# ---- block 1 ----
block_1/met1.png
Supply wires on this layer in gray.
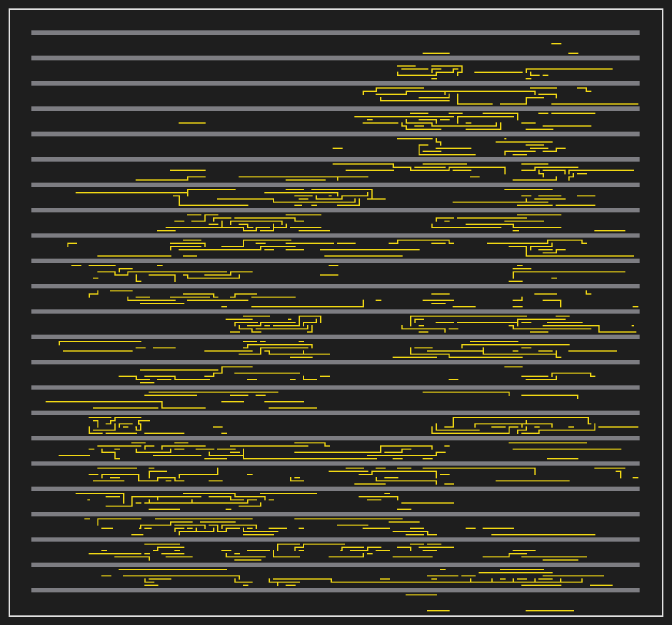

[src/rtl/hazard_ctrl_if.sv]
// Signal bundle between the pipeline datapath and the hazard/sequencing controller.
// The master side is the controller; the slave side is the datapath it steers.
interface hazard_ctrl_if;
    logic [4:0]  id_rs;
    logic [4:0]  id_rt;
    logic [9:0]  id_ctrl;
    logic [9:0]  ex_ctrl;
    logic [4:0]  ex_rt;
    logic        ex_branch_taken;
    logic [9:0]  mem_ctrl;
    logic        mem_ready;
    logic        pc_we;
    logic        ifid_we;
    logic        ifid_flush;
    logic        idex_we;
    logic        exmem_we;
    logic [9:0]  ctrl_out;
    logic        mem_req;
    logic [15:0] stall_cnt;
    logic        timeout_err;
    logic [1:0]  state;

    modport master (
        input  id_rs, id_rt, id_ctrl, ex_ctrl, ex_rt, ex_branch_taken, mem_ctrl, mem_ready,
        output pc_we, ifid_we, ifid_flush, idex_we, exmem_we, ctrl_out, mem_req,
               stall_cnt, timeout_err, state
    );

    modport slave (
        output id_rs, id_rt, id_ctrl, ex_ctrl, ex_rt, ex_branch_taken, mem_ctrl, mem_ready,
        input  pc_we, ifid_we, ifid_flush, idex_we, exmem_we, ctrl_out, mem_req,
               stall_cnt, timeout_err, state
    );
endinterface

[src/rtl/hazard_ctrl.sv]
// Pipeline sequencing controller: load-use stalls, branch/jump flushes and data-memory
// waits with timeout. Decoded outputs are Mealy functions of the state and inputs.
module hazard_ctrl #(
    parameter int unsigned FLUSH_CYCLES = 1,
    parameter int unsigned MEM_TIMEOUT  = 15
) (
    input logic           clk,
    input logic           rst_n,
    hazard_ctrl_if.master bus
);
    typedef enum logic [1:0] {
        StRun     = 2'd0,
        StMemWait = 2'd1,
        StFlush   = 2'd2,
        StHalt    = 2'd3
    } state_e;

    localparam logic [1:0] FlushInit  = 2'(FLUSH_CYCLES - 1);
    localparam logic [7:0] TimeoutVal = 8'(MEM_TIMEOUT);

    state_e      state_q, state_d;
    logic [1:0]  flush_cnt_q, flush_cnt_d;
    logic [7:0]  wait_cnt_q, wait_cnt_d;
    logic [15:0] stall_cnt_q;
    logic        timeout_err_q, timeout_err_d;

    logic       mem_access, load_use, freeze;
    logic       pc_we, ifid_we, ifid_flush, idex_we, exmem_we, mem_req;
    logic [9:0] ctrl_out;

    // Only the load/store bits of the downstream control words matter here.
    logic unused_ctrl_bits;
    assign unused_ctrl_bits = ^{bus.ex_ctrl[9:5], bus.ex_ctrl[3:0], bus.mem_ctrl[9:5],
                                bus.mem_ctrl[2:0]};

    assign mem_access = bus.mem_ctrl[4] | bus.mem_ctrl[3];
    assign load_use   = bus.ex_ctrl[4] && (bus.ex_rt != 5'd0) &&
                        ((bus.ex_rt == bus.id_rs) || (bus.ex_rt == bus.id_rt));

    always_comb begin
        state_d       = state_q;
        flush_cnt_d   = flush_cnt_q;
        wait_cnt_d    = wait_cnt_q;
        timeout_err_d = timeout_err_q;
        freeze        = 1'b0;
        pc_we         = 1'b1;
        ifid_we       = 1'b1;
        ifid_flush    = 1'b0;
        idex_we       = 1'b1;
        exmem_we      = 1'b1;
        mem_req       = 1'b0;
        ctrl_out      = bus.id_ctrl;

        unique case (state_q)
            StRun: begin
                mem_req = mem_access;
                if (mem_access && !bus.mem_ready) begin
                    freeze     = 1'b1;
                    state_d    = StMemWait;
                    wait_cnt_d = 8'd1;
                end else if (bus.ex_branch_taken) begin
                    ifid_flush = 1'b1;
                    ctrl_out   = 10'd0;
                    if (FLUSH_CYCLES > 1) begin
                        state_d     = StFlush;
                        flush_cnt_d = FlushInit;
                    end
                end else if (load_use) begin
                    pc_we    = 1'b0;
                    ifid_we  = 1'b0;
                    ctrl_out = 10'd0;
                end else if (bus.id_ctrl[9]) begin
                    ifid_flush = 1'b1;
                end
            end
            StMemWait: begin
                freeze = 1'b1;
                if (bus.mem_ready) begin
                    // Resume an interrupted branch flush if slots remain.
                    state_d = (flush_cnt_q != 2'd0) ? StFlush : StRun;
                end else if (wait_cnt_q == TimeoutVal) begin
                    state_d       = StHalt;
                    timeout_err_d = 1'b1;
                end else begin
                    wait_cnt_d = wait_cnt_q + 8'd1;
                end
            end
            StFlush: begin
                mem_req = mem_access;
                if (mem_access && !bus.mem_ready) begin
                    freeze     = 1'b1;
                    state_d    = StMemWait;
                    wait_cnt_d = 8'd1;
                end else begin
                    ifid_flush  = 1'b1;
                    ctrl_out    = 10'd0;
                    flush_cnt_d = flush_cnt_q - 2'd1;
                    if (flush_cnt_q <= 2'd1) begin
                        state_d     = StRun;
                        flush_cnt_d = 2'd0;
                    end
                end
            end
            StHalt: begin
                pc_we    = 1'b0;
                ifid_we  = 1'b0;
                idex_we  = 1'b0;
                exmem_we = 1'b0;
                ctrl_out = 10'd0;
            end
            default: state_d = StRun;
        endcase

        if (freeze) begin
            pc_we    = 1'b0;
            ifid_we  = 1'b0;
            idex_we  = 1'b0;
            exmem_we = 1'b0;
            mem_req  = 1'b1;
            ctrl_out = bus.id_ctrl;
        end
    end

    always_ff @(posedge clk or negedge rst_n) begin
        if (!rst_n) begin
            state_q       <= StRun;
            flush_cnt_q   <= 2'd0;
            wait_cnt_q    <= 8'd0;
            stall_cnt_q   <= 16'd0;
            timeout_err_q <= 1'b0;
        end else begin
            state_q       <= state_d;
            flush_cnt_q   <= flush_cnt_d;
            wait_cnt_q    <= wait_cnt_d;
            timeout_err_q <= timeout_err_d;
            if (!pc_we && (stall_cnt_q != 16'hFFFF)) begin
                stall_cnt_q <= stall_cnt_q + 16'd1;
            end
        end
    end

    assign bus.pc_we       = pc_we;
    assign bus.ifid_we     = ifid_we;
    assign bus.ifid_flush  = ifid_flush;
    assign bus.idex_we     = idex_we;
    assign bus.exmem_we    = exmem_we;
    assign bus.ctrl_out    = ctrl_out;
    assign bus.mem_req     = mem_req;
    assign bus.stall_cnt   = stall_cnt_q;
    assign bus.timeout_err = timeout_err_q;
    assign bus.state       = state_q;
endmodule

[src/flat_wrapper.sv]
// flat-port wrapper written by rule: the top's interface ports become plain ports
module hazard_ctrl_flat 
#(
    parameter int unsigned FLUSH_CYCLES = 1,
    parameter int unsigned MEM_TIMEOUT  = 15
)
  (clk, rst_n, bus_id_rs, bus_id_rt, bus_id_ctrl, bus_ex_ctrl, bus_ex_rt, bus_ex_branch_taken, bus_mem_ctrl, bus_mem_ready, bus_pc_we, bus_ifid_we, bus_ifid_flush, bus_idex_we, bus_exmem_we, bus_ctrl_out, bus_mem_req, bus_stall_cnt, bus_timeout_err, bus_state);
  hazard_ctrl_if bus_i ();
  input logic clk;
  input logic rst_n;
  input wire logic [$bits(bus_i.id_rs)-1:0] bus_id_rs;
  input wire logic [$bits(bus_i.id_rt)-1:0] bus_id_rt;
  input wire logic [$bits(bus_i.id_ctrl)-1:0] bus_id_ctrl;
  input wire logic [$bits(bus_i.ex_ctrl)-1:0] bus_ex_ctrl;
  input wire logic [$bits(bus_i.ex_rt)-1:0] bus_ex_rt;
  input wire logic [$bits(bus_i.ex_branch_taken)-1:0] bus_ex_branch_taken;
  input wire logic [$bits(bus_i.mem_ctrl)-1:0] bus_mem_ctrl;
  input wire logic [$bits(bus_i.mem_ready)-1:0] bus_mem_ready;
  output wire logic [$bits(bus_i.pc_we)-1:0] bus_pc_we;
  output wire logic [$bits(bus_i.ifid_we)-1:0] bus_ifid_we;
  output wire logic [$bits(bus_i.ifid_flush)-1:0] bus_ifid_flush;
  output wire logic [$bits(bus_i.idex_we)-1:0] bus_idex_we;
  output wire logic [$bits(bus_i.exmem_we)-1:0] bus_exmem_we;
  output wire logic [$bits(bus_i.ctrl_out)-1:0] bus_ctrl_out;
  output wire logic [$bits(bus_i.mem_req)-1:0] bus_mem_req;
  output wire logic [$bits(bus_i.stall_cnt)-1:0] bus_stall_cnt;
  output wire logic [$bits(bus_i.timeout_err)-1:0] bus_timeout_err;
  output wire logic [$bits(bus_i.state)-1:0] bus_state;
  assign bus_i.id_rs = bus_id_rs;
  assign bus_i.id_rt = bus_id_rt;
  assign bus_i.id_ctrl = bus_id_ctrl;
  assign bus_i.ex_ctrl = bus_ex_ctrl;
  assign bus_i.ex_rt = bus_ex_rt;
  assign bus_i.ex_branch_taken = bus_ex_branch_taken;
  assign bus_i.mem_ctrl = bus_mem_ctrl;
  assign bus_i.mem_ready = bus_mem_ready;
  assign bus_pc_we = bus_i.pc_we;
  assign bus_ifid_we = bus_i.ifid_we;
  assign bus_ifid_flush = bus_i.ifid_flush;
  assign bus_idex_we = bus_i.idex_we;
  assign bus_exmem_we = bus_i.exmem_we;
  assign bus_ctrl_out = bus_i.ctrl_out;
  assign bus_mem_req = bus_i.mem_req;
  assign bus_stall_cnt = bus_i.stall_cnt;
  assign bus_timeout_err = bus_i.timeout_err;
  assign bus_state = bus_i.state;
  hazard_ctrl #(.FLUSH_CYCLES(FLUSH_CYCLES), .MEM_TIMEOUT(MEM_TIMEOUT)) u_core (.clk(clk), .rst_n(rst_n), .bus(bus_i));
endmodule
[config.mk]
export PLATFORM = sky130hd
export DESIGN_NAME = hazard_ctrl_flat
export DESIGN_NICKNAME = d
export VERILOG_FILES = /design/src/rtl/hazard_ctrl_if.sv /design/src/rtl/hazard_ctrl.sv /design/src/flat_wrapper.sv
export SDC_FILE = /design/constraint.sdc
export NUM_CORES = 1
export LEC_CHECK = 0
export ABC_AREA = 0
export CAP_MARGIN = 20
export CORE_AREA = 2 2 68 63
export DETAILED_ROUTE_END_ITERATION = 10
export DIE_AREA = 0 0 70 65
export DONT_BUFFER_PORTS = 1
export HOLD_SLACK_MARGIN = 0.02
export REMOVE_ABC_BUFFERS = 1
export SKIP_CTS_REPAIR_TIMING = 1
export SYNTH_ARGS = -nofsm -noshare
export SYNTH_HDL_FRONTEND = slang
export SYNTH_SLANG_ARGS = --single-unit
[constraint.sdc]
create_clock -name clk -period 4 [get_ports clk]
set_clock_uncertainty 0.1 [all_clocks]
set_input_delay 0.8 -clock clk [delete_from_list [all_inputs] [get_ports clk]]
set_output_delay 0.8 -clock clk [all_outputs]
set_load 0.01 [all_outputs]
# ---- block 2 ----
[src/rtl/uart_pkg.sv]
// Shared UART definitions: receiver FSM states, default rates, divider helpers.
package uart_pkg;

  localparam int DEF_CLK_FREQ = 50_000_000;
  localparam int DEF_BR       = 115_200;

  typedef enum logic [2:0] {
    ST_IDLE,
    ST_START,
    ST_DATA,
    ST_PARITY,
    ST_STOP,
    ST_BREAK
  } uart_state_e;

  // Clock cycles per bit on the line.
  function automatic int baud_div(input int clk_freq, input int br);
    return clk_freq / br;
  endfunction

  // Clock cycles from the start edge to the middle of the start bit.
  function automatic int half_div(input int clk_freq, input int br);
    return baud_div(clk_freq, br) / 2;
  endfunction

endpackage

[src/rtl/uart_rx_if.sv]
// Receive-side consumer handshake: the receiver is master, the consumer is slave.
interface uart_rx_if #(
  parameter int READ_WIDTH = 8
);

  logic [READ_WIDTH-1:0] read_data;
  logic                  read_vld;
  logic                  read_rdy;
  logic                  parity_err;
  logic                  frame_err;
  logic                  overrun;

  modport master (
    output read_data, read_vld, parity_err, frame_err, overrun,
    input  read_rdy
  );

  modport slave (
    input  read_data, read_vld, parity_err, frame_err, overrun,
    output read_rdy
  );

endinterface

[src/rtl/uart_baud_cnt.sv]
// Baud counter: counts while enabled, ticks when the count equals the terminal value.
module uart_baud_cnt #(
  parameter int WIDTH = 4
) (
  input  logic             clk,
  input  logic             rst,
  input  logic             clear_i,
  input  logic             enable_i,
  input  logic [WIDTH-1:0] term_i,
  output logic             tick_o
);

  logic [WIDTH-1:0] cnt_q;

  // Counter register; clear has priority over counting.
  always_ff @(posedge clk) begin
    if (rst) begin
      cnt_q <= '0;
    end else if (clear_i) begin
      cnt_q <= '0;
    end else if (enable_i) begin
      cnt_q <= cnt_q + 1'b1;
    end
  end

  assign tick_o = enable_i && (cnt_q == term_i);

endmodule

[src/rtl/uart_rx.sv]
// UART receiver: synchronizes rx, samples mid-bit, checks even parity and stop bit,
// and presents each word through a valid/ready handshake with overrun detection.
module uart_rx
  import uart_pkg::*;
#(
  parameter int CLK_FREQ   = DEF_CLK_FREQ,
  parameter int BR         = DEF_BR,
  parameter int READ_WIDTH = 8,
  parameter int CHEAK      = 1
) (
  input  logic      clk,
  input  logic      rst,
  input  logic      rx,
  uart_rx_if.master rd
);

  localparam int BAUD_DIV = baud_div(CLK_FREQ, BR);
  localparam int HALF_DIV = half_div(CLK_FREQ, BR);
  localparam int CW       = $clog2(BAUD_DIV);
  localparam int BW       = $clog2(READ_WIDTH);
  localparam bit PAR_EN   = (CHEAK != 0);

  localparam logic [CW-1:0] TERM_FULL = CW'(BAUD_DIV - 1);
  localparam logic [CW-1:0] TERM_HALF = CW'(HALF_DIV - 1);
  localparam logic [BW-1:0] LAST_BIT  = BW'(READ_WIDTH - 1);

  uart_state_e state_q, state_d;

  logic                  sync1_q, rx_s_q, rx_prev_q;
  logic                  start_edge;
  logic                  cnt_clr, cnt_en, tick;
  logic [CW-1:0]         cnt_term;
  logic                  shift_en, par_en, word_done, stop_bad;
  logic [READ_WIDTH-1:0] shift_q;
  logic [BW-1:0]         bit_cnt_q;
  logic                  par_q;
  logic [READ_WIDTH-1:0] read_data_q;
  logic                  read_vld_q, parity_err_q, frame_err_q, overrun_q;

  // Two-flop synchronizer for rx plus one delayed copy for edge detection.
  always_ff @(posedge clk) begin
    // NOTE: non-blocking assignments make these flops a true shift chain regardless of evaluation order.
    if (rst) begin
      sync1_q   <= 1'b1;
      rx_s_q    <= 1'b1;
      rx_prev_q <= 1'b1;
    end else begin
      sync1_q   <= rx;
      rx_s_q    <= sync1_q;
      rx_prev_q <= rx_s_q;
    end
  end

  assign start_edge = rx_prev_q && !rx_s_q;

  uart_baud_cnt #(.WIDTH(CW)) u_baud_cnt (
    .clk      (clk),
    .rst      (rst),
    .clear_i  (cnt_clr),
    .enable_i (cnt_en),
    .term_i   (cnt_term),
    .tick_o   (tick)
  );

  // FSM state register.
  always_ff @(posedge clk) begin
    if (rst) state_q <= ST_IDLE;
    else     state_q <= state_d;
  end

  // FSM next-state logic; every transition except IDLE/BREAK waits for a baud tick.
  always_comb begin
    // NOTE: default assignment first so every path drives state_d and no latch is inferred.
    state_d = state_q;
    unique case (state_q)
      ST_IDLE:   if (start_edge) state_d = ST_START;
      ST_START:  if (tick) state_d = rx_s_q ? ST_IDLE : ST_DATA;
      ST_DATA:   if (tick && (bit_cnt_q == LAST_BIT)) state_d = PAR_EN ? ST_PARITY : ST_STOP;
      ST_PARITY: if (tick) state_d = ST_STOP;
      ST_STOP:   if (tick) state_d = rx_s_q ? ST_IDLE : ST_BREAK;
      ST_BREAK:  if (rx_s_q) state_d = ST_IDLE;
      default:   state_d = ST_IDLE;
    endcase
  end

  // FSM outputs: baud counter control and per-state sample strobes.
  always_comb begin
    cnt_en    = (state_q != ST_IDLE) && (state_q != ST_BREAK);
    cnt_clr   = !cnt_en || tick;
    cnt_term  = (state_q == ST_START) ? TERM_HALF : TERM_FULL;
    shift_en  = (state_q == ST_DATA)   && tick;
    par_en    = (state_q == ST_PARITY) && tick;
    word_done = (state_q == ST_STOP)   && tick && rx_s_q;
    stop_bad  = (state_q == ST_STOP)   && tick && !rx_s_q;
  end

  // Receive datapath: LSB-first shift register, bit counter, parity result.
  always_ff @(posedge clk) begin
    if (rst) begin
      shift_q   <= '0;
      bit_cnt_q <= '0;
      par_q     <= 1'b0;
    end else begin
      if (shift_en) begin
        shift_q   <= {rx_s_q, shift_q[READ_WIDTH-1:1]};
        bit_cnt_q <= bit_cnt_q + 1'b1;
      end else if (state_q != ST_DATA) begin
        bit_cnt_q <= '0;
      end
      if (par_en) par_q <= (^shift_q) ^ rx_s_q;
    end
  end

  // Output holding register with valid/ready handshake and error pulses.
  always_ff @(posedge clk) begin
    if (rst) begin
      read_data_q  <= '0;
      read_vld_q   <= 1'b0;
      parity_err_q <= 1'b0;
      frame_err_q  <= 1'b0;
      overrun_q    <= 1'b0;
    end else begin
      frame_err_q <= stop_bad;
      overrun_q   <= 1'b0;
      if (word_done) begin
        if (!read_vld_q || rd.read_rdy) begin
          read_data_q  <= shift_q;
          parity_err_q <= PAR_EN ? par_q : 1'b0;
          read_vld_q   <= 1'b1;
        end else begin
          overrun_q <= 1'b1;
        end
      end else if (read_vld_q && rd.read_rdy) begin
        read_vld_q <= 1'b0;
      end
    end
  end

  assign rd.read_data  = read_data_q;
  assign rd.read_vld   = read_vld_q;
  assign rd.parity_err = parity_err_q;
  assign rd.frame_err  = frame_err_q;
  assign rd.overrun    = overrun_q;

endmodule

[src/flat_wrapper.sv]
// flat-port wrapper written by rule: the top's interface ports become plain ports
module uart_rx_flat import uart_pkg::*;
#(
  parameter int CLK_FREQ   = DEF_CLK_FREQ,
  parameter int BR         = DEF_BR,
  parameter int READ_WIDTH = 8,
  parameter int CHEAK      = 1
)
  (clk, rst, rx, rd_read_data, rd_read_vld, rd_parity_err, rd_frame_err, rd_overrun, rd_read_rdy);
  uart_rx_if #(.READ_WIDTH(READ_WIDTH)) rd_i ();
  input  logic clk;
  input  logic rst;
  input  logic rx;
  output wire logic [$bits(rd_i.read_data)-1:0] rd_read_data;
  output wire logic [$bits(rd_i.read_vld)-1:0] rd_read_vld;
  output wire logic [$bits(rd_i.parity_err)-1:0] rd_parity_err;
  output wire logic [$bits(rd_i.frame_err)-1:0] rd_frame_err;
  output wire logic [$bits(rd_i.overrun)-1:0] rd_overrun;
  input wire logic [$bits(rd_i.read_rdy)-1:0] rd_read_rdy;
  assign rd_read_data = rd_i.read_data;
  assign rd_read_vld = rd_i.read_vld;
  assign rd_parity_err = rd_i.parity_err;
  assign rd_frame_err = rd_i.frame_err;
  assign rd_overrun = rd_i.overrun;
  assign rd_i.read_rdy = rd_read_rdy;
  uart_rx #(.CLK_FREQ(CLK_FREQ), .BR(BR), .READ_WIDTH(READ_WIDTH), .CHEAK(CHEAK)) u_core (.clk(clk), .rst(rst), .rx(rx), .rd(rd_i));
endmodule
[config.mk]
export PLATFORM = sky130hd
export DESIGN_NAME = uart_rx_flat
export DESIGN_NICKNAME = d
export VERILOG_FILES = /design/src/rtl/uart_pkg.sv /design/src/rtl/uart_rx_if.sv /design/src/rtl/uart_baud_cnt.sv /design/src/rtl/uart_rx.sv /design/src/flat_wrapper.sv
export SDC_FILE = /design/constraint.sdc
export NUM_CORES = 1
export LEC_CHECK = 0
export ABC_CLOCK_PERIOD_IN_PS = 1590
export CORE_ASPECT_RATIO = 2
export CORE_MARGIN = 4
export CORE_UTILIZATION = 45
export DETAILED_ROUTE_END_ITERATION = 7
export PLACE_DENSITY = 0.68
export SYNTH_ARGS = -nofsm -noshare
export SYNTH_HDL_FRONTEND = slang
export SYNTH_SLANG_ARGS = --single-unit
export TNS_END_PERCENT = 1
[constraint.sdc]
create_clock -name clk -period 1.59 [get_ports clk]
set_input_delay 0.477 -clock clk [delete_from_list [all_inputs] [get_ports clk]]
set_output_delay 0.477 -clock clk [all_outputs]
set_load 0.02 [all_outputs]
# ---- block 3 ----
$ cat src/rtl/mac_seq_multiplier.sv
// Sequential shift-and-add multiplier with optional two's-complement operands.
// Accepts one multiply in IDLE, runs WIDTH add/shift steps, then publishes
// the product on P in FIN and pulses DONE/LOAD for one cycle.
// Handshake: START is honoured only in IDLE (BUSY=0); while BUSY=1 START is
// ignored. DONE/LOAD is a single-cycle strobe marking a fresh value on P.
module mac_seq_multiplier #(
  parameter int WIDTH = 8
) (
  input  logic                 CLK,
  input  logic                 R,
  input  logic                 START,
  input  logic                 SGN,
  input  logic [WIDTH-1:0]     A,
  input  logic [WIDTH-1:0]     B,
  output logic                 BUSY,
  output logic                 DONE,
  output logic                 LOAD,
  output logic [2*WIDTH-1:0]   P,
  output logic [1:0]           dbg_state_o
);

  localparam int CW = $clog2(WIDTH + 1);
  localparam logic [CW-1:0] LAST_CNT = CW'(WIDTH - 1);

  typedef enum logic [1:0] {
    IDLE = 2'd0,
    RUN  = 2'd1,
    FIN  = 2'd2
  } state_t;

  state_t               state_q;
  logic [2*WIDTH-1:0]   mcand_q;
  logic [WIDTH-1:0]     mplier_q;
  logic [2*WIDTH-1:0]   prod_q;
  logic [CW-1:0]        cnt_q;
  logic                 neg_q;
  logic                 done_q;
  logic [2*WIDTH-1:0]   p_q;

  logic [WIDTH-1:0]     mag_a_d;
  logic [WIDTH-1:0]     mag_b_d;
  logic                 neg_d;
  logic [2*WIDTH-1:0]   prod_d;
  logic [2*WIDTH-1:0]   p_d;

  // Operand magnitudes and result sign; the most negative value maps to
  // 2^(WIDTH-1), which still fits as an unsigned WIDTH-bit magnitude.
  always_comb begin
    mag_a_d = A;
    mag_b_d = B;
    neg_d   = 1'b0;
    if (SGN) begin
      if (A[WIDTH-1]) mag_a_d = ~A + WIDTH'(1);
      if (B[WIDTH-1]) mag_b_d = ~B + WIDTH'(1);
      neg_d = A[WIDTH-1] ^ B[WIDTH-1];
    end
  end

  // Next partial product and the sign-corrected final product.
  always_comb begin
    prod_d = mplier_q[0] ? (prod_q + mcand_q) : prod_q;
    p_d    = neg_q ? (~prod_q + (2*WIDTH)'(1)) : prod_q;
  end

  // Control FSM and datapath registers; reset dominates START.
  always_ff @(posedge CLK) begin
    if (R) begin
      state_q  <= IDLE;
      mcand_q  <= '0;
      mplier_q <= '0;
      prod_q   <= '0;
      cnt_q    <= '0;
      neg_q    <= 1'b0;
      done_q   <= 1'b0;
      p_q      <= '0;
    end else begin
      done_q <= 1'b0;
      case (state_q)
        IDLE: begin
          if (START) begin
            mcand_q  <= {{WIDTH{1'b0}}, mag_a_d};
            mplier_q <= mag_b_d;
            prod_q   <= '0;
            cnt_q    <= '0;
            neg_q    <= neg_d;
            state_q  <= RUN;
          end
        end
        RUN: begin
          prod_q   <= prod_d;
          mcand_q  <= mcand_q << 1;
          mplier_q <= mplier_q >> 1;
          cnt_q    <= cnt_q + CW'(1);
          if (cnt_q == LAST_CNT) state_q <= FIN;
        end
        FIN: begin
          p_q     <= p_d;
          done_q  <= 1'b1;
          state_q <= IDLE;
        end
        default: state_q <= IDLE;
      endcase
    end
  end

  assign BUSY        = (state_q != IDLE);
  assign DONE        = done_q;
  assign LOAD        = done_q;
  assign P           = p_q;
  assign dbg_state_o = state_q;

endmodule

$ cat config.mk
export PLATFORM = sky130hd
export DESIGN_NAME = mac_seq_multiplier
export DESIGN_NICKNAME = d
export VERILOG_FILES = /design/src/rtl/mac_seq_multiplier.sv
export SDC_FILE = /design/constraint.sdc
export NUM_CORES = 1
export LEC_CHECK = 0
export CAP_MARGIN = 25
export CELL_PAD_IN_SITES_DETAIL_PLACEMENT = 1
export CELL_PAD_IN_SITES_GLOBAL_PLACEMENT = 2
export CORE_MARGIN = 4
export CORE_UTILIZATION = 36
export DETAILED_ROUTE_END_ITERATION = 16
export HOLD_SLACK_MARGIN = 0.03
export PLACE_DENSITY_LB_ADDON = 0.25
export SYNTH_ARGS = -nofsm -noshare
export SYNTH_HDL_FRONTEND = slang
export SYNTH_SLANG_ARGS = --single-unit
$ cat constraint.sdc
create_clock -name CLK -period 3.4 [get_ports CLK]
set_clock_uncertainty 0.15 [all_clocks]
set_input_delay 0.68 -clock CLK [delete_from_list [all_inputs] [get_ports CLK]]
set_output_delay 0.68 -clock CLK [all_outputs]
set_load 0.005 [all_outputs]
# ---- block 4 ----
File: src/rtl/dcf77_rtc.sv
// DCF77-disciplined real-time clock: free-running BCD calendar that is
// reloaded from a decoded DCF77 frame on each sync pulse.
module dcf77_rtc #(
   parameter int TICKS_PER_SEC = 100,
   parameter int HOLDOVER_MIN  = 60
) (
   input  logic        rst,
   input  logic        clk,
   input  logic        clk_en,
   input  logic [58:0] data_hold,
   input  logic        sync,
   output logic [6:0]  second,
   output logic [6:0]  minute,
   output logic [5:0]  hour,
   output logic [5:0]  day,
   output logic [2:0]  weekday,
   output logic [4:0]  month,
   output logic [7:0]  year,
   output logic        dst,
   output logic        valid,
   output logic        sec_tick
);

   localparam logic [6:0] PRE_MAX  = 7'(TICKS_PER_SEC - 1);
   localparam logic [7:0] HOLD_LIM = 8'(HOLDOVER_MIN);

   logic [6:0] prescaler, prescaler_n;
   logic [7:0] holdover, holdover_n;
   logic       synced, synced_n;

   logic [6:0] second_n, minute_n;
   logic [5:0] hour_n, day_n, last_day;
   logic [2:0] weekday_n;
   logic [4:0] month_n;
   logic [7:0] year_n;
   logic       dst_n, valid_n, tick_n;
   logic       wrap, leap;
   logic       sec_c, min_c, hour_c, day_c, mon_c;

   // Divisible by 4 expressed on the two BCD digits directly
   assign leap = year[4] ? (year[3:0] == 4'd2 || year[3:0] == 4'd6)
                         : (year[3:0] == 4'd0 || year[3:0] == 4'd4 ||
                            year[3:0] == 4'd8);

   always_comb begin
      last_day = 6'h31;
      case (month)
         5'h02: last_day = leap ? 6'h29 : 6'h28;
         5'h04, 5'h06, 5'h09, 5'h11: last_day = 6'h30;
         default: last_day = 6'h31;
      endcase
   end

   assign wrap   = clk_en && (prescaler == PRE_MAX);
   assign sec_c  = wrap && (second == 7'h59);
   assign min_c  = sec_c && (minute == 7'h59);
   assign hour_c = min_c && (hour == 6'h23);
   assign day_c  = hour_c && (day == last_day);
   assign mon_c  = day_c && (month == 5'h12);

   always_comb begin
      prescaler_n = prescaler;
      holdover_n  = holdover;
      synced_n    = synced;
      second_n    = second;
      minute_n    = minute;
      hour_n      = hour;
      day_n       = day;
      weekday_n   = weekday;
      month_n     = month;
      year_n      = year;
      dst_n       = dst;
      tick_n      = 1'b0;

      if (sync) begin
         minute_n    = data_hold[27:21];
         hour_n      = data_hold[34:29];
         day_n       = data_hold[41:36];
         weekday_n   = data_hold[44:42];
         month_n     = data_hold[49:45];
         year_n      = data_hold[57:50];
         dst_n       = data_hold[17];
         second_n    = 7'h00;
         prescaler_n = 7'd0;
         holdover_n  = 8'd0;
         synced_n    = 1'b1;
      end else begin
         if (clk_en)
            prescaler_n = wrap ? 7'd0 : prescaler + 7'd1;
         if (wrap) begin
            tick_n = 1'b1;
            if (sec_c)
               second_n = 7'h00;
            else if (second[3:0] == 4'd9)
               second_n = {second[6:4] + 3'd1, 4'd0};
            else
               second_n = second + 7'd1;
         end
         if (sec_c) begin
            if (holdover != 8'hff)
               holdover_n = holdover + 8'd1;
            if (min_c)
               minute_n = 7'h00;
            else if (minute[3:0] == 4'd9)
               minute_n = {minute[6:4] + 3'd1, 4'd0};
            else
               minute_n = minute + 7'd1;
         end
         if (min_c) begin
            if (hour_c)
               hour_n = 6'h00;
            else if (hour[3:0] == 4'd9)
               hour_n = {hour[5:4] + 2'd1, 4'd0};
            else
               hour_n = hour + 6'd1;
         end
         if (hour_c) begin
            weekday_n = (weekday == 3'd7) ? 3'd1 : weekday + 3'd1;
            if (day_c)
               day_n = 6'h01;
            else if (day[3:0] == 4'd9)
               day_n = {day[5:4] + 2'd1, 4'd0};
            else
               day_n = day + 6'd1;
         end
         if (day_c) begin
            if (mon_c)
               month_n = 5'h01;
            else if (month[3:0] == 4'd9)
               month_n = 5'h10;
            else
               month_n = month + 5'd1;
         end
         if (mon_c) begin
            if (year == 8'h99)
               year_n = 8'h00;
            else if (year[3:0] == 4'd9)
               year_n = {year[7:4] + 4'd1, 4'd0};
            else
               year_n = year + 8'd1;
         end
      end

      valid_n = synced_n && (holdover_n < HOLD_LIM);
   end

   always_ff @(posedge clk or posedge rst) begin
      if (rst) begin
         prescaler <= 7'd0;
         holdover  <= 8'd0;
         synced    <= 1'b0;
         second    <= 7'h00;
         minute    <= 7'h00;
         hour      <= 6'h00;
         day       <= 6'h01;
         weekday   <= 3'd6;
         month     <= 5'h01;
         year      <= 8'h00;
         dst       <= 1'b0;
         valid     <= 1'b0;
         sec_tick  <= 1'b0;
      end else begin
         prescaler <= prescaler_n;
         holdover  <= holdover_n;
         synced    <= synced_n;
         second    <= second_n;
         minute    <= minute_n;
         hour      <= hour_n;
         day       <= day_n;
         weekday   <= weekday_n;
         month     <= month_n;
         year      <= year_n;
         dst       <= dst_n;
         valid     <= valid_n;
         sec_tick  <= tick_n;
      end
   end

endmodule

File: config.mk
export PLATFORM = sky130hd
export DESIGN_NAME = dcf77_rtc
export DESIGN_NICKNAME = d
export VERILOG_FILES = /design/src/rtl/dcf77_rtc.sv
export SDC_FILE = /design/constraint.sdc
export NUM_CORES = 1
export LEC_CHECK = 0
export CAP_MARGIN = 20
export CORE_MARGIN = 5
export CORE_UTILIZATION = 49
export DETAILED_ROUTE_END_ITERATION = 10
export PLACE_DENSITY = 0.91
export SYNTH_ARGS = -nofsm -noshare
export SYNTH_HDL_FRONTEND = slang
export SYNTH_SLANG_ARGS = --single-unit
export TNS_END_PERCENT = 10
File: constraint.sdc
create_clock -name clk -period 3 [get_ports clk]
set_clock_uncertainty 0.2 [all_clocks]
set_input_delay 0.75 -clock clk [delete_from_list [all_inputs] [get_ports clk]]
set_output_delay 0.75 -clock clk [all_outputs]
set_load 0.005 [all_outputs]
block_3/met1.png
Supply wires on this layer in gray.
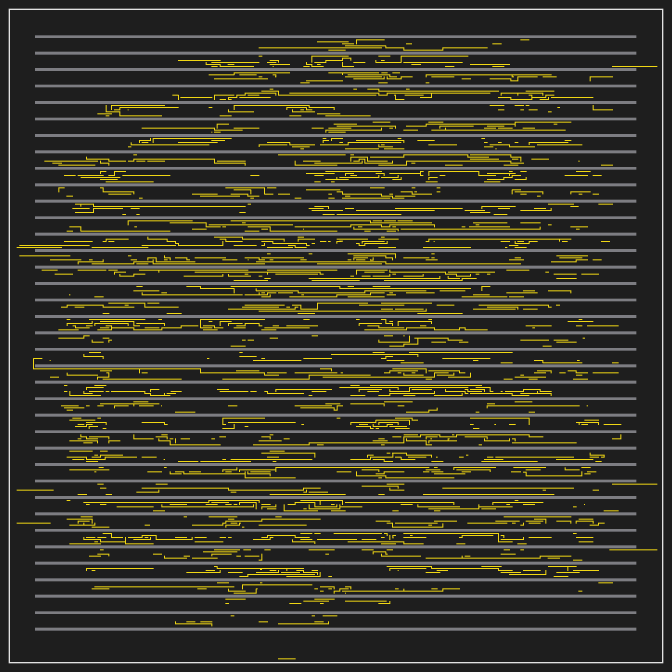
main direction: horizontal
nets with wire on the layer: 478

==> job_summary.md, block 3 <==
### Flow metrics

| Metric | Value |
|---|---|
| Top cells, area | `dfxtp_1, ha_1, a21oi_1` |
| Crit path max fanout | `6` |
| Top sig layer | `met4` |
| Total power | `1615 uW` |
| Status | `finished clean` |
| Register area | `1281 um2` |
| Final #Nets | `517` |
| Hold_sp | `P[10]` |
| Tmin final | `2.548 ns` |
| Met2 WL post-DR | `4539 um` |
| WP data required | `3.48 ns` |
| Clock Tree Buf Depth | `2` |
| Worst hold path depth | `2` |
| Final hold violation count | `0` |
| VDD IR max | `0.2199 mV` |
| Critical path class | `flop to flop` |
| Num rows | `36` |
| Net Sw Frac | `0.2609` |
| Flops & latches, synth | `64` |
| Die H | `107.8 um` |
| Resized cells post-CTS | `0` |
| Synthesis-to-layout area growth | `19.66%` |
| Clk root buf | `clkbuf_8` |
| Post-route cell area | `4288 um2` |
| Bufs and invs on worst path | `1` |
| H-tree Lvls | `3` |
| Chip Width | `107.8 um` |
| M3 GR Usage | `0.02699` |
| Met3 wire len | `214 um` |
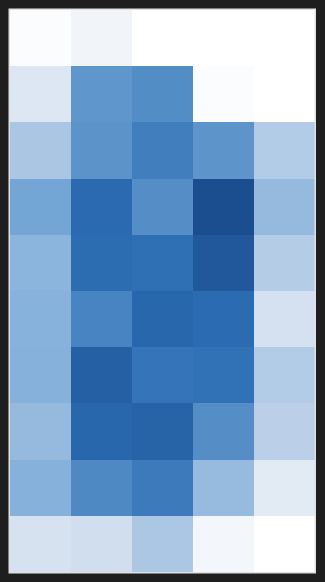
block_2/density.png
The die is cut into 5 by 10 equal tiles; white is low, dark blue is high, 0 to 100% covered.
fullest tile: 88%
nearly empty tiles: 10%
tiles over 75% full: 18%
mean over tiles: 44%
densest ninth of the die: center
emptiest ninth of the die: upper right

==> job_summary.md, block 2 <==
### Flow metrics

| Metric | Value |
|---|---|
| Comb gates | `122` |
| Failing checks | `negative setup slack` |
| Net Sw Frac | `0.2115` |
| VDD IR max | `0.7618 mV` |
| # DRC | `0` |
| Status | `complete, but fails checks` |
| GPL Wtd Cong | `0.7461` |
| Main flop type | `dfxtp_1` |
| FP Util | `0.4701` |
| Boundary Pins | `16` |
| Worst setup margin | `-0.1193 ns` |
| Logic area | `898.4 um2` |
| Synth mux share | `0.1168` |
| Flop count | `39` |
| WP depth | `6` |
| Flops & latches, synth | `39` |
| Setup-failing EPs final | `31` |
| H-tree Lvls | `2` |
| Drt first pass iters | `5` |
| Setup crit end | `u_core.state_q[0]` |
| First-pass GRT wire length | `6548 um` |
| M2 GR Usage | `0.3606` |
| Post-synthesis simple-gate area fraction | `0.1985` |
| GR peak layer | `met2` |
| Register area | `788.3 um2` |
| Final #Nets | `222` |
| Sequential element share of the synthesized area | `0.4555` |
| Comb pwr share | `0.072` |
| Tmin final | `1.709 ns` |
| Post-route cell area | `2242 um2` |
| XOR Share, Synth | `0.08978` |
| Fin crit share | `1.075` |
| DR vias | `1358` |
| Initial DRC count | `20` |
| Yosys stat cell total | `176` |
| Clock buffer cells | `6` |
| Int Pwr | `1564 uW` |
| Seq power | `993 uW` |
| Adder Share, Synth | `0.02190` |
| Yosys chip area | `1714 um2` |
| # placed instances | `254` |
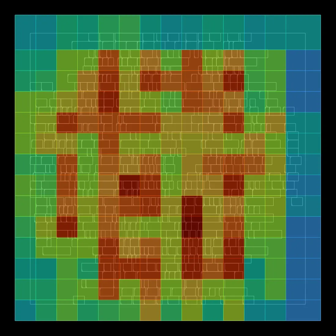
block_4/final_congestion.png
GRT Total Usage: 0.2245
M2 GR Usage: 0.3833
M3 GR Usage: 0.03994
Wirelength per Cell: 16.57 um

==> job_summary.md, block 4 <==
### Flow metrics

| Metric | Value |
|---|---|
| Status | `finished clean` |
| R2R depth | `6` |
| Worst r2r src | `month[2]` |
| Yosys stat cell total | `465` |
| Fin crit share | `0.9378` |
| Die H | `101.2 um` |
| Clk root buf | `clkbuf_8` |
| Well Taps | `105` |
| Slew headroom | `0.5150` |
| GPL Wtd Cong | `0.9045` |
| Adder Share, Synth | `0.05832` |
| Pre-CTS setup slack | `-0.1908 ns` |
| Tmin final | `2.814 ns` |
| Routed wire length | `11100 um` |
| TritonCTS Buffers | `9` |
| Top cells, area | `dfrtp_1, ha_1, nand2_1` |
| Worst setup EP type | `flop` |
| P_clk | `955 uW` |
| CP top delay family | `simple AND/OR/NAND/NOR gates` |
| # placed instances | `654` |
| Chip Width | `101.2 um` |
| Post-synthesis simple-gate area fraction | `0.2735` |
| Critical path arrival | `2.83 ns` |
| Worst hold path depth | `2` |
| Drt first pass iters | `5` |
| Leakage | `0.002272 uW` |
| Flops & latches, synth | `61` |
| M1 WL | `4701 um` |
| Clock Network Area Fraction | `0.04809` |
| Clk slew on worst S/H paths | `0.06 ns` |
| Seq power | `969 uW` |
| Boundary Pins | `108` |
| VDD IR max | `0.2138 mV` |
| Yosys chip area | `4076 um2` |
| Crit path max fanout | `4` |
| Unique masters post-synth | `65` |
| H-tree Lvls | `3` |
| Final global-route overflow total | `0` |
| Met1 Usage GRT | `0.2789` |
| Clock buffer cells | `13` |
block_1/density.png
The die is cut into 7 by 6 equal tiles; white is low, dark blue is high, 0 to 100% covered.
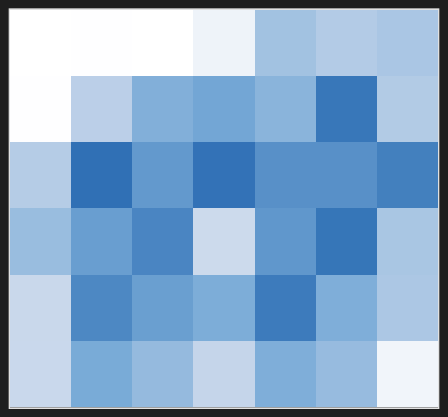
nearly empty tiles: 9.5%
mean over tiles: 41%
fullest tile: 74%
emptiest ninth of the die: upper left

block_1/cell_classes.png
Bar = 20 um. Fill, decap, tap and diode cells in gray.
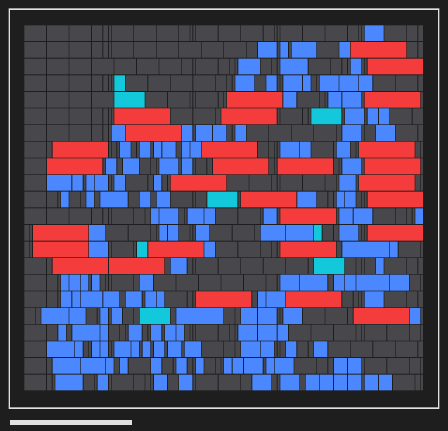
| color | class | cells |
|---|---|---|
| cyan | clock drivers and dummy loads | 8 |
| red | flops | 29 |
| blue | all other logic | 158 |

Notes on block_1/met1.png above:
longest straight run: 26.9 um
wire length on this layer: 1760 um

==> job_summary.md, block 1 <==
### Flow metrics

| Metric | Value |
|---|---|
| M3 GR Usage | `0.05599` |
| Combinational gate power | `501 uW` |
| Status | `finished clean` |
| CP Cell Sequence | `inv_1 > ha_1 > or2_2 > a21oi_1 > nand3_1 > and2_1` |
| Share of power burned in registers | `0.423` |
| XOR Share, Synth | `0.1179` |
| Slew at the pin closest to its max-slew limit | `0.7465 ns` |
| Pwr per Cell Area | `656.6 nW/um2` |
| GPL Wtd Cong | `0.7834` |
| WP data required | `3.10 ns` |
| Final #Nets | `250` |
| Most frequent logic cell in the layout | `dfrtp_1` |
| Ys Warns | `0` |
| Slew headroom | `0.5023` |
| Main logic family | `simple AND/OR/NAND/NOR gates` |
| Top sig layer | `met4` |
| Final Max Tran Viols | `0` |
| Clock Tree Buf Depth | `2` |
| CP Launch Point | `u_core.bus.state[0]` |
| Top cells, area | `dfrtp_1, xor2_1, xnor2_1` |
| Num rows | `22` |
| Hold WS | `0.1018 ns` |
| Boundary Pins | `84` |
| Worst setup EP type | `primary output` |
| HP Class | `input pin to asynchronous set/reset pin` |
| Most frequent cells in the layout | `dfrtp_1, nand2_1, o21ai_0, xor2_1, and2_1` |
| Crit Reg-Reg Endpoint | `u_core.bus.stall_cnt[1]` |
| # DRC | `0` |
| Net Sw Frac | `0.4410` |
| Routed Antenna Nets | `0` |
| Share of cells above drive strength 1 | `0.1026` |
| EDFF count, synth | `0` |
| Crit path max fanout | `10` |
| Non-clk buf share | `0` |

# ---- block 5 ----
<file path="config.mk">
export PLATFORM = sky130hd
export DESIGN_NAME = decode_scan
export DESIGN_NICKNAME = d
export VERILOG_FILES = /design/src/rtl/decode_scan_pkg.sv /design/src/rtl/decode_scan_tick_div.sv /design/src/rtl/decode_scan.sv
export SDC_FILE = /design/constraint.sdc
export NUM_CORES = 1
export LEC_CHECK = 0
export CAP_MARGIN = 15
export CORE_MARGIN = 1.5
export CORE_UTILIZATION = 40
export DETAILED_ROUTE_END_ITERATION = 10
export GPL_ROUTABILITY_DRIVEN = 0
export PLACE_DENSITY = 0.74
export SYNTH_ARGS = -nofsm -noshare
export SYNTH_HDL_FRONTEND = slang
export SYNTH_SLANG_ARGS = --single-unit
export TNS_END_PERCENT = 100
</file>
<file path="constraint.sdc">
create_clock -name clk -period 1.98 [get_ports clk]
set_input_delay 0.297 -clock clk [delete_from_list [all_inputs] [get_ports clk]]
set_output_delay 0.297 -clock clk [all_outputs]
set_load 0.02 [all_outputs]
</file>
<file path="src/rtl/decode_scan_pkg.sv">
// decode_pkg: shared types and helpers for the decode_scan block.
//   W       default output width (2**N_DFLT)
//   mode_e  operating mode: direct decode or auto-scan
//   onehot  index -> one-hot vector, MAX_W wide; callers cast down to their width
package decode_pkg;

  localparam int unsigned N_DFLT = 3;
  localparam int unsigned W      = 2 ** N_DFLT;
  localparam int unsigned MAX_N  = 8;
  localparam int unsigned MAX_W  = 2 ** MAX_N;

  typedef enum logic {
    MODE_DECODE = 1'b0,
    MODE_SCAN   = 1'b1
  } mode_e;

  function automatic logic [MAX_W-1:0] onehot(input logic [MAX_N-1:0] sel);
    logic [MAX_W-1:0] v;
    v      = '0;
    v[sel] = 1'b1;
    return v;
  endfunction

endpackage

</file>
<file path="src/rtl/decode_scan_tick_div.sv">
// tick_div: scan-step prescaler.
//   clk    rising-edge clock
//   rst_n  asynchronous reset, active low (counter -> 0)
//   run    count enable; the counter advances only while run=1
//   clr    synchronous clear to 0 (takes priority over run)
//   tick   combinational, high when run=1 and the counter is at DIV-1
module tick_div #(
  parameter int unsigned DIV = 4
) (
  input  logic clk,
  input  logic rst_n,
  input  logic run,
  input  logic clr,
  output logic tick
);

  localparam int unsigned     PW   = (DIV > 1) ? $clog2(DIV) : 1;
  localparam logic [PW-1:0]   LAST = PW'(DIV - 1);

  logic [PW-1:0] cnt_d, cnt_q;

  assign tick = run && (cnt_q == LAST);

  always_comb begin
    cnt_d = cnt_q;
    if (clr) begin
      cnt_d = '0;
    end else if (run) begin
      cnt_d = tick ? '0 : cnt_q + PW'(1);
    end
  end

  always_ff @(posedge clk or negedge rst_n) begin
    if (!rst_n) begin
      cnt_q <= '0;
    end else begin
      cnt_q <= cnt_d;
    end
  end

endmodule

</file>
<file path="src/rtl/decode_scan.sv">
// decode_scan: registered one-hot decoder with enable and auto-scan.
//   clk, rst_n  clock / asynchronous active-low reset
//   en          1: drive outputs; 0: all lines inactive, scan frozen
//   mode        0: y = onehot(x); 1: rotate active line through 0..last
//   x           direct select index
//   last        highest scan index
//   y           registered one-hot (inverted when ACT_LOW=1)
//   idx         registered index currently shown on y
//   wrap        one-cycle pulse on the last -> 0 scan step
module decode_scan
  import decode_pkg::*;
#(
  parameter int unsigned N       = 3,
  parameter int unsigned DIV     = 4,
  parameter bit          ACT_LOW = 1'b0
) (
  input  logic              clk,
  input  logic              rst_n,
  input  logic              en,
  input  logic              mode,
  input  logic [N-1:0]      x,
  input  logic [N-1:0]      last,
  output logic [2**N-1:0]   y,
  output logic [N-1:0]      idx,
  output logic              wrap
);

  localparam int unsigned OUT_W = 2 ** N;

  mode_e          mode_s;
  logic           run, clr, tick;
  logic [N-1:0]   idx_d, idx_q;
  logic           wrap_d, wrap_q;
  logic [OUT_W-1:0] y_d, y_q;

  assign mode_s = mode_e'(mode);
  assign run    = en && (mode_s == MODE_SCAN);
  assign clr    = en && (mode_s == MODE_DECODE);

  tick_div #(.DIV(DIV)) u_tick_div (
    .clk   (clk),
    .rst_n (rst_n),
    .run   (run),
    .clr   (clr),
    .tick  (tick)
  );

  always_comb begin
    idx_d  = idx_q;
    wrap_d = 1'b0;
    if (en) begin
      case (mode_s)
        MODE_DECODE: idx_d = x;
        MODE_SCAN: begin
          if (tick) begin
            // >= rather than == so a shrink of last below idx wraps on the next step
            if (idx_q >= last) begin
              idx_d  = '0;
              wrap_d = 1'b1;
            end else begin
              idx_d = idx_q + N'(1);
            end
          end
        end
        default: idx_d = idx_q;
      endcase
    end
    // y is built from idx_d so y and idx change on the same edge
    y_d = (en ? OUT_W'(onehot(MAX_N'(idx_d))) : '0) ^ {OUT_W{ACT_LOW}};
  end

  always_ff @(posedge clk or negedge rst_n) begin
    if (!rst_n) begin
      idx_q  <= '0;
      wrap_q <= 1'b0;
      y_q    <= {OUT_W{ACT_LOW}};
    end else begin
      idx_q  <= idx_d;
      wrap_q <= wrap_d;
      y_q    <= y_d;
    end
  end

  assign y    = y_q;
  assign idx  = idx_q;
  assign wrap = wrap_q;

endmodule

</file>
# ---- block 6 ----
### src/rtl/lifo_fifo_buffer.sv
// ---------------------------------------------------------------------------
// lifo_fifo_buffer
//
// Single-clock storage buffer that behaves as either a stack (LIFO) or a
// queue (FIFO), chosen at run time. Every push or pop completes in one
// cycle. The active mode can only change while the buffer is empty, so
// stored data is always read back in the order it was written under.
//
// Parameters
//   WIDTH      data word width in bits (>= 1)
//   DEPTH      number of entries, power of two, >= 2
//
// Ports
//   clk        clock, all state updates on the rising edge
//   rst_n      asynchronous active-low reset
//   ena        enable; when low every other control input is ignored
//   mode       requested mode, 0 = LIFO, 1 = FIFO (loaded only while empty)
//   flush      synchronous clear of the contents, highest priority
//   push       write din this cycle
//   pop        read one entry this cycle
//   din        push data
//   dout       last popped word (registered, holds between pops)
//   dout_valid one-cycle pulse, dout was updated by a successful pop
//   full       count == DEPTH
//   empty      count == 0
//   count      number of stored entries, 0..DEPTH
//   overflow   one-cycle pulse, a push was rejected
//   underflow  one-cycle pulse, a pop was rejected
//   mode_q     currently active mode
// ---------------------------------------------------------------------------
module lifo_fifo_buffer #(
    parameter int WIDTH = 8,
    parameter int DEPTH = 16
) (
    input  logic                       clk,
    input  logic                       rst_n,
    input  logic                       ena,
    input  logic                       mode,
    input  logic                       flush,
    input  logic                       push,
    input  logic                       pop,
    input  logic [WIDTH-1:0]           din,
    output logic [WIDTH-1:0]           dout,
    output logic                       dout_valid,
    output logic                       full,
    output logic                       empty,
    output logic [$clog2(DEPTH):0]     count,
    output logic                       overflow,
    output logic                       underflow,
    output logic                       mode_q
);

    localparam int              AW         = $clog2(DEPTH);
    localparam logic [AW:0]     FULL_COUNT = (AW+1)'(DEPTH);

    // Storage array. Deliberately not reset: an entry is only ever read
    // after it has been written, so its power-up contents never escape.
    logic [WIDTH-1:0] mem [DEPTH];

    // Queue pointers. Only meaningful in FIFO mode; in LIFO mode the top of
    // stack is derived from count and both pointers sit at zero.
    logic [AW-1:0] wr_ptr;
    logic [AW-1:0] rd_ptr;

    // Decoded per-cycle decisions, all based on the state before the edge.
    logic            op_en;
    logic            push_ok;
    logic            pop_ok;
    logic            push_rej;
    logic            pop_rej;
    logic            mode_load;
    logic [AW-1:0]   top_addr;
    logic [AW-1:0]   wr_addr;
    logic [AW-1:0]   rd_addr;
    logic [AW:0]     count_next;

    // Status flags are pure functions of the entry count.
    assign full  = (count == FULL_COUNT);
    assign empty = (count == '0);

    // Operation decode.
    //
    // A push is accepted when there is room, or when a pop in the same cycle
    // frees (FIFO) or replaces (LIFO) a slot. A full buffer with push and pop
    // together is therefore legal in both modes. On an empty buffer a
    // simultaneous pop is rejected but the push still goes through.
    //
    // The stack top lives at count-1. Taking that modulo 2**AW is safe:
    // when count == DEPTH the low AW bits are zero and the wrap lands on
    // DEPTH-1, which is exactly the top entry. In LIFO a push alone writes
    // one above the top; a push paired with an accepted pop overwrites the
    // top in place while the old top is read out.
    always_comb begin
        op_en      = ena && !flush;
        push_ok    = op_en && push && (!full || pop);
        pop_ok     = op_en && pop && !empty;
        push_rej   = op_en && push && full && !pop;
        pop_rej    = op_en && pop && empty;
        mode_load  = op_en && empty && !push;
        top_addr   = count[AW-1:0] - 1'b1;
        wr_addr    = '0;
        rd_addr    = '0;
        if (mode_q) begin
            wr_addr = wr_ptr;
            rd_addr = rd_ptr;
        end else begin
            wr_addr = pop_ok ? top_addr : count[AW-1:0];
            rd_addr = top_addr;
        end
        count_next = count + {{AW{1'b0}}, push_ok} - {{AW{1'b0}}, pop_ok};
    end

    // Storage write port. The read in the control block below uses the
    // pre-edge contents, so a LIFO replace returns the old top word.
    always_ff @(posedge clk) begin
        if (push_ok) begin
            mem[wr_addr] <= din;
        end
    end

    // Control and output registers.
    //
    // Pulses default low every cycle. Disabled cycles hold everything.
    // Flush empties the buffer and ignores any push/pop, leaving dout alone.
    // The pointers are also re-zeroed whenever a mode load is possible: the
    // buffer is empty then, so nothing is lost, and LIFO mode always starts
    // from a clean pointer pair.
    always_ff @(posedge clk or negedge rst_n) begin
        if (!rst_n) begin
            count      <= '0;
            wr_ptr     <= '0;
            rd_ptr     <= '0;
            dout       <= '0;
            dout_valid <= 1'b0;
            overflow   <= 1'b0;
            underflow  <= 1'b0;
            mode_q     <= 1'b0;
        end else begin
            dout_valid <= 1'b0;
            overflow   <= 1'b0;
            underflow  <= 1'b0;
            if (ena) begin
                if (flush) begin
                    count  <= '0;
                    wr_ptr <= '0;
                    rd_ptr <= '0;
                end else begin
                    count     <= count_next;
                    overflow  <= push_rej;
                    underflow <= pop_rej;
                    if (pop_ok) begin
                        dout       <= mem[rd_addr];
                        dout_valid <= 1'b1;
                    end
                    if (mode_q) begin
                        if (push_ok) begin
                            wr_ptr <= wr_ptr + 1'b1;
                        end
                        if (pop_ok) begin
                            rd_ptr <= rd_ptr + 1'b1;
                        end
                    end
                    if (mode_load) begin
                        mode_q <= mode;
                        wr_ptr <= '0;
                        rd_ptr <= '0;
                    end
                end
            end
        end
    end

endmodule

### config.mk
export PLATFORM = sky130hd
export DESIGN_NAME = lifo_fifo_buffer
export DESIGN_NICKNAME = d
export VERILOG_FILES = /design/src/rtl/lifo_fifo_buffer.sv
export SDC_FILE = /design/constraint.sdc
export NUM_CORES = 1
export LEC_CHECK = 0
export ABC_AREA = 1
export CORE_MARGIN = 2
export CORE_UTILIZATION = 65
export DETAILED_ROUTE_END_ITERATION = 10
export PLACE_DENSITY = 0.82
export SLEW_MARGIN = 40
export SYNTH_ARGS = -nofsm -noshare
export SYNTH_HDL_FRONTEND = slang
export SYNTH_SLANG_ARGS = --single-unit
### constraint.sdc
create_clock -name clk -period 4.63 [get_ports clk]
set_clock_uncertainty 0.2 [all_clocks]
set_input_delay 0.926 -clock clk [delete_from_list [all_inputs] [get_ports clk]]
set_output_delay 0.926 -clock clk [all_outputs]
set_load 0.03 [all_outputs]
# ---- block 7 ----
$ cat src/rtl/uart_tx.sv
// uart_tx: UART transmitter with a 16x8 FIFO in front of a start/data/parity/stop serialiser.
// Parity mode and stop count are captured when a byte is popped, so register writes
// made mid-frame only affect later frames.
module uart_tx (
  input  logic        mclk,
  input  logic        reset,
  input  logic [15:0] baud_max_cnt,
  input  logic [1:0]  parity_sel,
  input  logic        stop_sel,
  input  logic [7:0]  wr_data,
  input  logic        wr_en,
  output logic        full,
  output logic        empty,
  output logic        busy,
  output logic        overflow,
  output logic        txd
);

  // state   | meaning
  // IDLE    | line high, pop the FIFO head as soon as one is available
  // START   | start bit (low) for one bit period
  // DATA    | 8 data bits, LSB first, from the shift register
  // PARITY  | parity bit, present only when the latched parity mode is non-zero
  // STOP    | 1 or 2 stop bits (high), then back to IDLE
  typedef enum logic [2:0] {
    IDLE   = 3'd0,
    START  = 3'd1,
    DATA   = 3'd2,
    PARITY = 3'd3,
    STOP   = 3'd4
  } state_t;

  logic [7:0]  mem_q [16];
  logic [3:0]  wr_ptr_q, rd_ptr_q;
  logic [4:0]  count_q, count_d;
  logic        full_q, empty_q, ovf_q;
  logic        push, pop;

  state_t      state_q;
  logic [15:0] cnt1_q;
  logic [2:0]  bit_idx_q;
  logic [7:0]  shift_q;
  logic        par_en_q, par_bit_q, stop2_q;
  logic        txd_q;
  logic        bit_tc;
  logic [7:0]  head;

  assign push   = wr_en & ~full_q;
  assign pop    = (state_q == IDLE) & ~empty_q;
  assign head   = mem_q[rd_ptr_q];
  assign bit_tc = (cnt1_q == baud_max_cnt);

  // Occupancy after this edge; push and pop together cancel out.
  always_comb begin
    count_d = count_q;
    if (push && !pop)
      count_d = count_q + 5'd1;
    else if (pop && !push)
      count_d = count_q - 5'd1;
  end

  // FIFO storage: written only on an accepted push, so no reset is needed.
  always_ff @(posedge mclk) begin
    if (push)
      mem_q[wr_ptr_q] <= wr_data;
  end

  // FIFO pointers, count and registered status flags.
  always_ff @(posedge mclk) begin
    if (reset) begin
      wr_ptr_q <= 4'd0;
      rd_ptr_q <= 4'd0;
      count_q  <= 5'd0;
      full_q   <= 1'b0;
      empty_q  <= 1'b1;
      ovf_q    <= 1'b0;
    end else begin
      if (push)
        wr_ptr_q <= wr_ptr_q + 4'd1;
      if (pop)
        rd_ptr_q <= rd_ptr_q + 4'd1;
      count_q <= count_d;
      full_q  <= (count_d == 5'd16);
      empty_q <= (count_d == 5'd0);
      ovf_q   <= wr_en & full_q;
    end
  end

  // Frame sequencer with bit timer, bit index and registered line output.
  always_ff @(posedge mclk) begin
    if (reset) begin
      state_q   <= IDLE;
      cnt1_q    <= 16'd0;
      bit_idx_q <= 3'd0;
      shift_q   <= 8'd0;
      par_en_q  <= 1'b0;
      par_bit_q <= 1'b0;
      stop2_q   <= 1'b0;
      txd_q     <= 1'b1;
    end else begin
      case (state_q)
        IDLE: begin
          txd_q     <= 1'b1;
          cnt1_q    <= 16'd0;
          bit_idx_q <= 3'd0;
          if (!empty_q) begin
            shift_q  <= head;
            par_en_q <= (parity_sel != 2'd0);
            case (parity_sel)
              2'd1:    par_bit_q <= ^head;
              2'd2:    par_bit_q <= ~(^head);
              default: par_bit_q <= 1'b0;
            endcase
            stop2_q <= stop_sel;
            txd_q   <= 1'b0;
            state_q <= START;
          end
        end
        START: begin
          if (bit_tc) begin
            cnt1_q    <= 16'd0;
            bit_idx_q <= 3'd0;
            txd_q     <= shift_q[0];
            state_q   <= DATA;
          end else begin
            cnt1_q <= cnt1_q + 16'd1;
          end
        end
        DATA: begin
          if (bit_tc) begin
            cnt1_q  <= 16'd0;
            shift_q <= {1'b0, shift_q[7:1]};
            if (bit_idx_q == 3'd7) begin
              bit_idx_q <= 3'd0;
              if (par_en_q) begin
                txd_q   <= par_bit_q;
                state_q <= PARITY;
              end else begin
                txd_q   <= 1'b1;
                state_q <= STOP;
              end
            end else begin
              bit_idx_q <= bit_idx_q + 3'd1;
              txd_q     <= shift_q[1];
            end
          end else begin
            cnt1_q <= cnt1_q + 16'd1;
          end
        end
        PARITY: begin
          if (bit_tc) begin
            cnt1_q    <= 16'd0;
            bit_idx_q <= 3'd0;
            txd_q     <= 1'b1;
            state_q   <= STOP;
          end else begin
            cnt1_q <= cnt1_q + 16'd1;
          end
        end
        STOP: begin
          txd_q <= 1'b1;
          if (bit_tc) begin
            cnt1_q <= 16'd0;
            if (bit_idx_q == {2'b00, stop2_q}) begin
              bit_idx_q <= 3'd0;
              state_q   <= IDLE;
            end else begin
              bit_idx_q <= bit_idx_q + 3'd1;
            end
          end else begin
            cnt1_q <= cnt1_q + 16'd1;
          end
        end
        default: begin
          state_q <= IDLE;
          txd_q   <= 1'b1;
        end
      endcase
    end
  end

  assign full     = full_q;
  assign empty    = empty_q;
  assign overflow = ovf_q;
  assign busy     = (state_q != IDLE);
  assign txd      = txd_q;

endmodule

$ cat config.mk
export PLATFORM = sky130hd
export DESIGN_NAME = uart_tx
export DESIGN_NICKNAME = d
export VERILOG_FILES = /design/src/rtl/uart_tx.sv
export SDC_FILE = /design/constraint.sdc
export NUM_CORES = 1
export LEC_CHECK = 0
export CORE_MARGIN = 2
export CORE_UTILIZATION = 35
export CTS_BUF_LIST = sky130_fd_sc_hd__clkbuf_4 sky130_fd_sc_hd__clkbuf_8 sky130_fd_sc_hd__clkbuf_16
export CTS_CLUSTER_SIZE = 8
export DETAILED_ROUTE_END_ITERATION = 6
export PLACE_DENSITY = 0.57
export SETUP_SLACK_MARGIN = 0.4
export SYNTH_ARGS = -nofsm -noshare
export SYNTH_HDL_FRONTEND = slang
export SYNTH_SLANG_ARGS = --single-unit
$ cat constraint.sdc
create_clock -name mclk -period 2.1 [get_ports mclk]
set_input_delay 0.315 -clock mclk [delete_from_list [all_inputs] [get_ports mclk]]
set_output_delay 0.315 -clock mclk [all_outputs]
set_load 0.01 [all_outputs]
block_6/met4.png
Bar = 20 um. Supply wires on this layer in gray. Cells faint in the background.
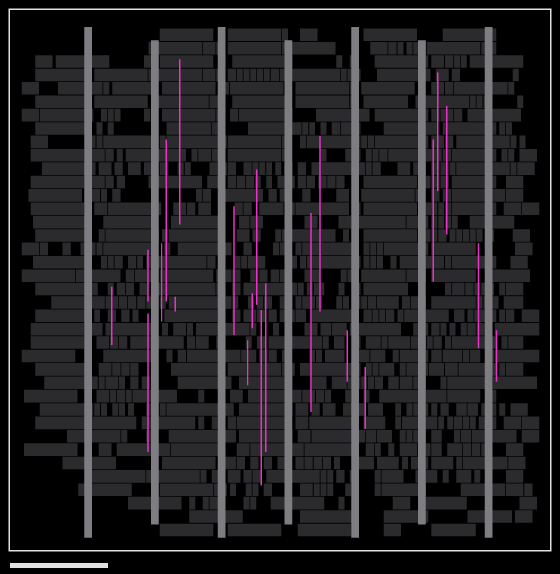
main direction: vertical
nets with wire on the layer: 19
longest straight run: 40.1 um

block_6/met1.png
Supply wires on this layer in gray.
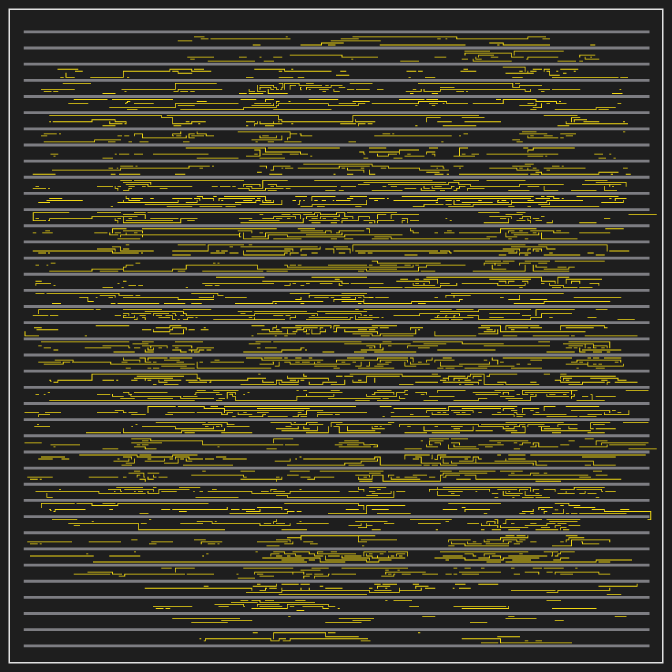
wire length on this layer: 6510 um
nets with wire on the layer: 684
longest straight run: 35.9 um
share of all routed wire: 40%

==> job_summary.md, block 6 <==
### Flow metrics

| Metric | Value |
|---|---|
| Drt first pass iters | `5` |
| Clock Tree Buf Depth | `2` |
| Status | `finished clean` |
| Top Consumer | `combinational logic` |
| Slowest stage delay, CP | `0.74 ns` |
| Register area | `4469 um2` |
| Fin Setup TNS | `0 ns` |
| Boundary Pins | `34` |
| Initial antenna violation count | `0` |
| Detailed Place HPWL | `10400 um` |
| Clk Latency, worst-skew pair | `0.53 ns` |
| FP Util | `0.6678` |
| Largest net degree at the start of global routing | `66` |
| Hold WS | `0.1759 ns` |
| Flop count | `153` |
| Final global-route overflow total | `0` |
| Met3 wire len | `1469 um` |
| Final #Nets | `752` |
| Most used cell, CP | `inv_1` |
| WP data required | `3.50 ns` |
| Routed Antenna Nets | `0` |
| Number of I/O port buffers | `33` |
| CP Cell Sequence | `inv_1 > ha_1 > inv_1 > nor3_1 > clkdlybuf4s50_1` |
| Post-Synthesis Cell Area | `7271 um2` |
| Main flop type | `edfxtp_1` |
| Setup-failing EPs final | `0` |
| Max FFs per register | `128` |
| Ys Warns | `0` |
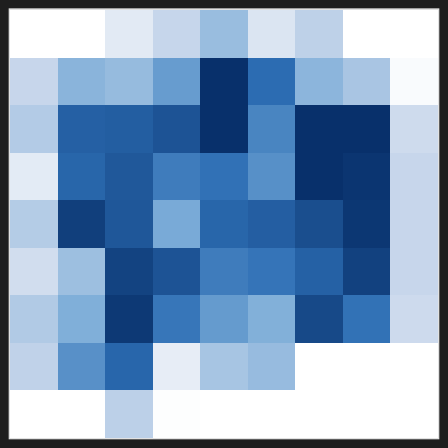
block_5/density.png
The die is cut into 9 by 9 equal tiles; white is low, dark blue is high, 0 to 100% covered.
nearly empty tiles: 19%
emptiest ninth of the die: lower right
fullest tile: 100%
tiles over 75% full: 31%
mean over tiles: 47%

==> job_summary.md, block 5 <==
### Flow metrics

| Metric | Value |
|---|---|
| Status | `finished clean` |
| Antenna cells | `0` |
| TritonCTS Buffers | `3` |
| Final global-route overflow total | `0` |
| Final Non-Filler Cells | `128` |
| WP depth | `10` |
| Met1 Usage GRT | `0.1816` |
| Largest net degree at the start of global routing | `15` |
| F_max | `529.6 MHz` |
| Hold WS | `0.3940 ns` |
| Synth mux share | `0` |
| Post-Synthesis Cell Area | `762.0 um2` |
| Sinks on Clock Net | `14` |
| Slew at the pin closest to its max-slew limit | `0.5547 ns` |
| Unique masters post-synth | `29` |
| Postcts setup bufs | `0` |
| Final #Nets | `120` |
| Met3 wire len | `90 um` |
| Crit path max fanout | `5` |
| WP data required | `2.17 ns` |
| Flop count | `14` |
| Most frequent logic cell in the layout | `clkdlybuf4s50_1` |
| Non-clk buf share | `0.2400` |
| Combinational gate power | `275 uW` |
block_7/met4.png
Bar = 50 um. Supply wires on this layer in gray. Cells faint in the background.
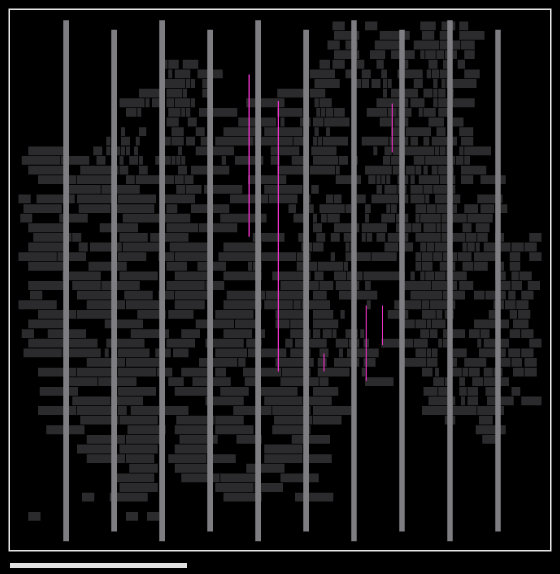
share of all routed wire: 1.0%
longest straight run: 76.2 um
nets with wire on the layer: 3
main direction: vertical
wire length on this layer: 172 um

block_7/met1.png
Supply wires on this layer in gray.
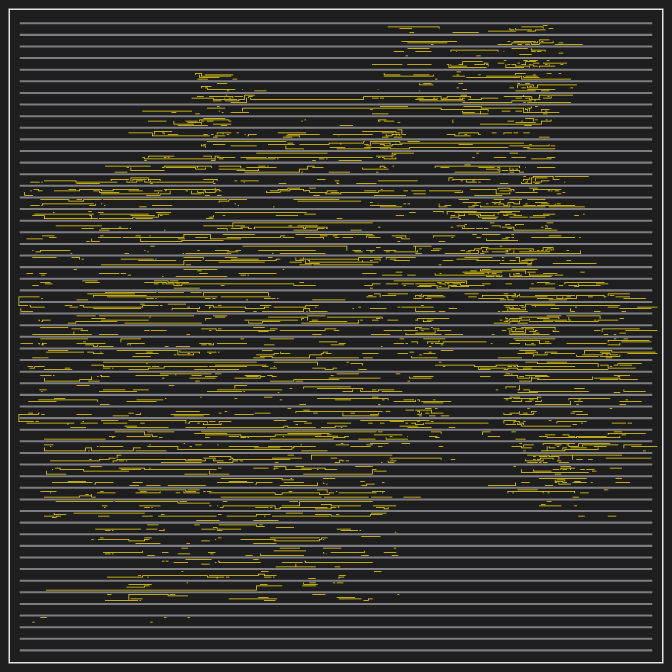
main direction: horizontal
longest straight run: 49.2 um
nets with wire on the layer: 659

==> job_summary.md, block 7 <==
### Flow metrics

| Metric | Value |
|---|---|
| Status | `complete, but fails checks` |
| Failing checks | `negative setup slack` |
| TritonCTS Buffers | `17` |
| Post-route cell area | `10170 um2` |
| FFs w/ async S/R, synth | `0` |
| Met1 Usage GRT | `0.1784` |
| Post-synth top area cell | `edfxtp_1` |
| Initial DRC count | `326` |
| Most frequent cells after synthesis | `edfxtp_1, nor2_1, dfxtp_1, nand2_1, xor2_1` |
| Worst setup EP type | `flop` |
| Final #Nets | `702` |
| Largest net degree at the start of global routing | `23` |
| Top-area cell share | `0.4966` |
| Core Box Area | `21760 um2` |
| Final Max Tran Viols | `0` |
| Yosys aoi share | `0.05335` |
| Top cells, area | `edfxtp_1, dfxtp_1, mux4_2` |
| Seq power | `4390 uW` |
| Post-synthesis simple-gate area fraction | `0.1010` |
| Post-CTS Hold Buffers | `0` |
| FF-to-FF setup slack | `-0.28 ns` |
| Top flop regs | `mem_q x128, cnt1_q x16, shift_q x8` |
| Yosys stat cell total | `552` |
| Clk slew on worst S/H paths | `0.07 ns` |
| Main logic family | `multiplexers` |
| Hold WS | `0.4797 ns` |
| Final Util | `0.4676` |
| Final global-route overflow total | `0` |
| Worst setup margin | `-0.2801 ns` |
| Pre-CTS setup slack | `-0.3799 ns` |
| Tmin final | `2.380 ns` |
| Hold EP | `bit_idx_q[0]` |
| Setup-failing EPs final | `3` |
| H-tree Lvls | `4` |
| F_max | `420.2 MHz` |
| Critical path arrival | `2.69 ns` |
| Die H | `152.7 um` |
| Top Consumer | `combinational logic` |
| CTS tree | `done` |
| Synth mux share | `0.1135` |
| Antenna cells | `0` |
| P_clk | `3110 uW` |
| R2R depth | `9` |
| Chip Width | `152.7 um` |

# ---- block 8 ----
block_8/cell_classes.png
Bar = 200 um. Fill, decap, tap and diode cells in gray.
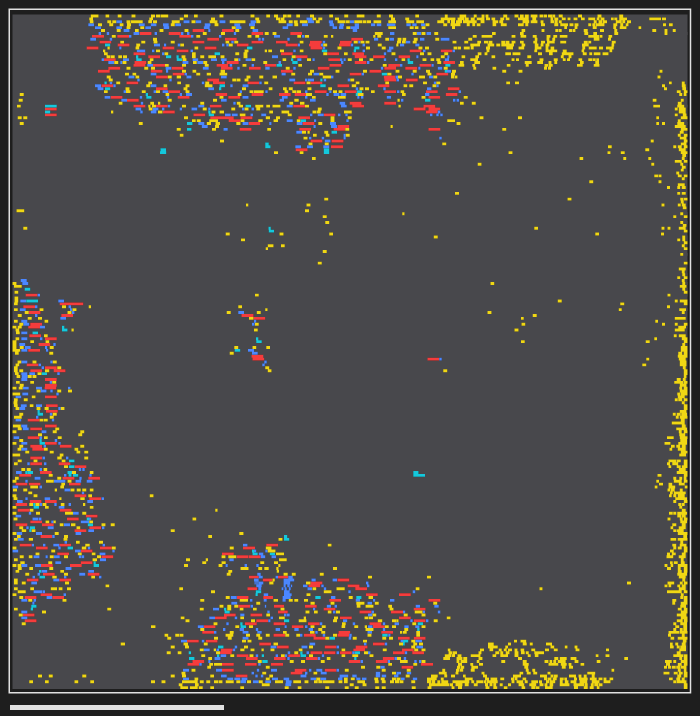

--- src/rtl/dfp_arbiter.sv ---
// Round-robin arbiter sharing one line-wide memory port between the I-cache (0) and D-cache (1).
// After a completed write the port stays reserved briefly so the owner's allocate read follows atomically.
module dfp_arbiter #(
    parameter int ADDR_W   = 32,
    parameter int LINE_W   = 256,
    parameter int HOLD_CYC = 2
) (
    input  logic              clk,
    input  logic              rst,
    input  logic              req0_read,
    input  logic              req0_write,
    input  logic [ADDR_W-1:0] req0_addr,
    input  logic [LINE_W-1:0] req0_wdata,
    output logic [LINE_W-1:0] req0_rdata,
    output logic              req0_resp,
    input  logic              req1_read,
    input  logic              req1_write,
    input  logic [ADDR_W-1:0] req1_addr,
    input  logic [LINE_W-1:0] req1_wdata,
    output logic [LINE_W-1:0] req1_rdata,
    output logic              req1_resp,
    output logic              mem_read,
    output logic              mem_write,
    output logic [ADDR_W-1:0] mem_addr,
    output logic [LINE_W-1:0] mem_wdata,
    input  logic [LINE_W-1:0] mem_rdata,
    input  logic              mem_resp
);
    localparam int CNT_W = $clog2(HOLD_CYC + 1);

    typedef enum logic [1:0] {IDLE, BUSY, HOLD} state_t;

    state_t            state_q, state_d;
    logic              owner_q, owner_d;
    logic              op_wr_q, op_wr_d;
    logic              last_q, last_d;
    logic [CNT_W-1:0]  hold_cnt_q, hold_cnt_d;
    logic [ADDR_W-1:0] addr_q;
    logic [LINE_W-1:0] wdata_q;

    logic act0, act1;
    logic load;
    logic pick;
    logic busy;

    assign act0 = req0_read | req0_write;
    assign act1 = req1_read | req1_write;

    always_ff @(posedge clk or negedge rst) begin
        if (!rst) begin
            state_q    <= IDLE;
            owner_q    <= 1'b0;
            op_wr_q    <= 1'b0;
            last_q     <= 1'b1;
            hold_cnt_q <= '0;
        end else begin
            state_q    <= state_d;
            owner_q    <= owner_d;
            op_wr_q    <= op_wr_d;
            last_q     <= last_d;
            hold_cnt_q <= hold_cnt_d;
        end
    end

    // Payload is only driven out while BUSY, so it carries no reset.
    always_ff @(posedge clk) begin
        if (load) begin
            addr_q  <= pick ? req1_addr  : req0_addr;
            wdata_q <= pick ? req1_wdata : req0_wdata;
        end
    end

    always_comb begin
        state_d    = state_q;
        owner_d    = owner_q;
        op_wr_d    = op_wr_q;
        last_d     = last_q;
        hold_cnt_d = hold_cnt_q;
        load       = 1'b0;
        pick       = owner_q;
        case (state_q)
            IDLE: begin
                if (act0 | act1) begin
                    pick    = (act0 & act1) ? ~last_q : act1;
                    load    = 1'b1;
                    last_d  = pick;
                    state_d = BUSY;
                end
            end
            BUSY: begin
                if (mem_resp) begin
                    if (op_wr_q) begin
                        state_d    = HOLD;
                        hold_cnt_d = CNT_W'(HOLD_CYC);
                    end else begin
                        state_d = IDLE;
                    end
                end
            end
            HOLD: begin
                // Owner's follow-up bypasses arbitration and does not count as a new grant.
                if (owner_q ? act1 : act0) begin
                    load    = 1'b1;
                    state_d = BUSY;
                end else begin
                    hold_cnt_d = hold_cnt_q - CNT_W'(1);
                    if (hold_cnt_q == CNT_W'(1)) begin
                        state_d = IDLE;
                    end
                end
            end
            default: state_d = IDLE;
        endcase
        if (load) begin
            owner_d = pick;
            op_wr_d = pick ? req1_write : req0_write;
        end
    end

    always_comb begin
        busy      = (state_q == BUSY);
        mem_read  = busy & ~op_wr_q;
        mem_write = busy & op_wr_q;
        mem_addr  = busy ? addr_q : '0;
        mem_wdata = busy ? wdata_q : '0;
        req0_resp = busy & mem_resp & ~owner_q;
        req1_resp = busy & mem_resp & owner_q;
    end

    assign req0_rdata = mem_rdata;
    assign req1_rdata = mem_rdata;

endmodule

--- config.mk ---
export PLATFORM = sky130hd
export DESIGN_NAME = dfp_arbiter
export DESIGN_NICKNAME = d
export VERILOG_FILES = /design/src/rtl/dfp_arbiter.sv
export SDC_FILE = /design/constraint.sdc
export NUM_CORES = 1
export LEC_CHECK = 0
export CAP_MARGIN = 15
export CORE_AREA = 2 2 634 636
export CTS_BUF_LIST = sky130_fd_sc_hd__clkbuf_8
export DETAILED_ROUTE_END_ITERATION = 8
export DIE_AREA = 0 0 636 638
export GPL_TIMING_DRIVEN = 0
export PLACE_DENSITY = 0.3
export SLEW_MARGIN = 10
export SYNTH_ARGS = -nofsm -noshare
export SYNTH_HDL_FRONTEND = slang
export SYNTH_SLANG_ARGS = --single-unit
--- constraint.sdc ---
create_clock -name clk -period 43.3 [get_ports clk]
set_input_delay 8.66 -clock clk [delete_from_list [all_inputs] [get_ports clk]]
set_output_delay 8.66 -clock clk [all_outputs]
set_load 0.02 [all_outputs]
# ---- block 9 ----
File: src/rtl/fib_arbiter.sv
// fib_arbiter: two-requester round-robin front end for a single shared fib core.
// One transaction is in flight at a time: grant -> send param -> wait result -> return.
// Optional watchdog: define FIB_ARB_TIMEOUT_EN to abort a stuck core after TIMEOUT cycles.
//
// state  | meaning
// IDLE   | no transaction, arbitrating requests
// SEND   | presenting latched param to the core
// WAIT   | accepting the core result
// RETURN | holding result for the owner until it acks
module fib_arbiter #(
  parameter int WIDTH   = 64,
  parameter int TIMEOUT = 1000
) (
  input  logic             clk,
  input  logic             rst,
  input  logic [WIDTH-1:0] s0_param_data,
  input  logic             s0_param_en,
  output logic             s0_param_ack,
  input  logic [WIDTH-1:0] s1_param_data,
  input  logic             s1_param_en,
  output logic             s1_param_ack,
  output logic [WIDTH-1:0] s0_result_data,
  output logic             s0_result_en,
  input  logic             s0_result_ack,
  output logic             s0_result_err,
  output logic [WIDTH-1:0] s1_result_data,
  output logic             s1_result_en,
  input  logic             s1_result_ack,
  output logic             s1_result_err,
  output logic [WIDTH-1:0] core_param_data,
  output logic             core_param_en,
  input  logic             core_param_ack,
  input  logic [WIDTH-1:0] core_result_data,
  input  logic             core_result_en,
  output logic             core_result_ack,
  output logic             core_rst
);

  typedef enum logic [1:0] {IDLE, SEND, WAIT, RETURN} state_t;

  state_t           state;
  logic             owner;
  logic             last;
  logic             grant_sel;
  logic             any_req;
  logic             ack0_q;
  logic             ack1_q;
  logic [WIDTH-1:0] param_q;
  logic [WIDTH-1:0] result_q;

`ifdef FIB_ARB_TIMEOUT_EN
  localparam int CW = $clog2(TIMEOUT + 1);
  localparam logic [CW-1:0] CNT_LAST = CW'(TIMEOUT - 1);

  logic [CW-1:0] cnt;
  logic          err_q;
  logic          core_rst_q;
  logic          expired;

  // Watchdog fires on the cycle the counter would reach TIMEOUT.
  assign expired = (cnt >= CNT_LAST);
`endif

  // Round-robin pick: a lone requester wins, a tie goes to the one not granted last.
  always_comb begin
    any_req   = s0_param_en | s1_param_en;
    grant_sel = (s0_param_en && s1_param_en) ? ~last : s1_param_en;
  end

  // Transaction FSM with registered param ack pulses and data registers.
  always_ff @(posedge clk) begin
    if (rst) begin
      state    <= IDLE;
      owner    <= 1'b0;
      last     <= 1'b1;
      ack0_q   <= 1'b0;
      ack1_q   <= 1'b0;
      param_q  <= '0;
      result_q <= '0;
`ifdef FIB_ARB_TIMEOUT_EN
      cnt        <= '0;
      err_q      <= 1'b0;
      core_rst_q <= 1'b0;
`endif
    end else begin
      ack0_q <= 1'b0;
      ack1_q <= 1'b0;
`ifdef FIB_ARB_TIMEOUT_EN
      core_rst_q <= 1'b0;
`endif
      case (state)
        IDLE: begin
          if (any_req) begin
            owner   <= grant_sel;
            last    <= grant_sel;
            param_q <= grant_sel ? s1_param_data : s0_param_data;
            ack0_q  <= ~grant_sel;
            ack1_q  <= grant_sel;
            state   <= SEND;
`ifdef FIB_ARB_TIMEOUT_EN
            cnt   <= '0;
            err_q <= 1'b0;
`endif
          end
        end
        SEND: begin
          if (core_param_ack) begin
            state <= WAIT;
          end
`ifdef FIB_ARB_TIMEOUT_EN
          else if (expired) begin
            result_q   <= '1;
            err_q      <= 1'b1;
            core_rst_q <= 1'b1;
            state      <= RETURN;
          end
          cnt <= cnt + 1'b1;
`endif
        end
        WAIT: begin
          if (core_result_en) begin
            result_q <= core_result_data;
            state    <= RETURN;
          end
`ifdef FIB_ARB_TIMEOUT_EN
          else if (expired) begin
            result_q   <= '1;
            err_q      <= 1'b1;
            core_rst_q <= 1'b1;
            state      <= RETURN;
          end
          cnt <= cnt + 1'b1;
`endif
        end
        RETURN: begin
          if (owner ? s1_result_ack : s0_result_ack) begin
            state <= IDLE;
          end
        end
        default: state <= IDLE;
      endcase
    end
  end

  assign s0_param_ack    = ack0_q;
  assign s1_param_ack    = ack1_q;
  assign core_param_en   = (state == SEND);
  assign core_param_data = param_q;
  assign core_result_ack = (state == WAIT);
  assign s0_result_en    = (state == RETURN) && !owner;
  assign s1_result_en    = (state == RETURN) && owner;
  assign s0_result_data  = result_q;
  assign s1_result_data  = result_q;

`ifdef FIB_ARB_TIMEOUT_EN
  assign s0_result_err = s0_result_en & err_q;
  assign s1_result_err = s1_result_en & err_q;
  assign core_rst      = rst | core_rst_q;
`else
  assign s0_result_err = 1'b0;
  assign s1_result_err = 1'b0;
  assign core_rst      = rst;
`endif

endmodule
File: config.mk
export PLATFORM = sky130hd
export DESIGN_NAME = fib_arbiter
export DESIGN_NICKNAME = d
export VERILOG_FILES = /design/src/rtl/fib_arbiter.sv
export SDC_FILE = /design/constraint.sdc
export NUM_CORES = 1
export LEC_CHECK = 0
export ABC_AREA = 1
export ABC_CLOCK_PERIOD_IN_PS = 3400
export CAP_MARGIN = 10
export CORE_AREA = 2 2 154 156
export CTS_CLUSTER_DIAMETER = 80
export CTS_CLUSTER_SIZE = 8
export DETAILED_ROUTE_END_ITERATION = 8
export DIE_AREA = 0 0 156 158
export PLACE_DENSITY = 0.65
export SYNTH_ARGS = -nofsm -noshare
export SYNTH_HDL_FRONTEND = slang
export SYNTH_SLANG_ARGS = --single-unit
File: constraint.sdc
create_clock -name clk -period 3.4 [get_ports clk]
set_input_delay 0.68 -clock clk [delete_from_list [all_inputs] [get_ports clk]]
set_output_delay 0.68 -clock clk [all_outputs]
set_load 0.005 [all_outputs]
# ---- block 10 ----
===== config.mk =====
export PLATFORM = sky130hd
export DESIGN_NAME = max7219_chain_ctrl
export DESIGN_NICKNAME = d
export VERILOG_FILES = /design/src/rtl/max7219_pkg.sv /design/src/rtl/max7219_word_shifter.sv /design/src/rtl/max7219_chain_ctrl.sv
export SDC_FILE = /design/constraint.sdc
export NUM_CORES = 1
export LEC_CHECK = 0
export CAP_MARGIN = 25
export CORE_ASPECT_RATIO = 0.7
export CORE_MARGIN = 10
export CORE_UTILIZATION = 49
export DETAILED_ROUTE_END_ITERATION = 6
export PLACE_DENSITY = 0.76
export SKIP_LAST_GASP = 1
export SLEW_MARGIN = 20
export SYNTH_ARGS = -nofsm -noshare
export SYNTH_HDL_FRONTEND = slang
export SYNTH_SLANG_ARGS = --single-unit

===== constraint.sdc =====
create_clock -name clk -period 23.6 [get_ports clk]
set_input_delay 4.72 -clock clk [delete_from_list [all_inputs] [get_ports clk]]
set_output_delay 4.72 -clock clk [all_outputs]
set_load 0.05 [all_outputs]

===== src/rtl/max7219_pkg.sv =====
// Shared definitions for the MAX7219 chain controller: register map, FSM
// encodings and the power-up initialisation word table.
package max7219_pkg;

  localparam logic [3:0] ADDR_NOOP   = 4'h0;
  localparam logic [3:0] ADDR_DIGIT0 = 4'h1;
  localparam logic [3:0] ADDR_DIGIT1 = 4'h2;
  localparam logic [3:0] ADDR_DIGIT2 = 4'h3;
  localparam logic [3:0] ADDR_DIGIT3 = 4'h4;
  localparam logic [3:0] ADDR_DIGIT4 = 4'h5;
  localparam logic [3:0] ADDR_DIGIT5 = 4'h6;
  localparam logic [3:0] ADDR_DIGIT6 = 4'h7;
  localparam logic [3:0] ADDR_DIGIT7 = 4'h8;
  localparam logic [3:0] ADDR_DECODE = 4'h9;
  localparam logic [3:0] ADDR_INTENS = 4'hA;
  localparam logic [3:0] ADDR_SCAN   = 4'hB;
  localparam logic [3:0] ADDR_SHUTDN = 4'hC;
  localparam logic [3:0] ADDR_TEST   = 4'hF;

  localparam logic [2:0] INIT_LAST = 3'd4;

  // Top-level command FSM.
  localparam logic [1:0] ST_INIT   = 2'd0;
  localparam logic [1:0] ST_IDLE   = 2'd1;
  localparam logic [1:0] ST_INTENS = 2'd2;
  localparam logic [1:0] ST_FRAME  = 2'd3;

  // Word shifter sub-phases; LOAD_WORD is folded into the IDLE/GAP exits.
  localparam logic [2:0] PH_IDLE  = 3'd0;
  localparam logic [2:0] PH_LOW   = 3'd1;
  localparam logic [2:0] PH_HIGH  = 3'd2;
  localparam logic [2:0] PH_LATCH = 3'd3;
  localparam logic [2:0] PH_GAP   = 3'd4;

  function automatic logic [15:0] mk_word(input logic [3:0] addr, input logic [7:0] data);
    return {4'h0, addr, data};
  endfunction

  function automatic logic [15:0] init_word(input logic [2:0] idx, input logic [3:0] intens);
    case (idx)
      3'd0:    return mk_word(ADDR_SHUTDN, 8'h01);
      3'd1:    return mk_word(ADDR_DECODE, 8'h00);
      3'd2:    return mk_word(ADDR_SCAN, 8'h07);
      3'd3:    return mk_word(ADDR_INTENS, {4'h0, intens});
      default: return mk_word(ADDR_TEST, 8'h00);
    endcase
  endfunction

endpackage


===== src/rtl/max7219_word_shifter.sv =====
// Serialises one 16*N_DEV-bit chain word on SRCLK/SER and strobes RCLK.
// A new word may be started on the last gap cycle so words run back to back.
module max7219_word_shifter
  import max7219_pkg::*;
#(
  parameter int N_DEV   = 4,
  parameter int CLK_DIV = 4
) (
  input  logic                 clk,
  input  logic                 rst_n,
  input  logic                 start,
  input  logic [16*N_DEV-1:0]  word,
  output logic                 ready,
  output logic                 done,
  output logic                 srclk,
  output logic                 rclk,
  output logic                 ser
);

  localparam int NB    = 16 * N_DEV;
  localparam int BIT_W = $clog2(NB);
  localparam int DIV_W = (CLK_DIV > 1) ? $clog2(CLK_DIV) : 1;
  localparam logic [DIV_W-1:0] DIV_MAX = DIV_W'(CLK_DIV - 1);
  localparam logic [BIT_W-1:0] BIT_MAX = BIT_W'(NB - 1);

  logic [2:0]       phase, phase_d;
  logic [DIV_W-1:0] div_cnt, div_d;
  logic [BIT_W-1:0] bit_cnt, bit_d;
  logic [NB-1:0]    shreg, sh_d;
  logic             div_last;

  assign div_last = (div_cnt == DIV_MAX);
  assign done     = (phase == PH_GAP) && div_last;
  assign ready    = (phase == PH_IDLE) || done;

  // NOTE: every variable gets a default before the case so no latch is inferred.
  always_comb begin
    phase_d = phase;
    div_d   = div_last ? '0 : div_cnt + DIV_W'(1);
    bit_d   = bit_cnt;
    sh_d    = shreg;
    case (phase)
      PH_IDLE: begin
        div_d = '0;
        if (start) begin
          phase_d = PH_LOW;
          bit_d   = '0;
          sh_d    = word;
        end
      end
      PH_LOW:  if (div_last) phase_d = PH_HIGH;
      PH_HIGH: begin
        if (div_last) begin
          if (bit_cnt == BIT_MAX) begin
            phase_d = PH_LATCH;
          end else begin
            phase_d = PH_LOW;
            bit_d   = bit_cnt + BIT_W'(1);
            sh_d    = {shreg[NB-2:0], 1'b0};
          end
        end
      end
      PH_LATCH: if (div_last) phase_d = PH_GAP;
      PH_GAP: begin
        if (div_last) begin
          if (start) begin
            phase_d = PH_LOW;
            bit_d   = '0;
            sh_d    = word;
          end else begin
            phase_d = PH_IDLE;
          end
        end
      end
      default: phase_d = PH_IDLE;
    endcase
  end

  // NOTE: sequential state uses non-blocking assignments only, so every
  // register samples the pre-edge values regardless of statement order.
  always_ff @(posedge clk) begin
    if (!rst_n) begin
      phase   <= PH_IDLE;
      div_cnt <= '0;
      bit_cnt <= '0;
      shreg   <= '0;
      srclk   <= 1'b0;
      rclk    <= 1'b0;
      ser     <= 1'b0;
    end else begin
      phase   <= phase_d;
      div_cnt <= div_d;
      bit_cnt <= bit_d;
      shreg   <= sh_d;
      // Pins are registered from the next phase so they never glitch.
      srclk   <= (phase_d == PH_HIGH);
      rclk    <= (phase_d == PH_LATCH);
      ser     <= ((phase_d == PH_LOW) || (phase_d == PH_HIGH)) ? sh_d[NB-1] : 1'b0;
    end
  end

endmodule


===== src/rtl/max7219_chain_ctrl.sv =====
// MAX7219 chain controller: runs the init sequence, then sends whole frames
// (one word per row) and pending intensity updates through the word shifter.
module max7219_chain_ctrl
  import max7219_pkg::*;
#(
  parameter int         N_DEV    = 4,
  parameter int         CLK_DIV  = 4,
  parameter logic [3:0] INIT_INT = 4'h8
) (
  input  logic                clk,
  input  logic                rst_n,
  input  logic [64*N_DEV-1:0] frame_data,
  input  logic                frame_valid,
  output logic                frame_ready,
  input  logic [3:0]          intensity_in,
  input  logic                intensity_wr,
  output logic                init_done,
  output logic                busy,
  output logic                SRCLK,
  output logic                RCLK,
  output logic                SER
);

  localparam int NB = 16 * N_DEV;
  localparam int FW = 64 * N_DEV;

  function automatic logic [NB-1:0] bcast(input logic [15:0] w);
    logic [NB-1:0] v;
    for (int d = 0; d < N_DEV; d++) v[d*16 +: 16] = w;
    return v;
  endfunction

  // Device 0 occupies the LSBs so it is shifted last and lands nearest the source.
  function automatic logic [NB-1:0] row_word(input logic [FW-1:0] f, input logic [2:0] r);
    logic [NB-1:0] v;
    for (int d = 0; d < N_DEV; d++)
      v[d*16 +: 16] = mk_word({1'b0, r} + 4'd1, f[d*64 + int'(r)*8 +: 8]);
    return v;
  endfunction

  logic [1:0]    state;
  logic [2:0]    idx;
  logic          last_word;
  logic          pend;
  logic [3:0]    pend_val;
  logic [FW-1:0] frame_buf;

  logic          sh_start, sh_ready, sh_done;
  logic [NB-1:0] sh_word;
  logic          intens_launch, frame_accept;

  assign intens_launch = (state == ST_IDLE) && sh_ready && pend;
  assign frame_ready   = (state == ST_IDLE) && sh_ready && !pend;
  assign frame_accept  = frame_ready && frame_valid;
  assign busy          = (state != ST_IDLE);

  always_comb begin
    sh_start = 1'b0;
    sh_word  = bcast(init_word(idx, INIT_INT));
    case (state)
      ST_INIT: sh_start = sh_ready && !last_word;
      ST_IDLE: begin
        if (intens_launch) begin
          sh_start = 1'b1;
          sh_word  = bcast(mk_word(ADDR_INTENS, {4'h0, pend_val}));
        end else if (frame_accept) begin
          // Row 0 goes straight from the input so the transfer starts on accept.
          sh_start = 1'b1;
          sh_word  = row_word(frame_data, 3'd0);
        end
      end
      ST_FRAME: begin
        sh_start = sh_ready && !last_word;
        sh_word  = row_word(frame_buf, idx);
      end
      default: sh_start = 1'b0;
    endcase
  end

  always_ff @(posedge clk) begin
    if (!rst_n) begin
      state     <= ST_INIT;
      idx       <= '0;
      last_word <= 1'b0;
      init_done <= 1'b0;
      pend      <= 1'b0;
      pend_val  <= '0;
    end else begin
      // A write in the launch cycle stays pending, so the newest value wins.
      if (intensity_wr) begin
        pend     <= 1'b1;
        pend_val <= intensity_in;
      end else if (intens_launch) begin
        pend <= 1'b0;
      end

      case (state)
        ST_INIT: begin
          if (sh_start) begin
            idx <= idx + 3'd1;
            if (idx == INIT_LAST) last_word <= 1'b1;
          end
          if (sh_done && last_word) begin
            state     <= ST_IDLE;
            init_done <= 1'b1;
            last_word <= 1'b0;
            idx       <= '0;
          end
        end
        ST_IDLE: begin
          if (intens_launch) begin
            state <= ST_INTENS;
          end else if (frame_accept) begin
            state     <= ST_FRAME;
            idx       <= 3'd1;
            last_word <= 1'b0;
          end
        end
        ST_INTENS: if (sh_done) state <= ST_IDLE;
        ST_FRAME: begin
          if (sh_start) begin
            idx <= idx + 3'd1;
            if (idx == 3'd7) last_word <= 1'b1;
          end
          if (sh_done && last_word) begin
            state     <= ST_IDLE;
            last_word <= 1'b0;
            idx       <= '0;
          end
        end
        default: state <= ST_INIT;
      endcase
    end
  end

  // NOTE: the frame buffer is pure datapath and is never read before it is
  // written, so it is deliberately left out of reset.
  always_ff @(posedge clk) begin
    if (frame_accept) frame_buf <= frame_data;
  end

  max7219_word_shifter #(
    .N_DEV   (N_DEV),
    .CLK_DIV (CLK_DIV)
  ) u_shifter (
    .clk   (clk),
    .rst_n (rst_n),
    .start (sh_start),
    .word  (sh_word),
    .ready (sh_ready),
    .done  (sh_done),
    .srclk (SRCLK),
    .rclk  (RCLK),
    .ser   (SER)
  );

endmodule


# ---- block 11 ----
<file path="config.mk">
export PLATFORM = sky130hd
export DESIGN_NAME = pe_tail_acc_flat
export DESIGN_NICKNAME = d
export VERILOG_FILES = /design/src/rtl/pe_tail_acc_pkg.sv /design/src/rtl/pe_tail_acc_if.sv /design/src/rtl/pe_tail_acc_mac.sv /design/src/rtl/pe_tail_acc.sv /design/src/flat_wrapper.sv
export SDC_FILE = /design/constraint.sdc
export NUM_CORES = 1
export LEC_CHECK = 0
export CAP_MARGIN = 15
export CORE_UTILIZATION = 43
export DETAILED_ROUTE_END_ITERATION = 10
export DONT_BUFFER_PORTS = 1
export PLACE_DENSITY = 0.54
export RECOVER_POWER = 25
export SYNTH_ARGS = -nofsm -noshare
export SYNTH_HDL_FRONTEND = slang
export SYNTH_SLANG_ARGS = --single-unit
</file>
<file path="constraint.sdc">
create_clock -name clk -period 6.93 [get_ports clk]
set_input_delay 1.386 -clock clk [delete_from_list [all_inputs] [get_ports clk]]
set_output_delay 1.386 -clock clk [all_outputs]
set_load 0.005 [all_outputs]
</file>
<file path="src/rtl/pe_tail_acc_pkg.sv">
// pe_pkg: mode encoding and the width-generic saturating add
// shared by the tail PE and its MAC datapath.
package pe_pkg;

  typedef logic [1:0] pe_mode_t;

  localparam pe_mode_t MODE_GEMM = 2'b00;
  localparam pe_mode_t MODE_CNN  = 2'b01;
  localparam pe_mode_t MODE_DNN  = 2'b10;
  localparam pe_mode_t MODE_HOLD = 2'b11;

  localparam int SAT_W = 64;

  typedef struct packed {
    logic             hit;
    logic [SAT_W-1:0] val;
  } sat_res_t;

  // Operands are sign-extended ACCW-bit values; clamp to ACCW range.
  function automatic sat_res_t sat_add(
    input logic signed [SAT_W-1:0] a,
    input logic signed [SAT_W-1:0] b,
    input int                      accw
  );
    logic signed [SAT_W-1:0] hi;
    logic signed [SAT_W-1:0] lo;
    logic signed [SAT_W-1:0] s;
    sat_res_t                r;
    hi = (64'sd1 <<< (accw - 1)) - 64'sd1;
    lo = -hi - 64'sd1;
    s  = a + b;
    r.hit = (s > hi) || (s < lo);
    if (s > hi)      r.val = hi;
    else if (s < lo) r.val = lo;
    else             r.val = s;
    return r;
  endfunction

endpackage

</file>
<file path="src/rtl/pe_tail_acc_if.sv">
// Handshake and control bundle of the tail PE; master drives
// beats and control, slave is the PE.
interface pe_tail_acc_if
  import pe_pkg::*;
#(
  parameter int DW   = 8,
  parameter int ACCW = 20
);
  logic                   clr;
  pe_mode_t               mode;
  logic                   w_load;
  logic signed [DW-1:0]   w_in;
  logic                   in_valid;
  logic                   in_ready;
  logic                   in_last;
  logic signed [DW-1:0]   data_in;
  logic signed [ACCW-1:0] psum_in;
  logic                   out_valid;
  logic                   out_ready;
  logic signed [ACCW-1:0] out_data;
  logic                   ovf;
  logic                   busy;

  modport master (
    output clr, mode, w_load, w_in,
    output in_valid, in_last, data_in, psum_in,
    output out_ready,
    input  in_ready, out_valid, out_data,
    input  ovf, busy
  );

  modport slave (
    input  clr, mode, w_load, w_in,
    input  in_valid, in_last, data_in, psum_in,
    input  out_ready,
    output in_ready, out_valid, out_data,
    output ovf, busy
  );
endinterface

</file>
<file path="src/rtl/pe_tail_acc_mac.sv">
// pe_tail_mac: combinational data*weight + psum + base.
// PE_TAIL_SAT_EN selects saturating adds, else two's-complement wrap.
module pe_tail_mac
  import pe_pkg::*;
#(
  parameter int DW   = 8,
  parameter int ACCW = 20
) (
  input  logic signed [DW-1:0]   i_data,
  input  logic signed [DW-1:0]   i_weight,
  input  logic signed [ACCW-1:0] i_psum,
  input  logic signed [ACCW-1:0] i_base,
  output logic signed [ACCW-1:0] o_sum,
  output logic                   o_sat_hit
);

  logic signed [2*DW-1:0] w_dx;
  logic signed [2*DW-1:0] w_wx;
  logic signed [2*DW-1:0] w_prod;
  logic signed [ACCW-1:0] w_prod_x;

  assign w_dx     = {{DW{i_data[DW-1]}}, i_data};
  assign w_wx     = {{DW{i_weight[DW-1]}}, i_weight};
  assign w_prod   = w_dx * w_wx;
  assign w_prod_x = {{(ACCW-2*DW){w_prod[2*DW-1]}}, w_prod};

`ifdef PE_TAIL_SAT_EN
  sat_res_t w_t;
  sat_res_t w_s;
  logic     w_fit_err;

  assign w_t = sat_add(SAT_W'(w_prod_x), SAT_W'(i_psum), ACCW);
  assign w_s = sat_add(w_t.val, SAT_W'(i_base), ACCW);
  // Clamped result always fits; upper bits must mirror the sign.
  assign w_fit_err = (w_s.val[SAT_W-1:ACCW-1] !=
                      {(SAT_W-ACCW+1){w_s.val[ACCW-1]}});
  assign o_sum     = w_s.val[ACCW-1:0];
  assign o_sat_hit = w_t.hit | w_s.hit | w_fit_err;
`else
  logic signed [ACCW-1:0] w_term;

  assign w_term    = w_prod_x + i_psum;
  assign o_sum     = w_term + i_base;
  assign o_sat_hit = 1'b0;
`endif

endmodule

</file>
<file path="src/rtl/pe_tail_acc.sv">
// pe_tail_acc: last-column PE with NBANK ping-pong accumulators
// and a valid/ready drain port. Optional macro: PE_TAIL_SAT_EN.
module pe_tail_acc
  import pe_pkg::*;
#(
  parameter int DW    = 8,
  parameter int ACCW  = 20,
  parameter int NBANK = 2
) (
  input logic          clk,
  input logic          rst,
  pe_tail_acc_if.slave bus
);

  localparam int PW = $clog2(NBANK);

  logic signed [ACCW-1:0] r_acc [NBANK];
  logic [NBANK-1:0]       r_full;
  logic [PW-1:0]          r_wr;
  logic [PW-1:0]          r_rd;
  logic signed [DW-1:0]   r_weight;
  pe_mode_t               r_mode;
  logic                   r_in_tile;
  logic                   r_out_valid;
  logic signed [ACCW-1:0] r_out_data;
  logic                   r_ovf;

  pe_mode_t               w_mode;
  logic                   w_stream;
  logic                   w_accept;
  logic                   w_close;
  logic                   w_drain;
  logic signed [ACCW-1:0] w_base;
  logic signed [ACCW-1:0] w_sum;
  logic                   w_sat_hit;

  // Mode is frozen for the rest of a GEMM tile once it has started.
  assign w_mode   = r_in_tile ? r_mode : bus.mode;
  assign w_stream = (w_mode == MODE_CNN) ||
                    (w_mode == MODE_DNN);

  assign bus.in_ready = !rst && !bus.clr &&
                        !r_full[r_wr] &&
                        (w_mode != MODE_HOLD);

  assign w_accept = bus.in_valid && bus.in_ready;
  assign w_close  = w_stream || bus.in_last;
  assign w_base   = r_in_tile ? r_acc[r_wr] : '0;
  assign w_drain  = r_full[r_rd] && !bus.clr &&
                    (!r_out_valid || bus.out_ready);

  pe_tail_mac #(
    .DW   (DW),
    .ACCW (ACCW)
  ) u_mac (
    .i_data    (bus.data_in),
    .i_weight  (r_weight),
    .i_psum    (bus.psum_in),
    .i_base    (w_base),
    .o_sum     (w_sum),
    .o_sat_hit (w_sat_hit)
  );

  always_ff @(posedge clk or posedge rst) begin
    if (rst) begin
      for (int i = 0; i < NBANK; i++) r_acc[i] <= '0;
      r_full      <= '0;
      r_wr        <= '0;
      r_rd        <= '0;
      r_weight    <= '0;
      r_mode      <= MODE_GEMM;
      r_in_tile   <= 1'b0;
      r_out_valid <= 1'b0;
      r_out_data  <= '0;
      r_ovf       <= 1'b0;
    end else begin
      if (bus.w_load) r_weight <= bus.w_in;
      if (bus.clr) begin
        for (int i = 0; i < NBANK; i++) r_acc[i] <= '0;
        r_full      <= '0;
        r_wr        <= '0;
        r_rd        <= '0;
        r_mode      <= MODE_GEMM;
        r_in_tile   <= 1'b0;
        r_out_valid <= 1'b0;
        r_out_data  <= '0;
        r_ovf       <= 1'b0;
      end else begin
        if (w_accept) begin
          r_acc[r_wr] <= w_sum;
          if (!r_in_tile) r_mode <= bus.mode;
          if (w_sat_hit)  r_ovf  <= 1'b1;
          if (w_close) begin
            r_full[r_wr] <= 1'b1;
            r_wr         <= r_wr + PW'(1);
            r_in_tile    <= 1'b0;
          end else begin
            r_in_tile    <= 1'b1;
          end
        end
        // Write and drain never share a bank: drain only reads full ones.
        if (w_drain) begin
          r_out_data   <= r_acc[r_rd];
          r_out_valid  <= 1'b1;
          r_full[r_rd] <= 1'b0;
          r_rd         <= r_rd + PW'(1);
        end else if (bus.out_ready) begin
          r_out_valid  <= 1'b0;
        end
      end
    end
  end

  assign bus.out_valid = r_out_valid;
  assign bus.out_data  = r_out_data;
  assign bus.ovf       = r_ovf;
  assign bus.busy      = (|r_full) || r_out_valid;

endmodule

</file>
<file path="src/flat_wrapper.sv">
// flat-port wrapper written by rule: the top's interface ports become plain ports
module pe_tail_acc_flat import pe_pkg::*;
#(
  parameter int DW    = 8,
  parameter int ACCW  = 20,
  parameter int NBANK = 2
)
  (clk, rst, bus_clr, bus_mode, bus_w_load, bus_w_in, bus_in_valid, bus_in_last, bus_data_in, bus_psum_in, bus_out_ready, bus_in_ready, bus_out_valid, bus_out_data, bus_ovf, bus_busy);
  pe_tail_acc_if #(.DW(DW), .ACCW(ACCW)) bus_i ();
  input logic clk;
  input logic rst;
  input wire logic [$bits(bus_i.clr)-1:0] bus_clr;
  input wire logic [$bits(bus_i.mode)-1:0] bus_mode;
  input wire logic [$bits(bus_i.w_load)-1:0] bus_w_load;
  input wire logic [$bits(bus_i.w_in)-1:0] bus_w_in;
  input wire logic [$bits(bus_i.in_valid)-1:0] bus_in_valid;
  input wire logic [$bits(bus_i.in_last)-1:0] bus_in_last;
  input wire logic [$bits(bus_i.data_in)-1:0] bus_data_in;
  input wire logic [$bits(bus_i.psum_in)-1:0] bus_psum_in;
  input wire logic [$bits(bus_i.out_ready)-1:0] bus_out_ready;
  output wire logic [$bits(bus_i.in_ready)-1:0] bus_in_ready;
  output wire logic [$bits(bus_i.out_valid)-1:0] bus_out_valid;
  output wire logic [$bits(bus_i.out_data)-1:0] bus_out_data;
  output wire logic [$bits(bus_i.ovf)-1:0] bus_ovf;
  output wire logic [$bits(bus_i.busy)-1:0] bus_busy;
  assign bus_i.clr = bus_clr;
  assign bus_i.mode = bus_mode;
  assign bus_i.w_load = bus_w_load;
  assign bus_i.w_in = bus_w_in;
  assign bus_i.in_valid = bus_in_valid;
  assign bus_i.in_last = bus_in_last;
  assign bus_i.data_in = bus_data_in;
  assign bus_i.psum_in = bus_psum_in;
  assign bus_i.out_ready = bus_out_ready;
  assign bus_in_ready = bus_i.in_ready;
  assign bus_out_valid = bus_i.out_valid;
  assign bus_out_data = bus_i.out_data;
  assign bus_ovf = bus_i.ovf;
  assign bus_busy = bus_i.busy;
  pe_tail_acc #(.DW(DW), .ACCW(ACCW), .NBANK(NBANK)) u_core (.clk(clk), .rst(rst), .bus(bus_i));
endmodule
</file>
block_10/met4.png
Bar = 50 um. Supply wires on this layer in gray. Cells faint in the background.
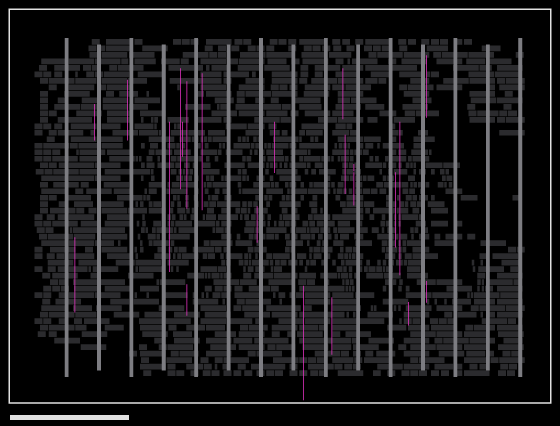
wire length on this layer: 630 um
longest straight run: 63.9 um
main direction: vertical
nets with wire on the layer: 14
share of all routed wire: 1.7%

==> job_summary.md, block 10 <==
### Flow metrics

| Metric | Value |
|---|---|
| Well Taps | `378` |
| M3 GR Usage | `0.04562` |
| Core Box Area | `29080 um2` |
| Routed Antenna Nets | `0` |
| CP Launch Point | `frame_valid` |
| Net Sw Frac | `0.2934` |
| Startpoint Class | `input pin` |
| FF-to-FF setup slack | `19.75 ns` |
| F_max | `130.8 MHz` |
| Met3 wire len | `2549 um` |
| Status | `finished clean` |
| Tool warnings | `36` |
| Crit path max fanout | `110` |
| Adder Share, Synth | `0.01116` |
| Most frequent cells after synthesis | `edfxtp_1, nand2_1, dfxtp_1, a21oi_1, mux4_2` |
| Fraction of area in registers | `0.5071` |
| Worst hold path depth | `1` |
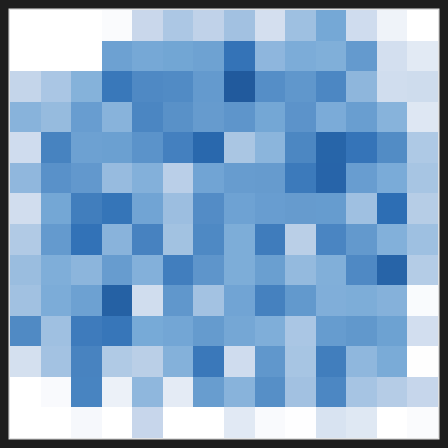
block_11/density.png
The die is cut into 14 by 14 equal tiles; white is low, dark blue is high, 0 to 100% covered.
tiles over 75% full: 3.6%
fullest tile: 83%
mean over tiles: 43%
nearly empty tiles: 8.2%

block_11/final_congestion.png
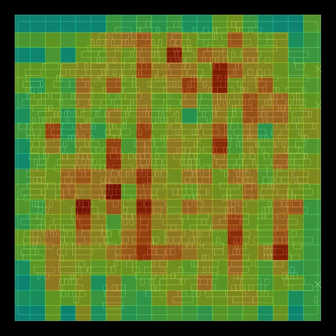
GRT Total Usage: 0.1936
Wirelength per Cell: 15.85 um
met1 Usage GRT: 0.2358

==> job_summary.md, block 11 <==
### Flow metrics

| Metric | Value |
|---|---|
| Top sig layer | `met4` |
| XOR Share, Synth | `0.02173` |
| Tool warnings | `28` |
| Main logic family | `adder cells` |
| Final Max Tran Viols | `77` |
| Num rows | `49` |
| Share of cells above drive strength 1 | `0.05239` |
| Status | `complete, but fails checks` |
| Resized cells post-CTS | `0` |
| Yosys chip area | `8063 um2` |
| Vias in the first global route | `6122` |
| Routed wire length | `17250 um` |
| Int Pwr | `1974 uW` |
| # DRC | `4` |
| Post-Synthesis Cell Area | `8063 um2` |
| MaxCap Viol Count | `1` |
| Max FFs per register | `40` |
| Worst setup EP type | `flop` |
| Final #Nets | `1057` |
| Largest net degree at the start of global routing | `77` |
| Largest class | `combinational gates` |
| Number of non-clock inverters | `182` |
| Initial antenna violation count | `0` |
| Comb gates | `578` |
| Failing checks | `design-rule violations, max-capacitance violations, max-slew violations` |
| Top-count cell post-synth | `inv_1` |
| Post-synthesis simple-gate area fraction | `0.1466` |
| Adder Share, Synth | `0.3420` |
| First-pass GRT wire length | `29440 um` |
| Final Util | `0.4728` |
| Setup-failing EPs final | `0` |
| Pwr per Cell Area | `471.6 nW/um2` |
| P_clk | `497 uW` |
| Seq power | `529 uW` |
| Clock Network Area Fraction | `0.03631` |
| Flop count | `76` |
| Comb pwr share | `0.747` |
| Worst r2r src | `u_core.r_weight[1]` |
| Hold WS | `0.5334 ns` |
| Post-synth top area cell | `fa_1` |
| Mean post-synth cell area | `9.289 um2` |
| Met2 WL post-DR | `9257 um` |
| Yosys aoi share | `0.08116` |
block_9/met4.png
Bar = 50 um. Supply wires on this layer in gray. Cells faint in the background.
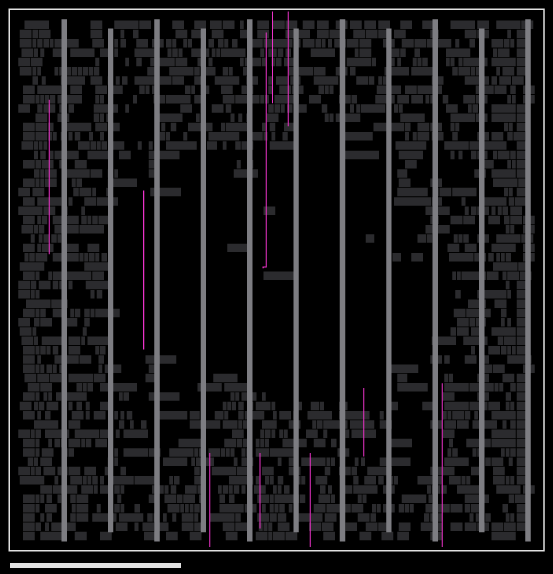
main direction: vertical
share of all routed wire: 1.7%
wire length on this layer: 364 um

==> job_summary.md, block 9 <==
### Flow metrics

| Metric | Value |
|---|---|
| CP top delay family | `buffers and inverters` |
| XOR Share, Synth | `0` |
| Critical path arrival | `1.78 ns` |
| Final Max Tran Viols | `0` |
| Post-Synthesis Cell Area | `5909 um2` |
| First-pass GRT wire length | `31980 um` |
| Slowest stage delay, CP | `0.56 ns` |
| Clock share of power | `0.263` |
| Clock skew | `0.02064 ns` |
| Net Sw Frac | `0.3222` |
| Clock Tree Buf Depth | `2` |
| Yosys chip area | `5909 um2` |
| Largest net degree at the start of global routing | `100` |
| Status | `finished clean` |
| Ys Warns | `0` |
| Post-route cell area | `10160 um2` |
| FF-to-FF setup slack | `1.67 ns` |
| Crit Reg-Reg Endpoint | `s0_result_data[38]` |
| Clock buffer cells | `20` |
| MaxCap Viol Count | `0` |
| Bufs and invs on worst path | `2` |
| F_max | `407.1 MHz` |
| Boundary Pins | `401` |
| H-tree Lvls | `4` |
| Hold EP | `last` |
| Share of power burned in registers | `0.332` |
| Synthesized instance count | `825` |
| Detailed Place HPWL | `15510 um` |
| Yosys stat cell total | `825` |
| Tmin final | `2.457 ns` |
| Die H | `158 um` |
| Resized cells post-CTS | `0` |
| Hold WS | `0.4792 ns` |
| Clk slew on worst S/H paths | `0.06 ns` |
| Post-synthesis simple-gate area fraction | `0.2268` |
| Logic area | `2386 um2` |
block_8/final_congestion.png
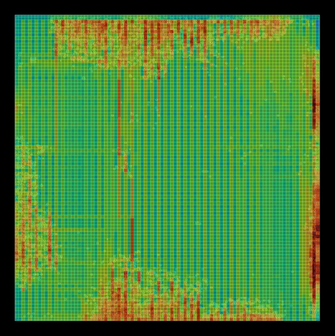
Final Util: 0.1041
GRT Total Usage: 0.09352

About block_8/cell_classes.png:
| color | class | cells |
|---|---|---|
| blue | all other logic | 615 |
| yellow | other buffers and delay cells | 1999 |
| cyan | clock drivers and dummy loads | 112 |
| red | flops | 295 |

==> job_summary.md, block 8 <==
### Flow metrics

| Metric | Value |
|---|---|
| Status | `finished clean` |
| Synthesis-to-layout area growth | `116.7%` |
| Resized cells post-CTS | `0` |
| Slowest stage delay, CP | `0.68 ns` |
| Max FFs per register | `256` |
| Vias in the first global route | `17720` |
| Comb pwr share | `0.635` |
| FFs w/ async S/R, synth | `0.02373` |
| Final Max Tran Viols | `0` |
| # placed instances | `8174` |
| Clock Tree Buf Depth | `3` |
| Number of non-clock inverters | `1` |
| Worst r2r src | `state_q[1]` |
| Crit path max fanout | `4` |
| DR vias | `17240` |
| Worst setup margin | `24.57 ns` |
| Synth mux share | `0.2095` |
| Total power | `2368 uW` |
| Flop count | `295` |


==> screenshots <==
Wires at chosen ports, followed through buffers.
(a)
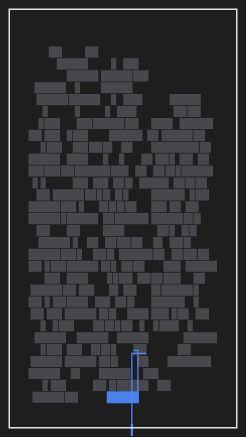
(b)
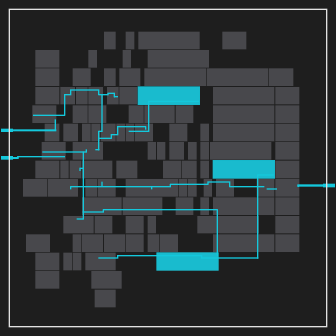
(c)
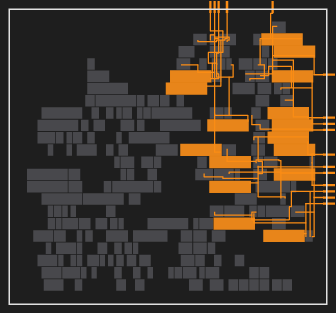
(a) is block 2.
(c) is block 1.
(b) is block 5.


==> layout pictures side by side <==
Cell area per tile.
Plate I
The die is cut into 11 by 11 equal tiles; white is low, dark blue is high, 0 to 100% covered.
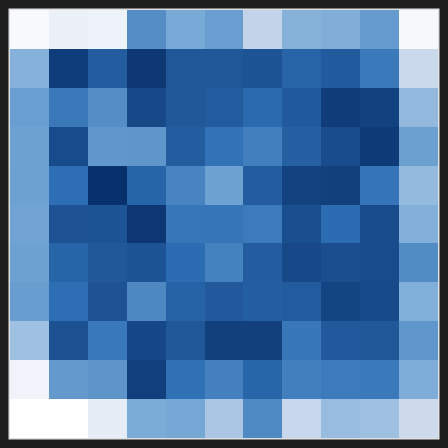
Plate II
The die is cut into 32 by 32 equal tiles; white is low, dark blue is high, 0 to 100% covered.
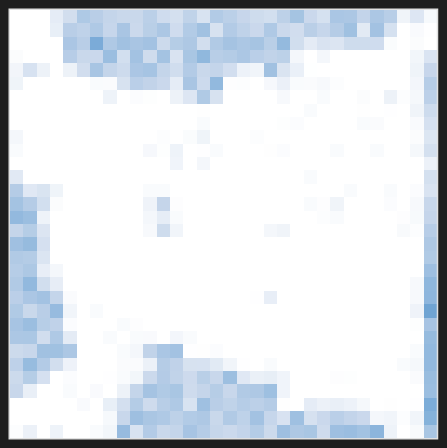
Plate III
The die is cut into 11 by 11 equal tiles; white is low, dark blue is high, 0 to 100% covered.
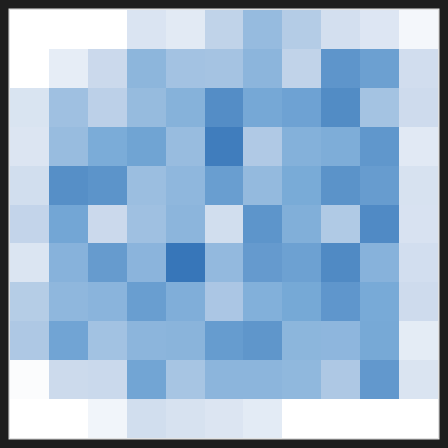
Plate IV
The die is cut into 16 by 16 equal tiles; white is low, dark blue is high, 0 to 100% covered.
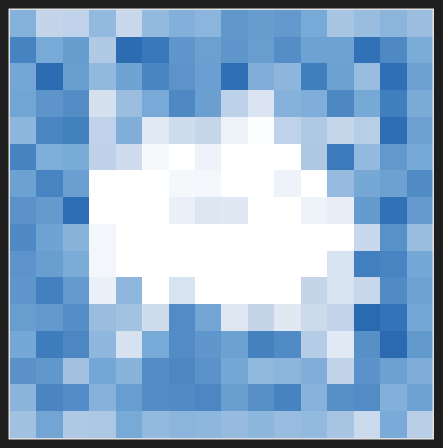
Plate V
The die is cut into 15 by 15 equal tiles; white is low, dark blue is high, 0 to 100% covered.
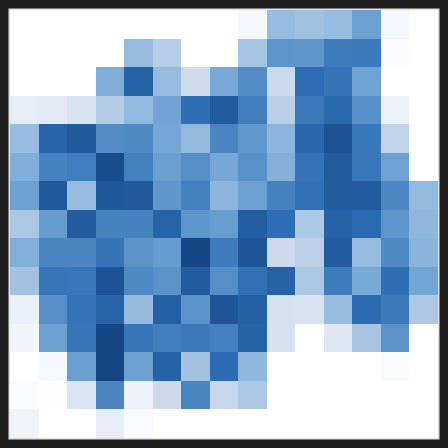
Plate VI
The die is cut into 10 by 10 equal tiles; white is low, dark blue is high, 0 to 100% covered.
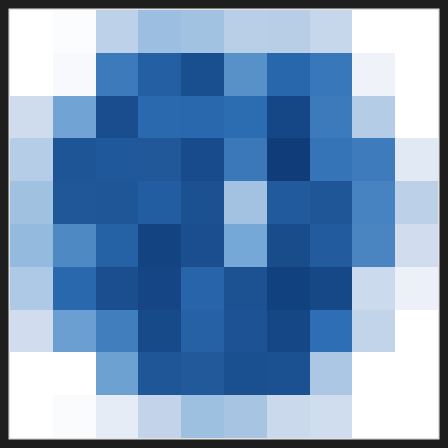
Of these, lowest utilization: Plate II
- block 4 = Plate VI
- block 6 = Plate I
- block 7 = Plate V
- block 8 = Plate II
- block 3 = Plate III
- block 9 = Plate IV

Key to Plate II:
mean over tiles: 8.6%
nearly empty tiles: 60%
fullest tile: 53%

Power and IR drop assume default switching activity.
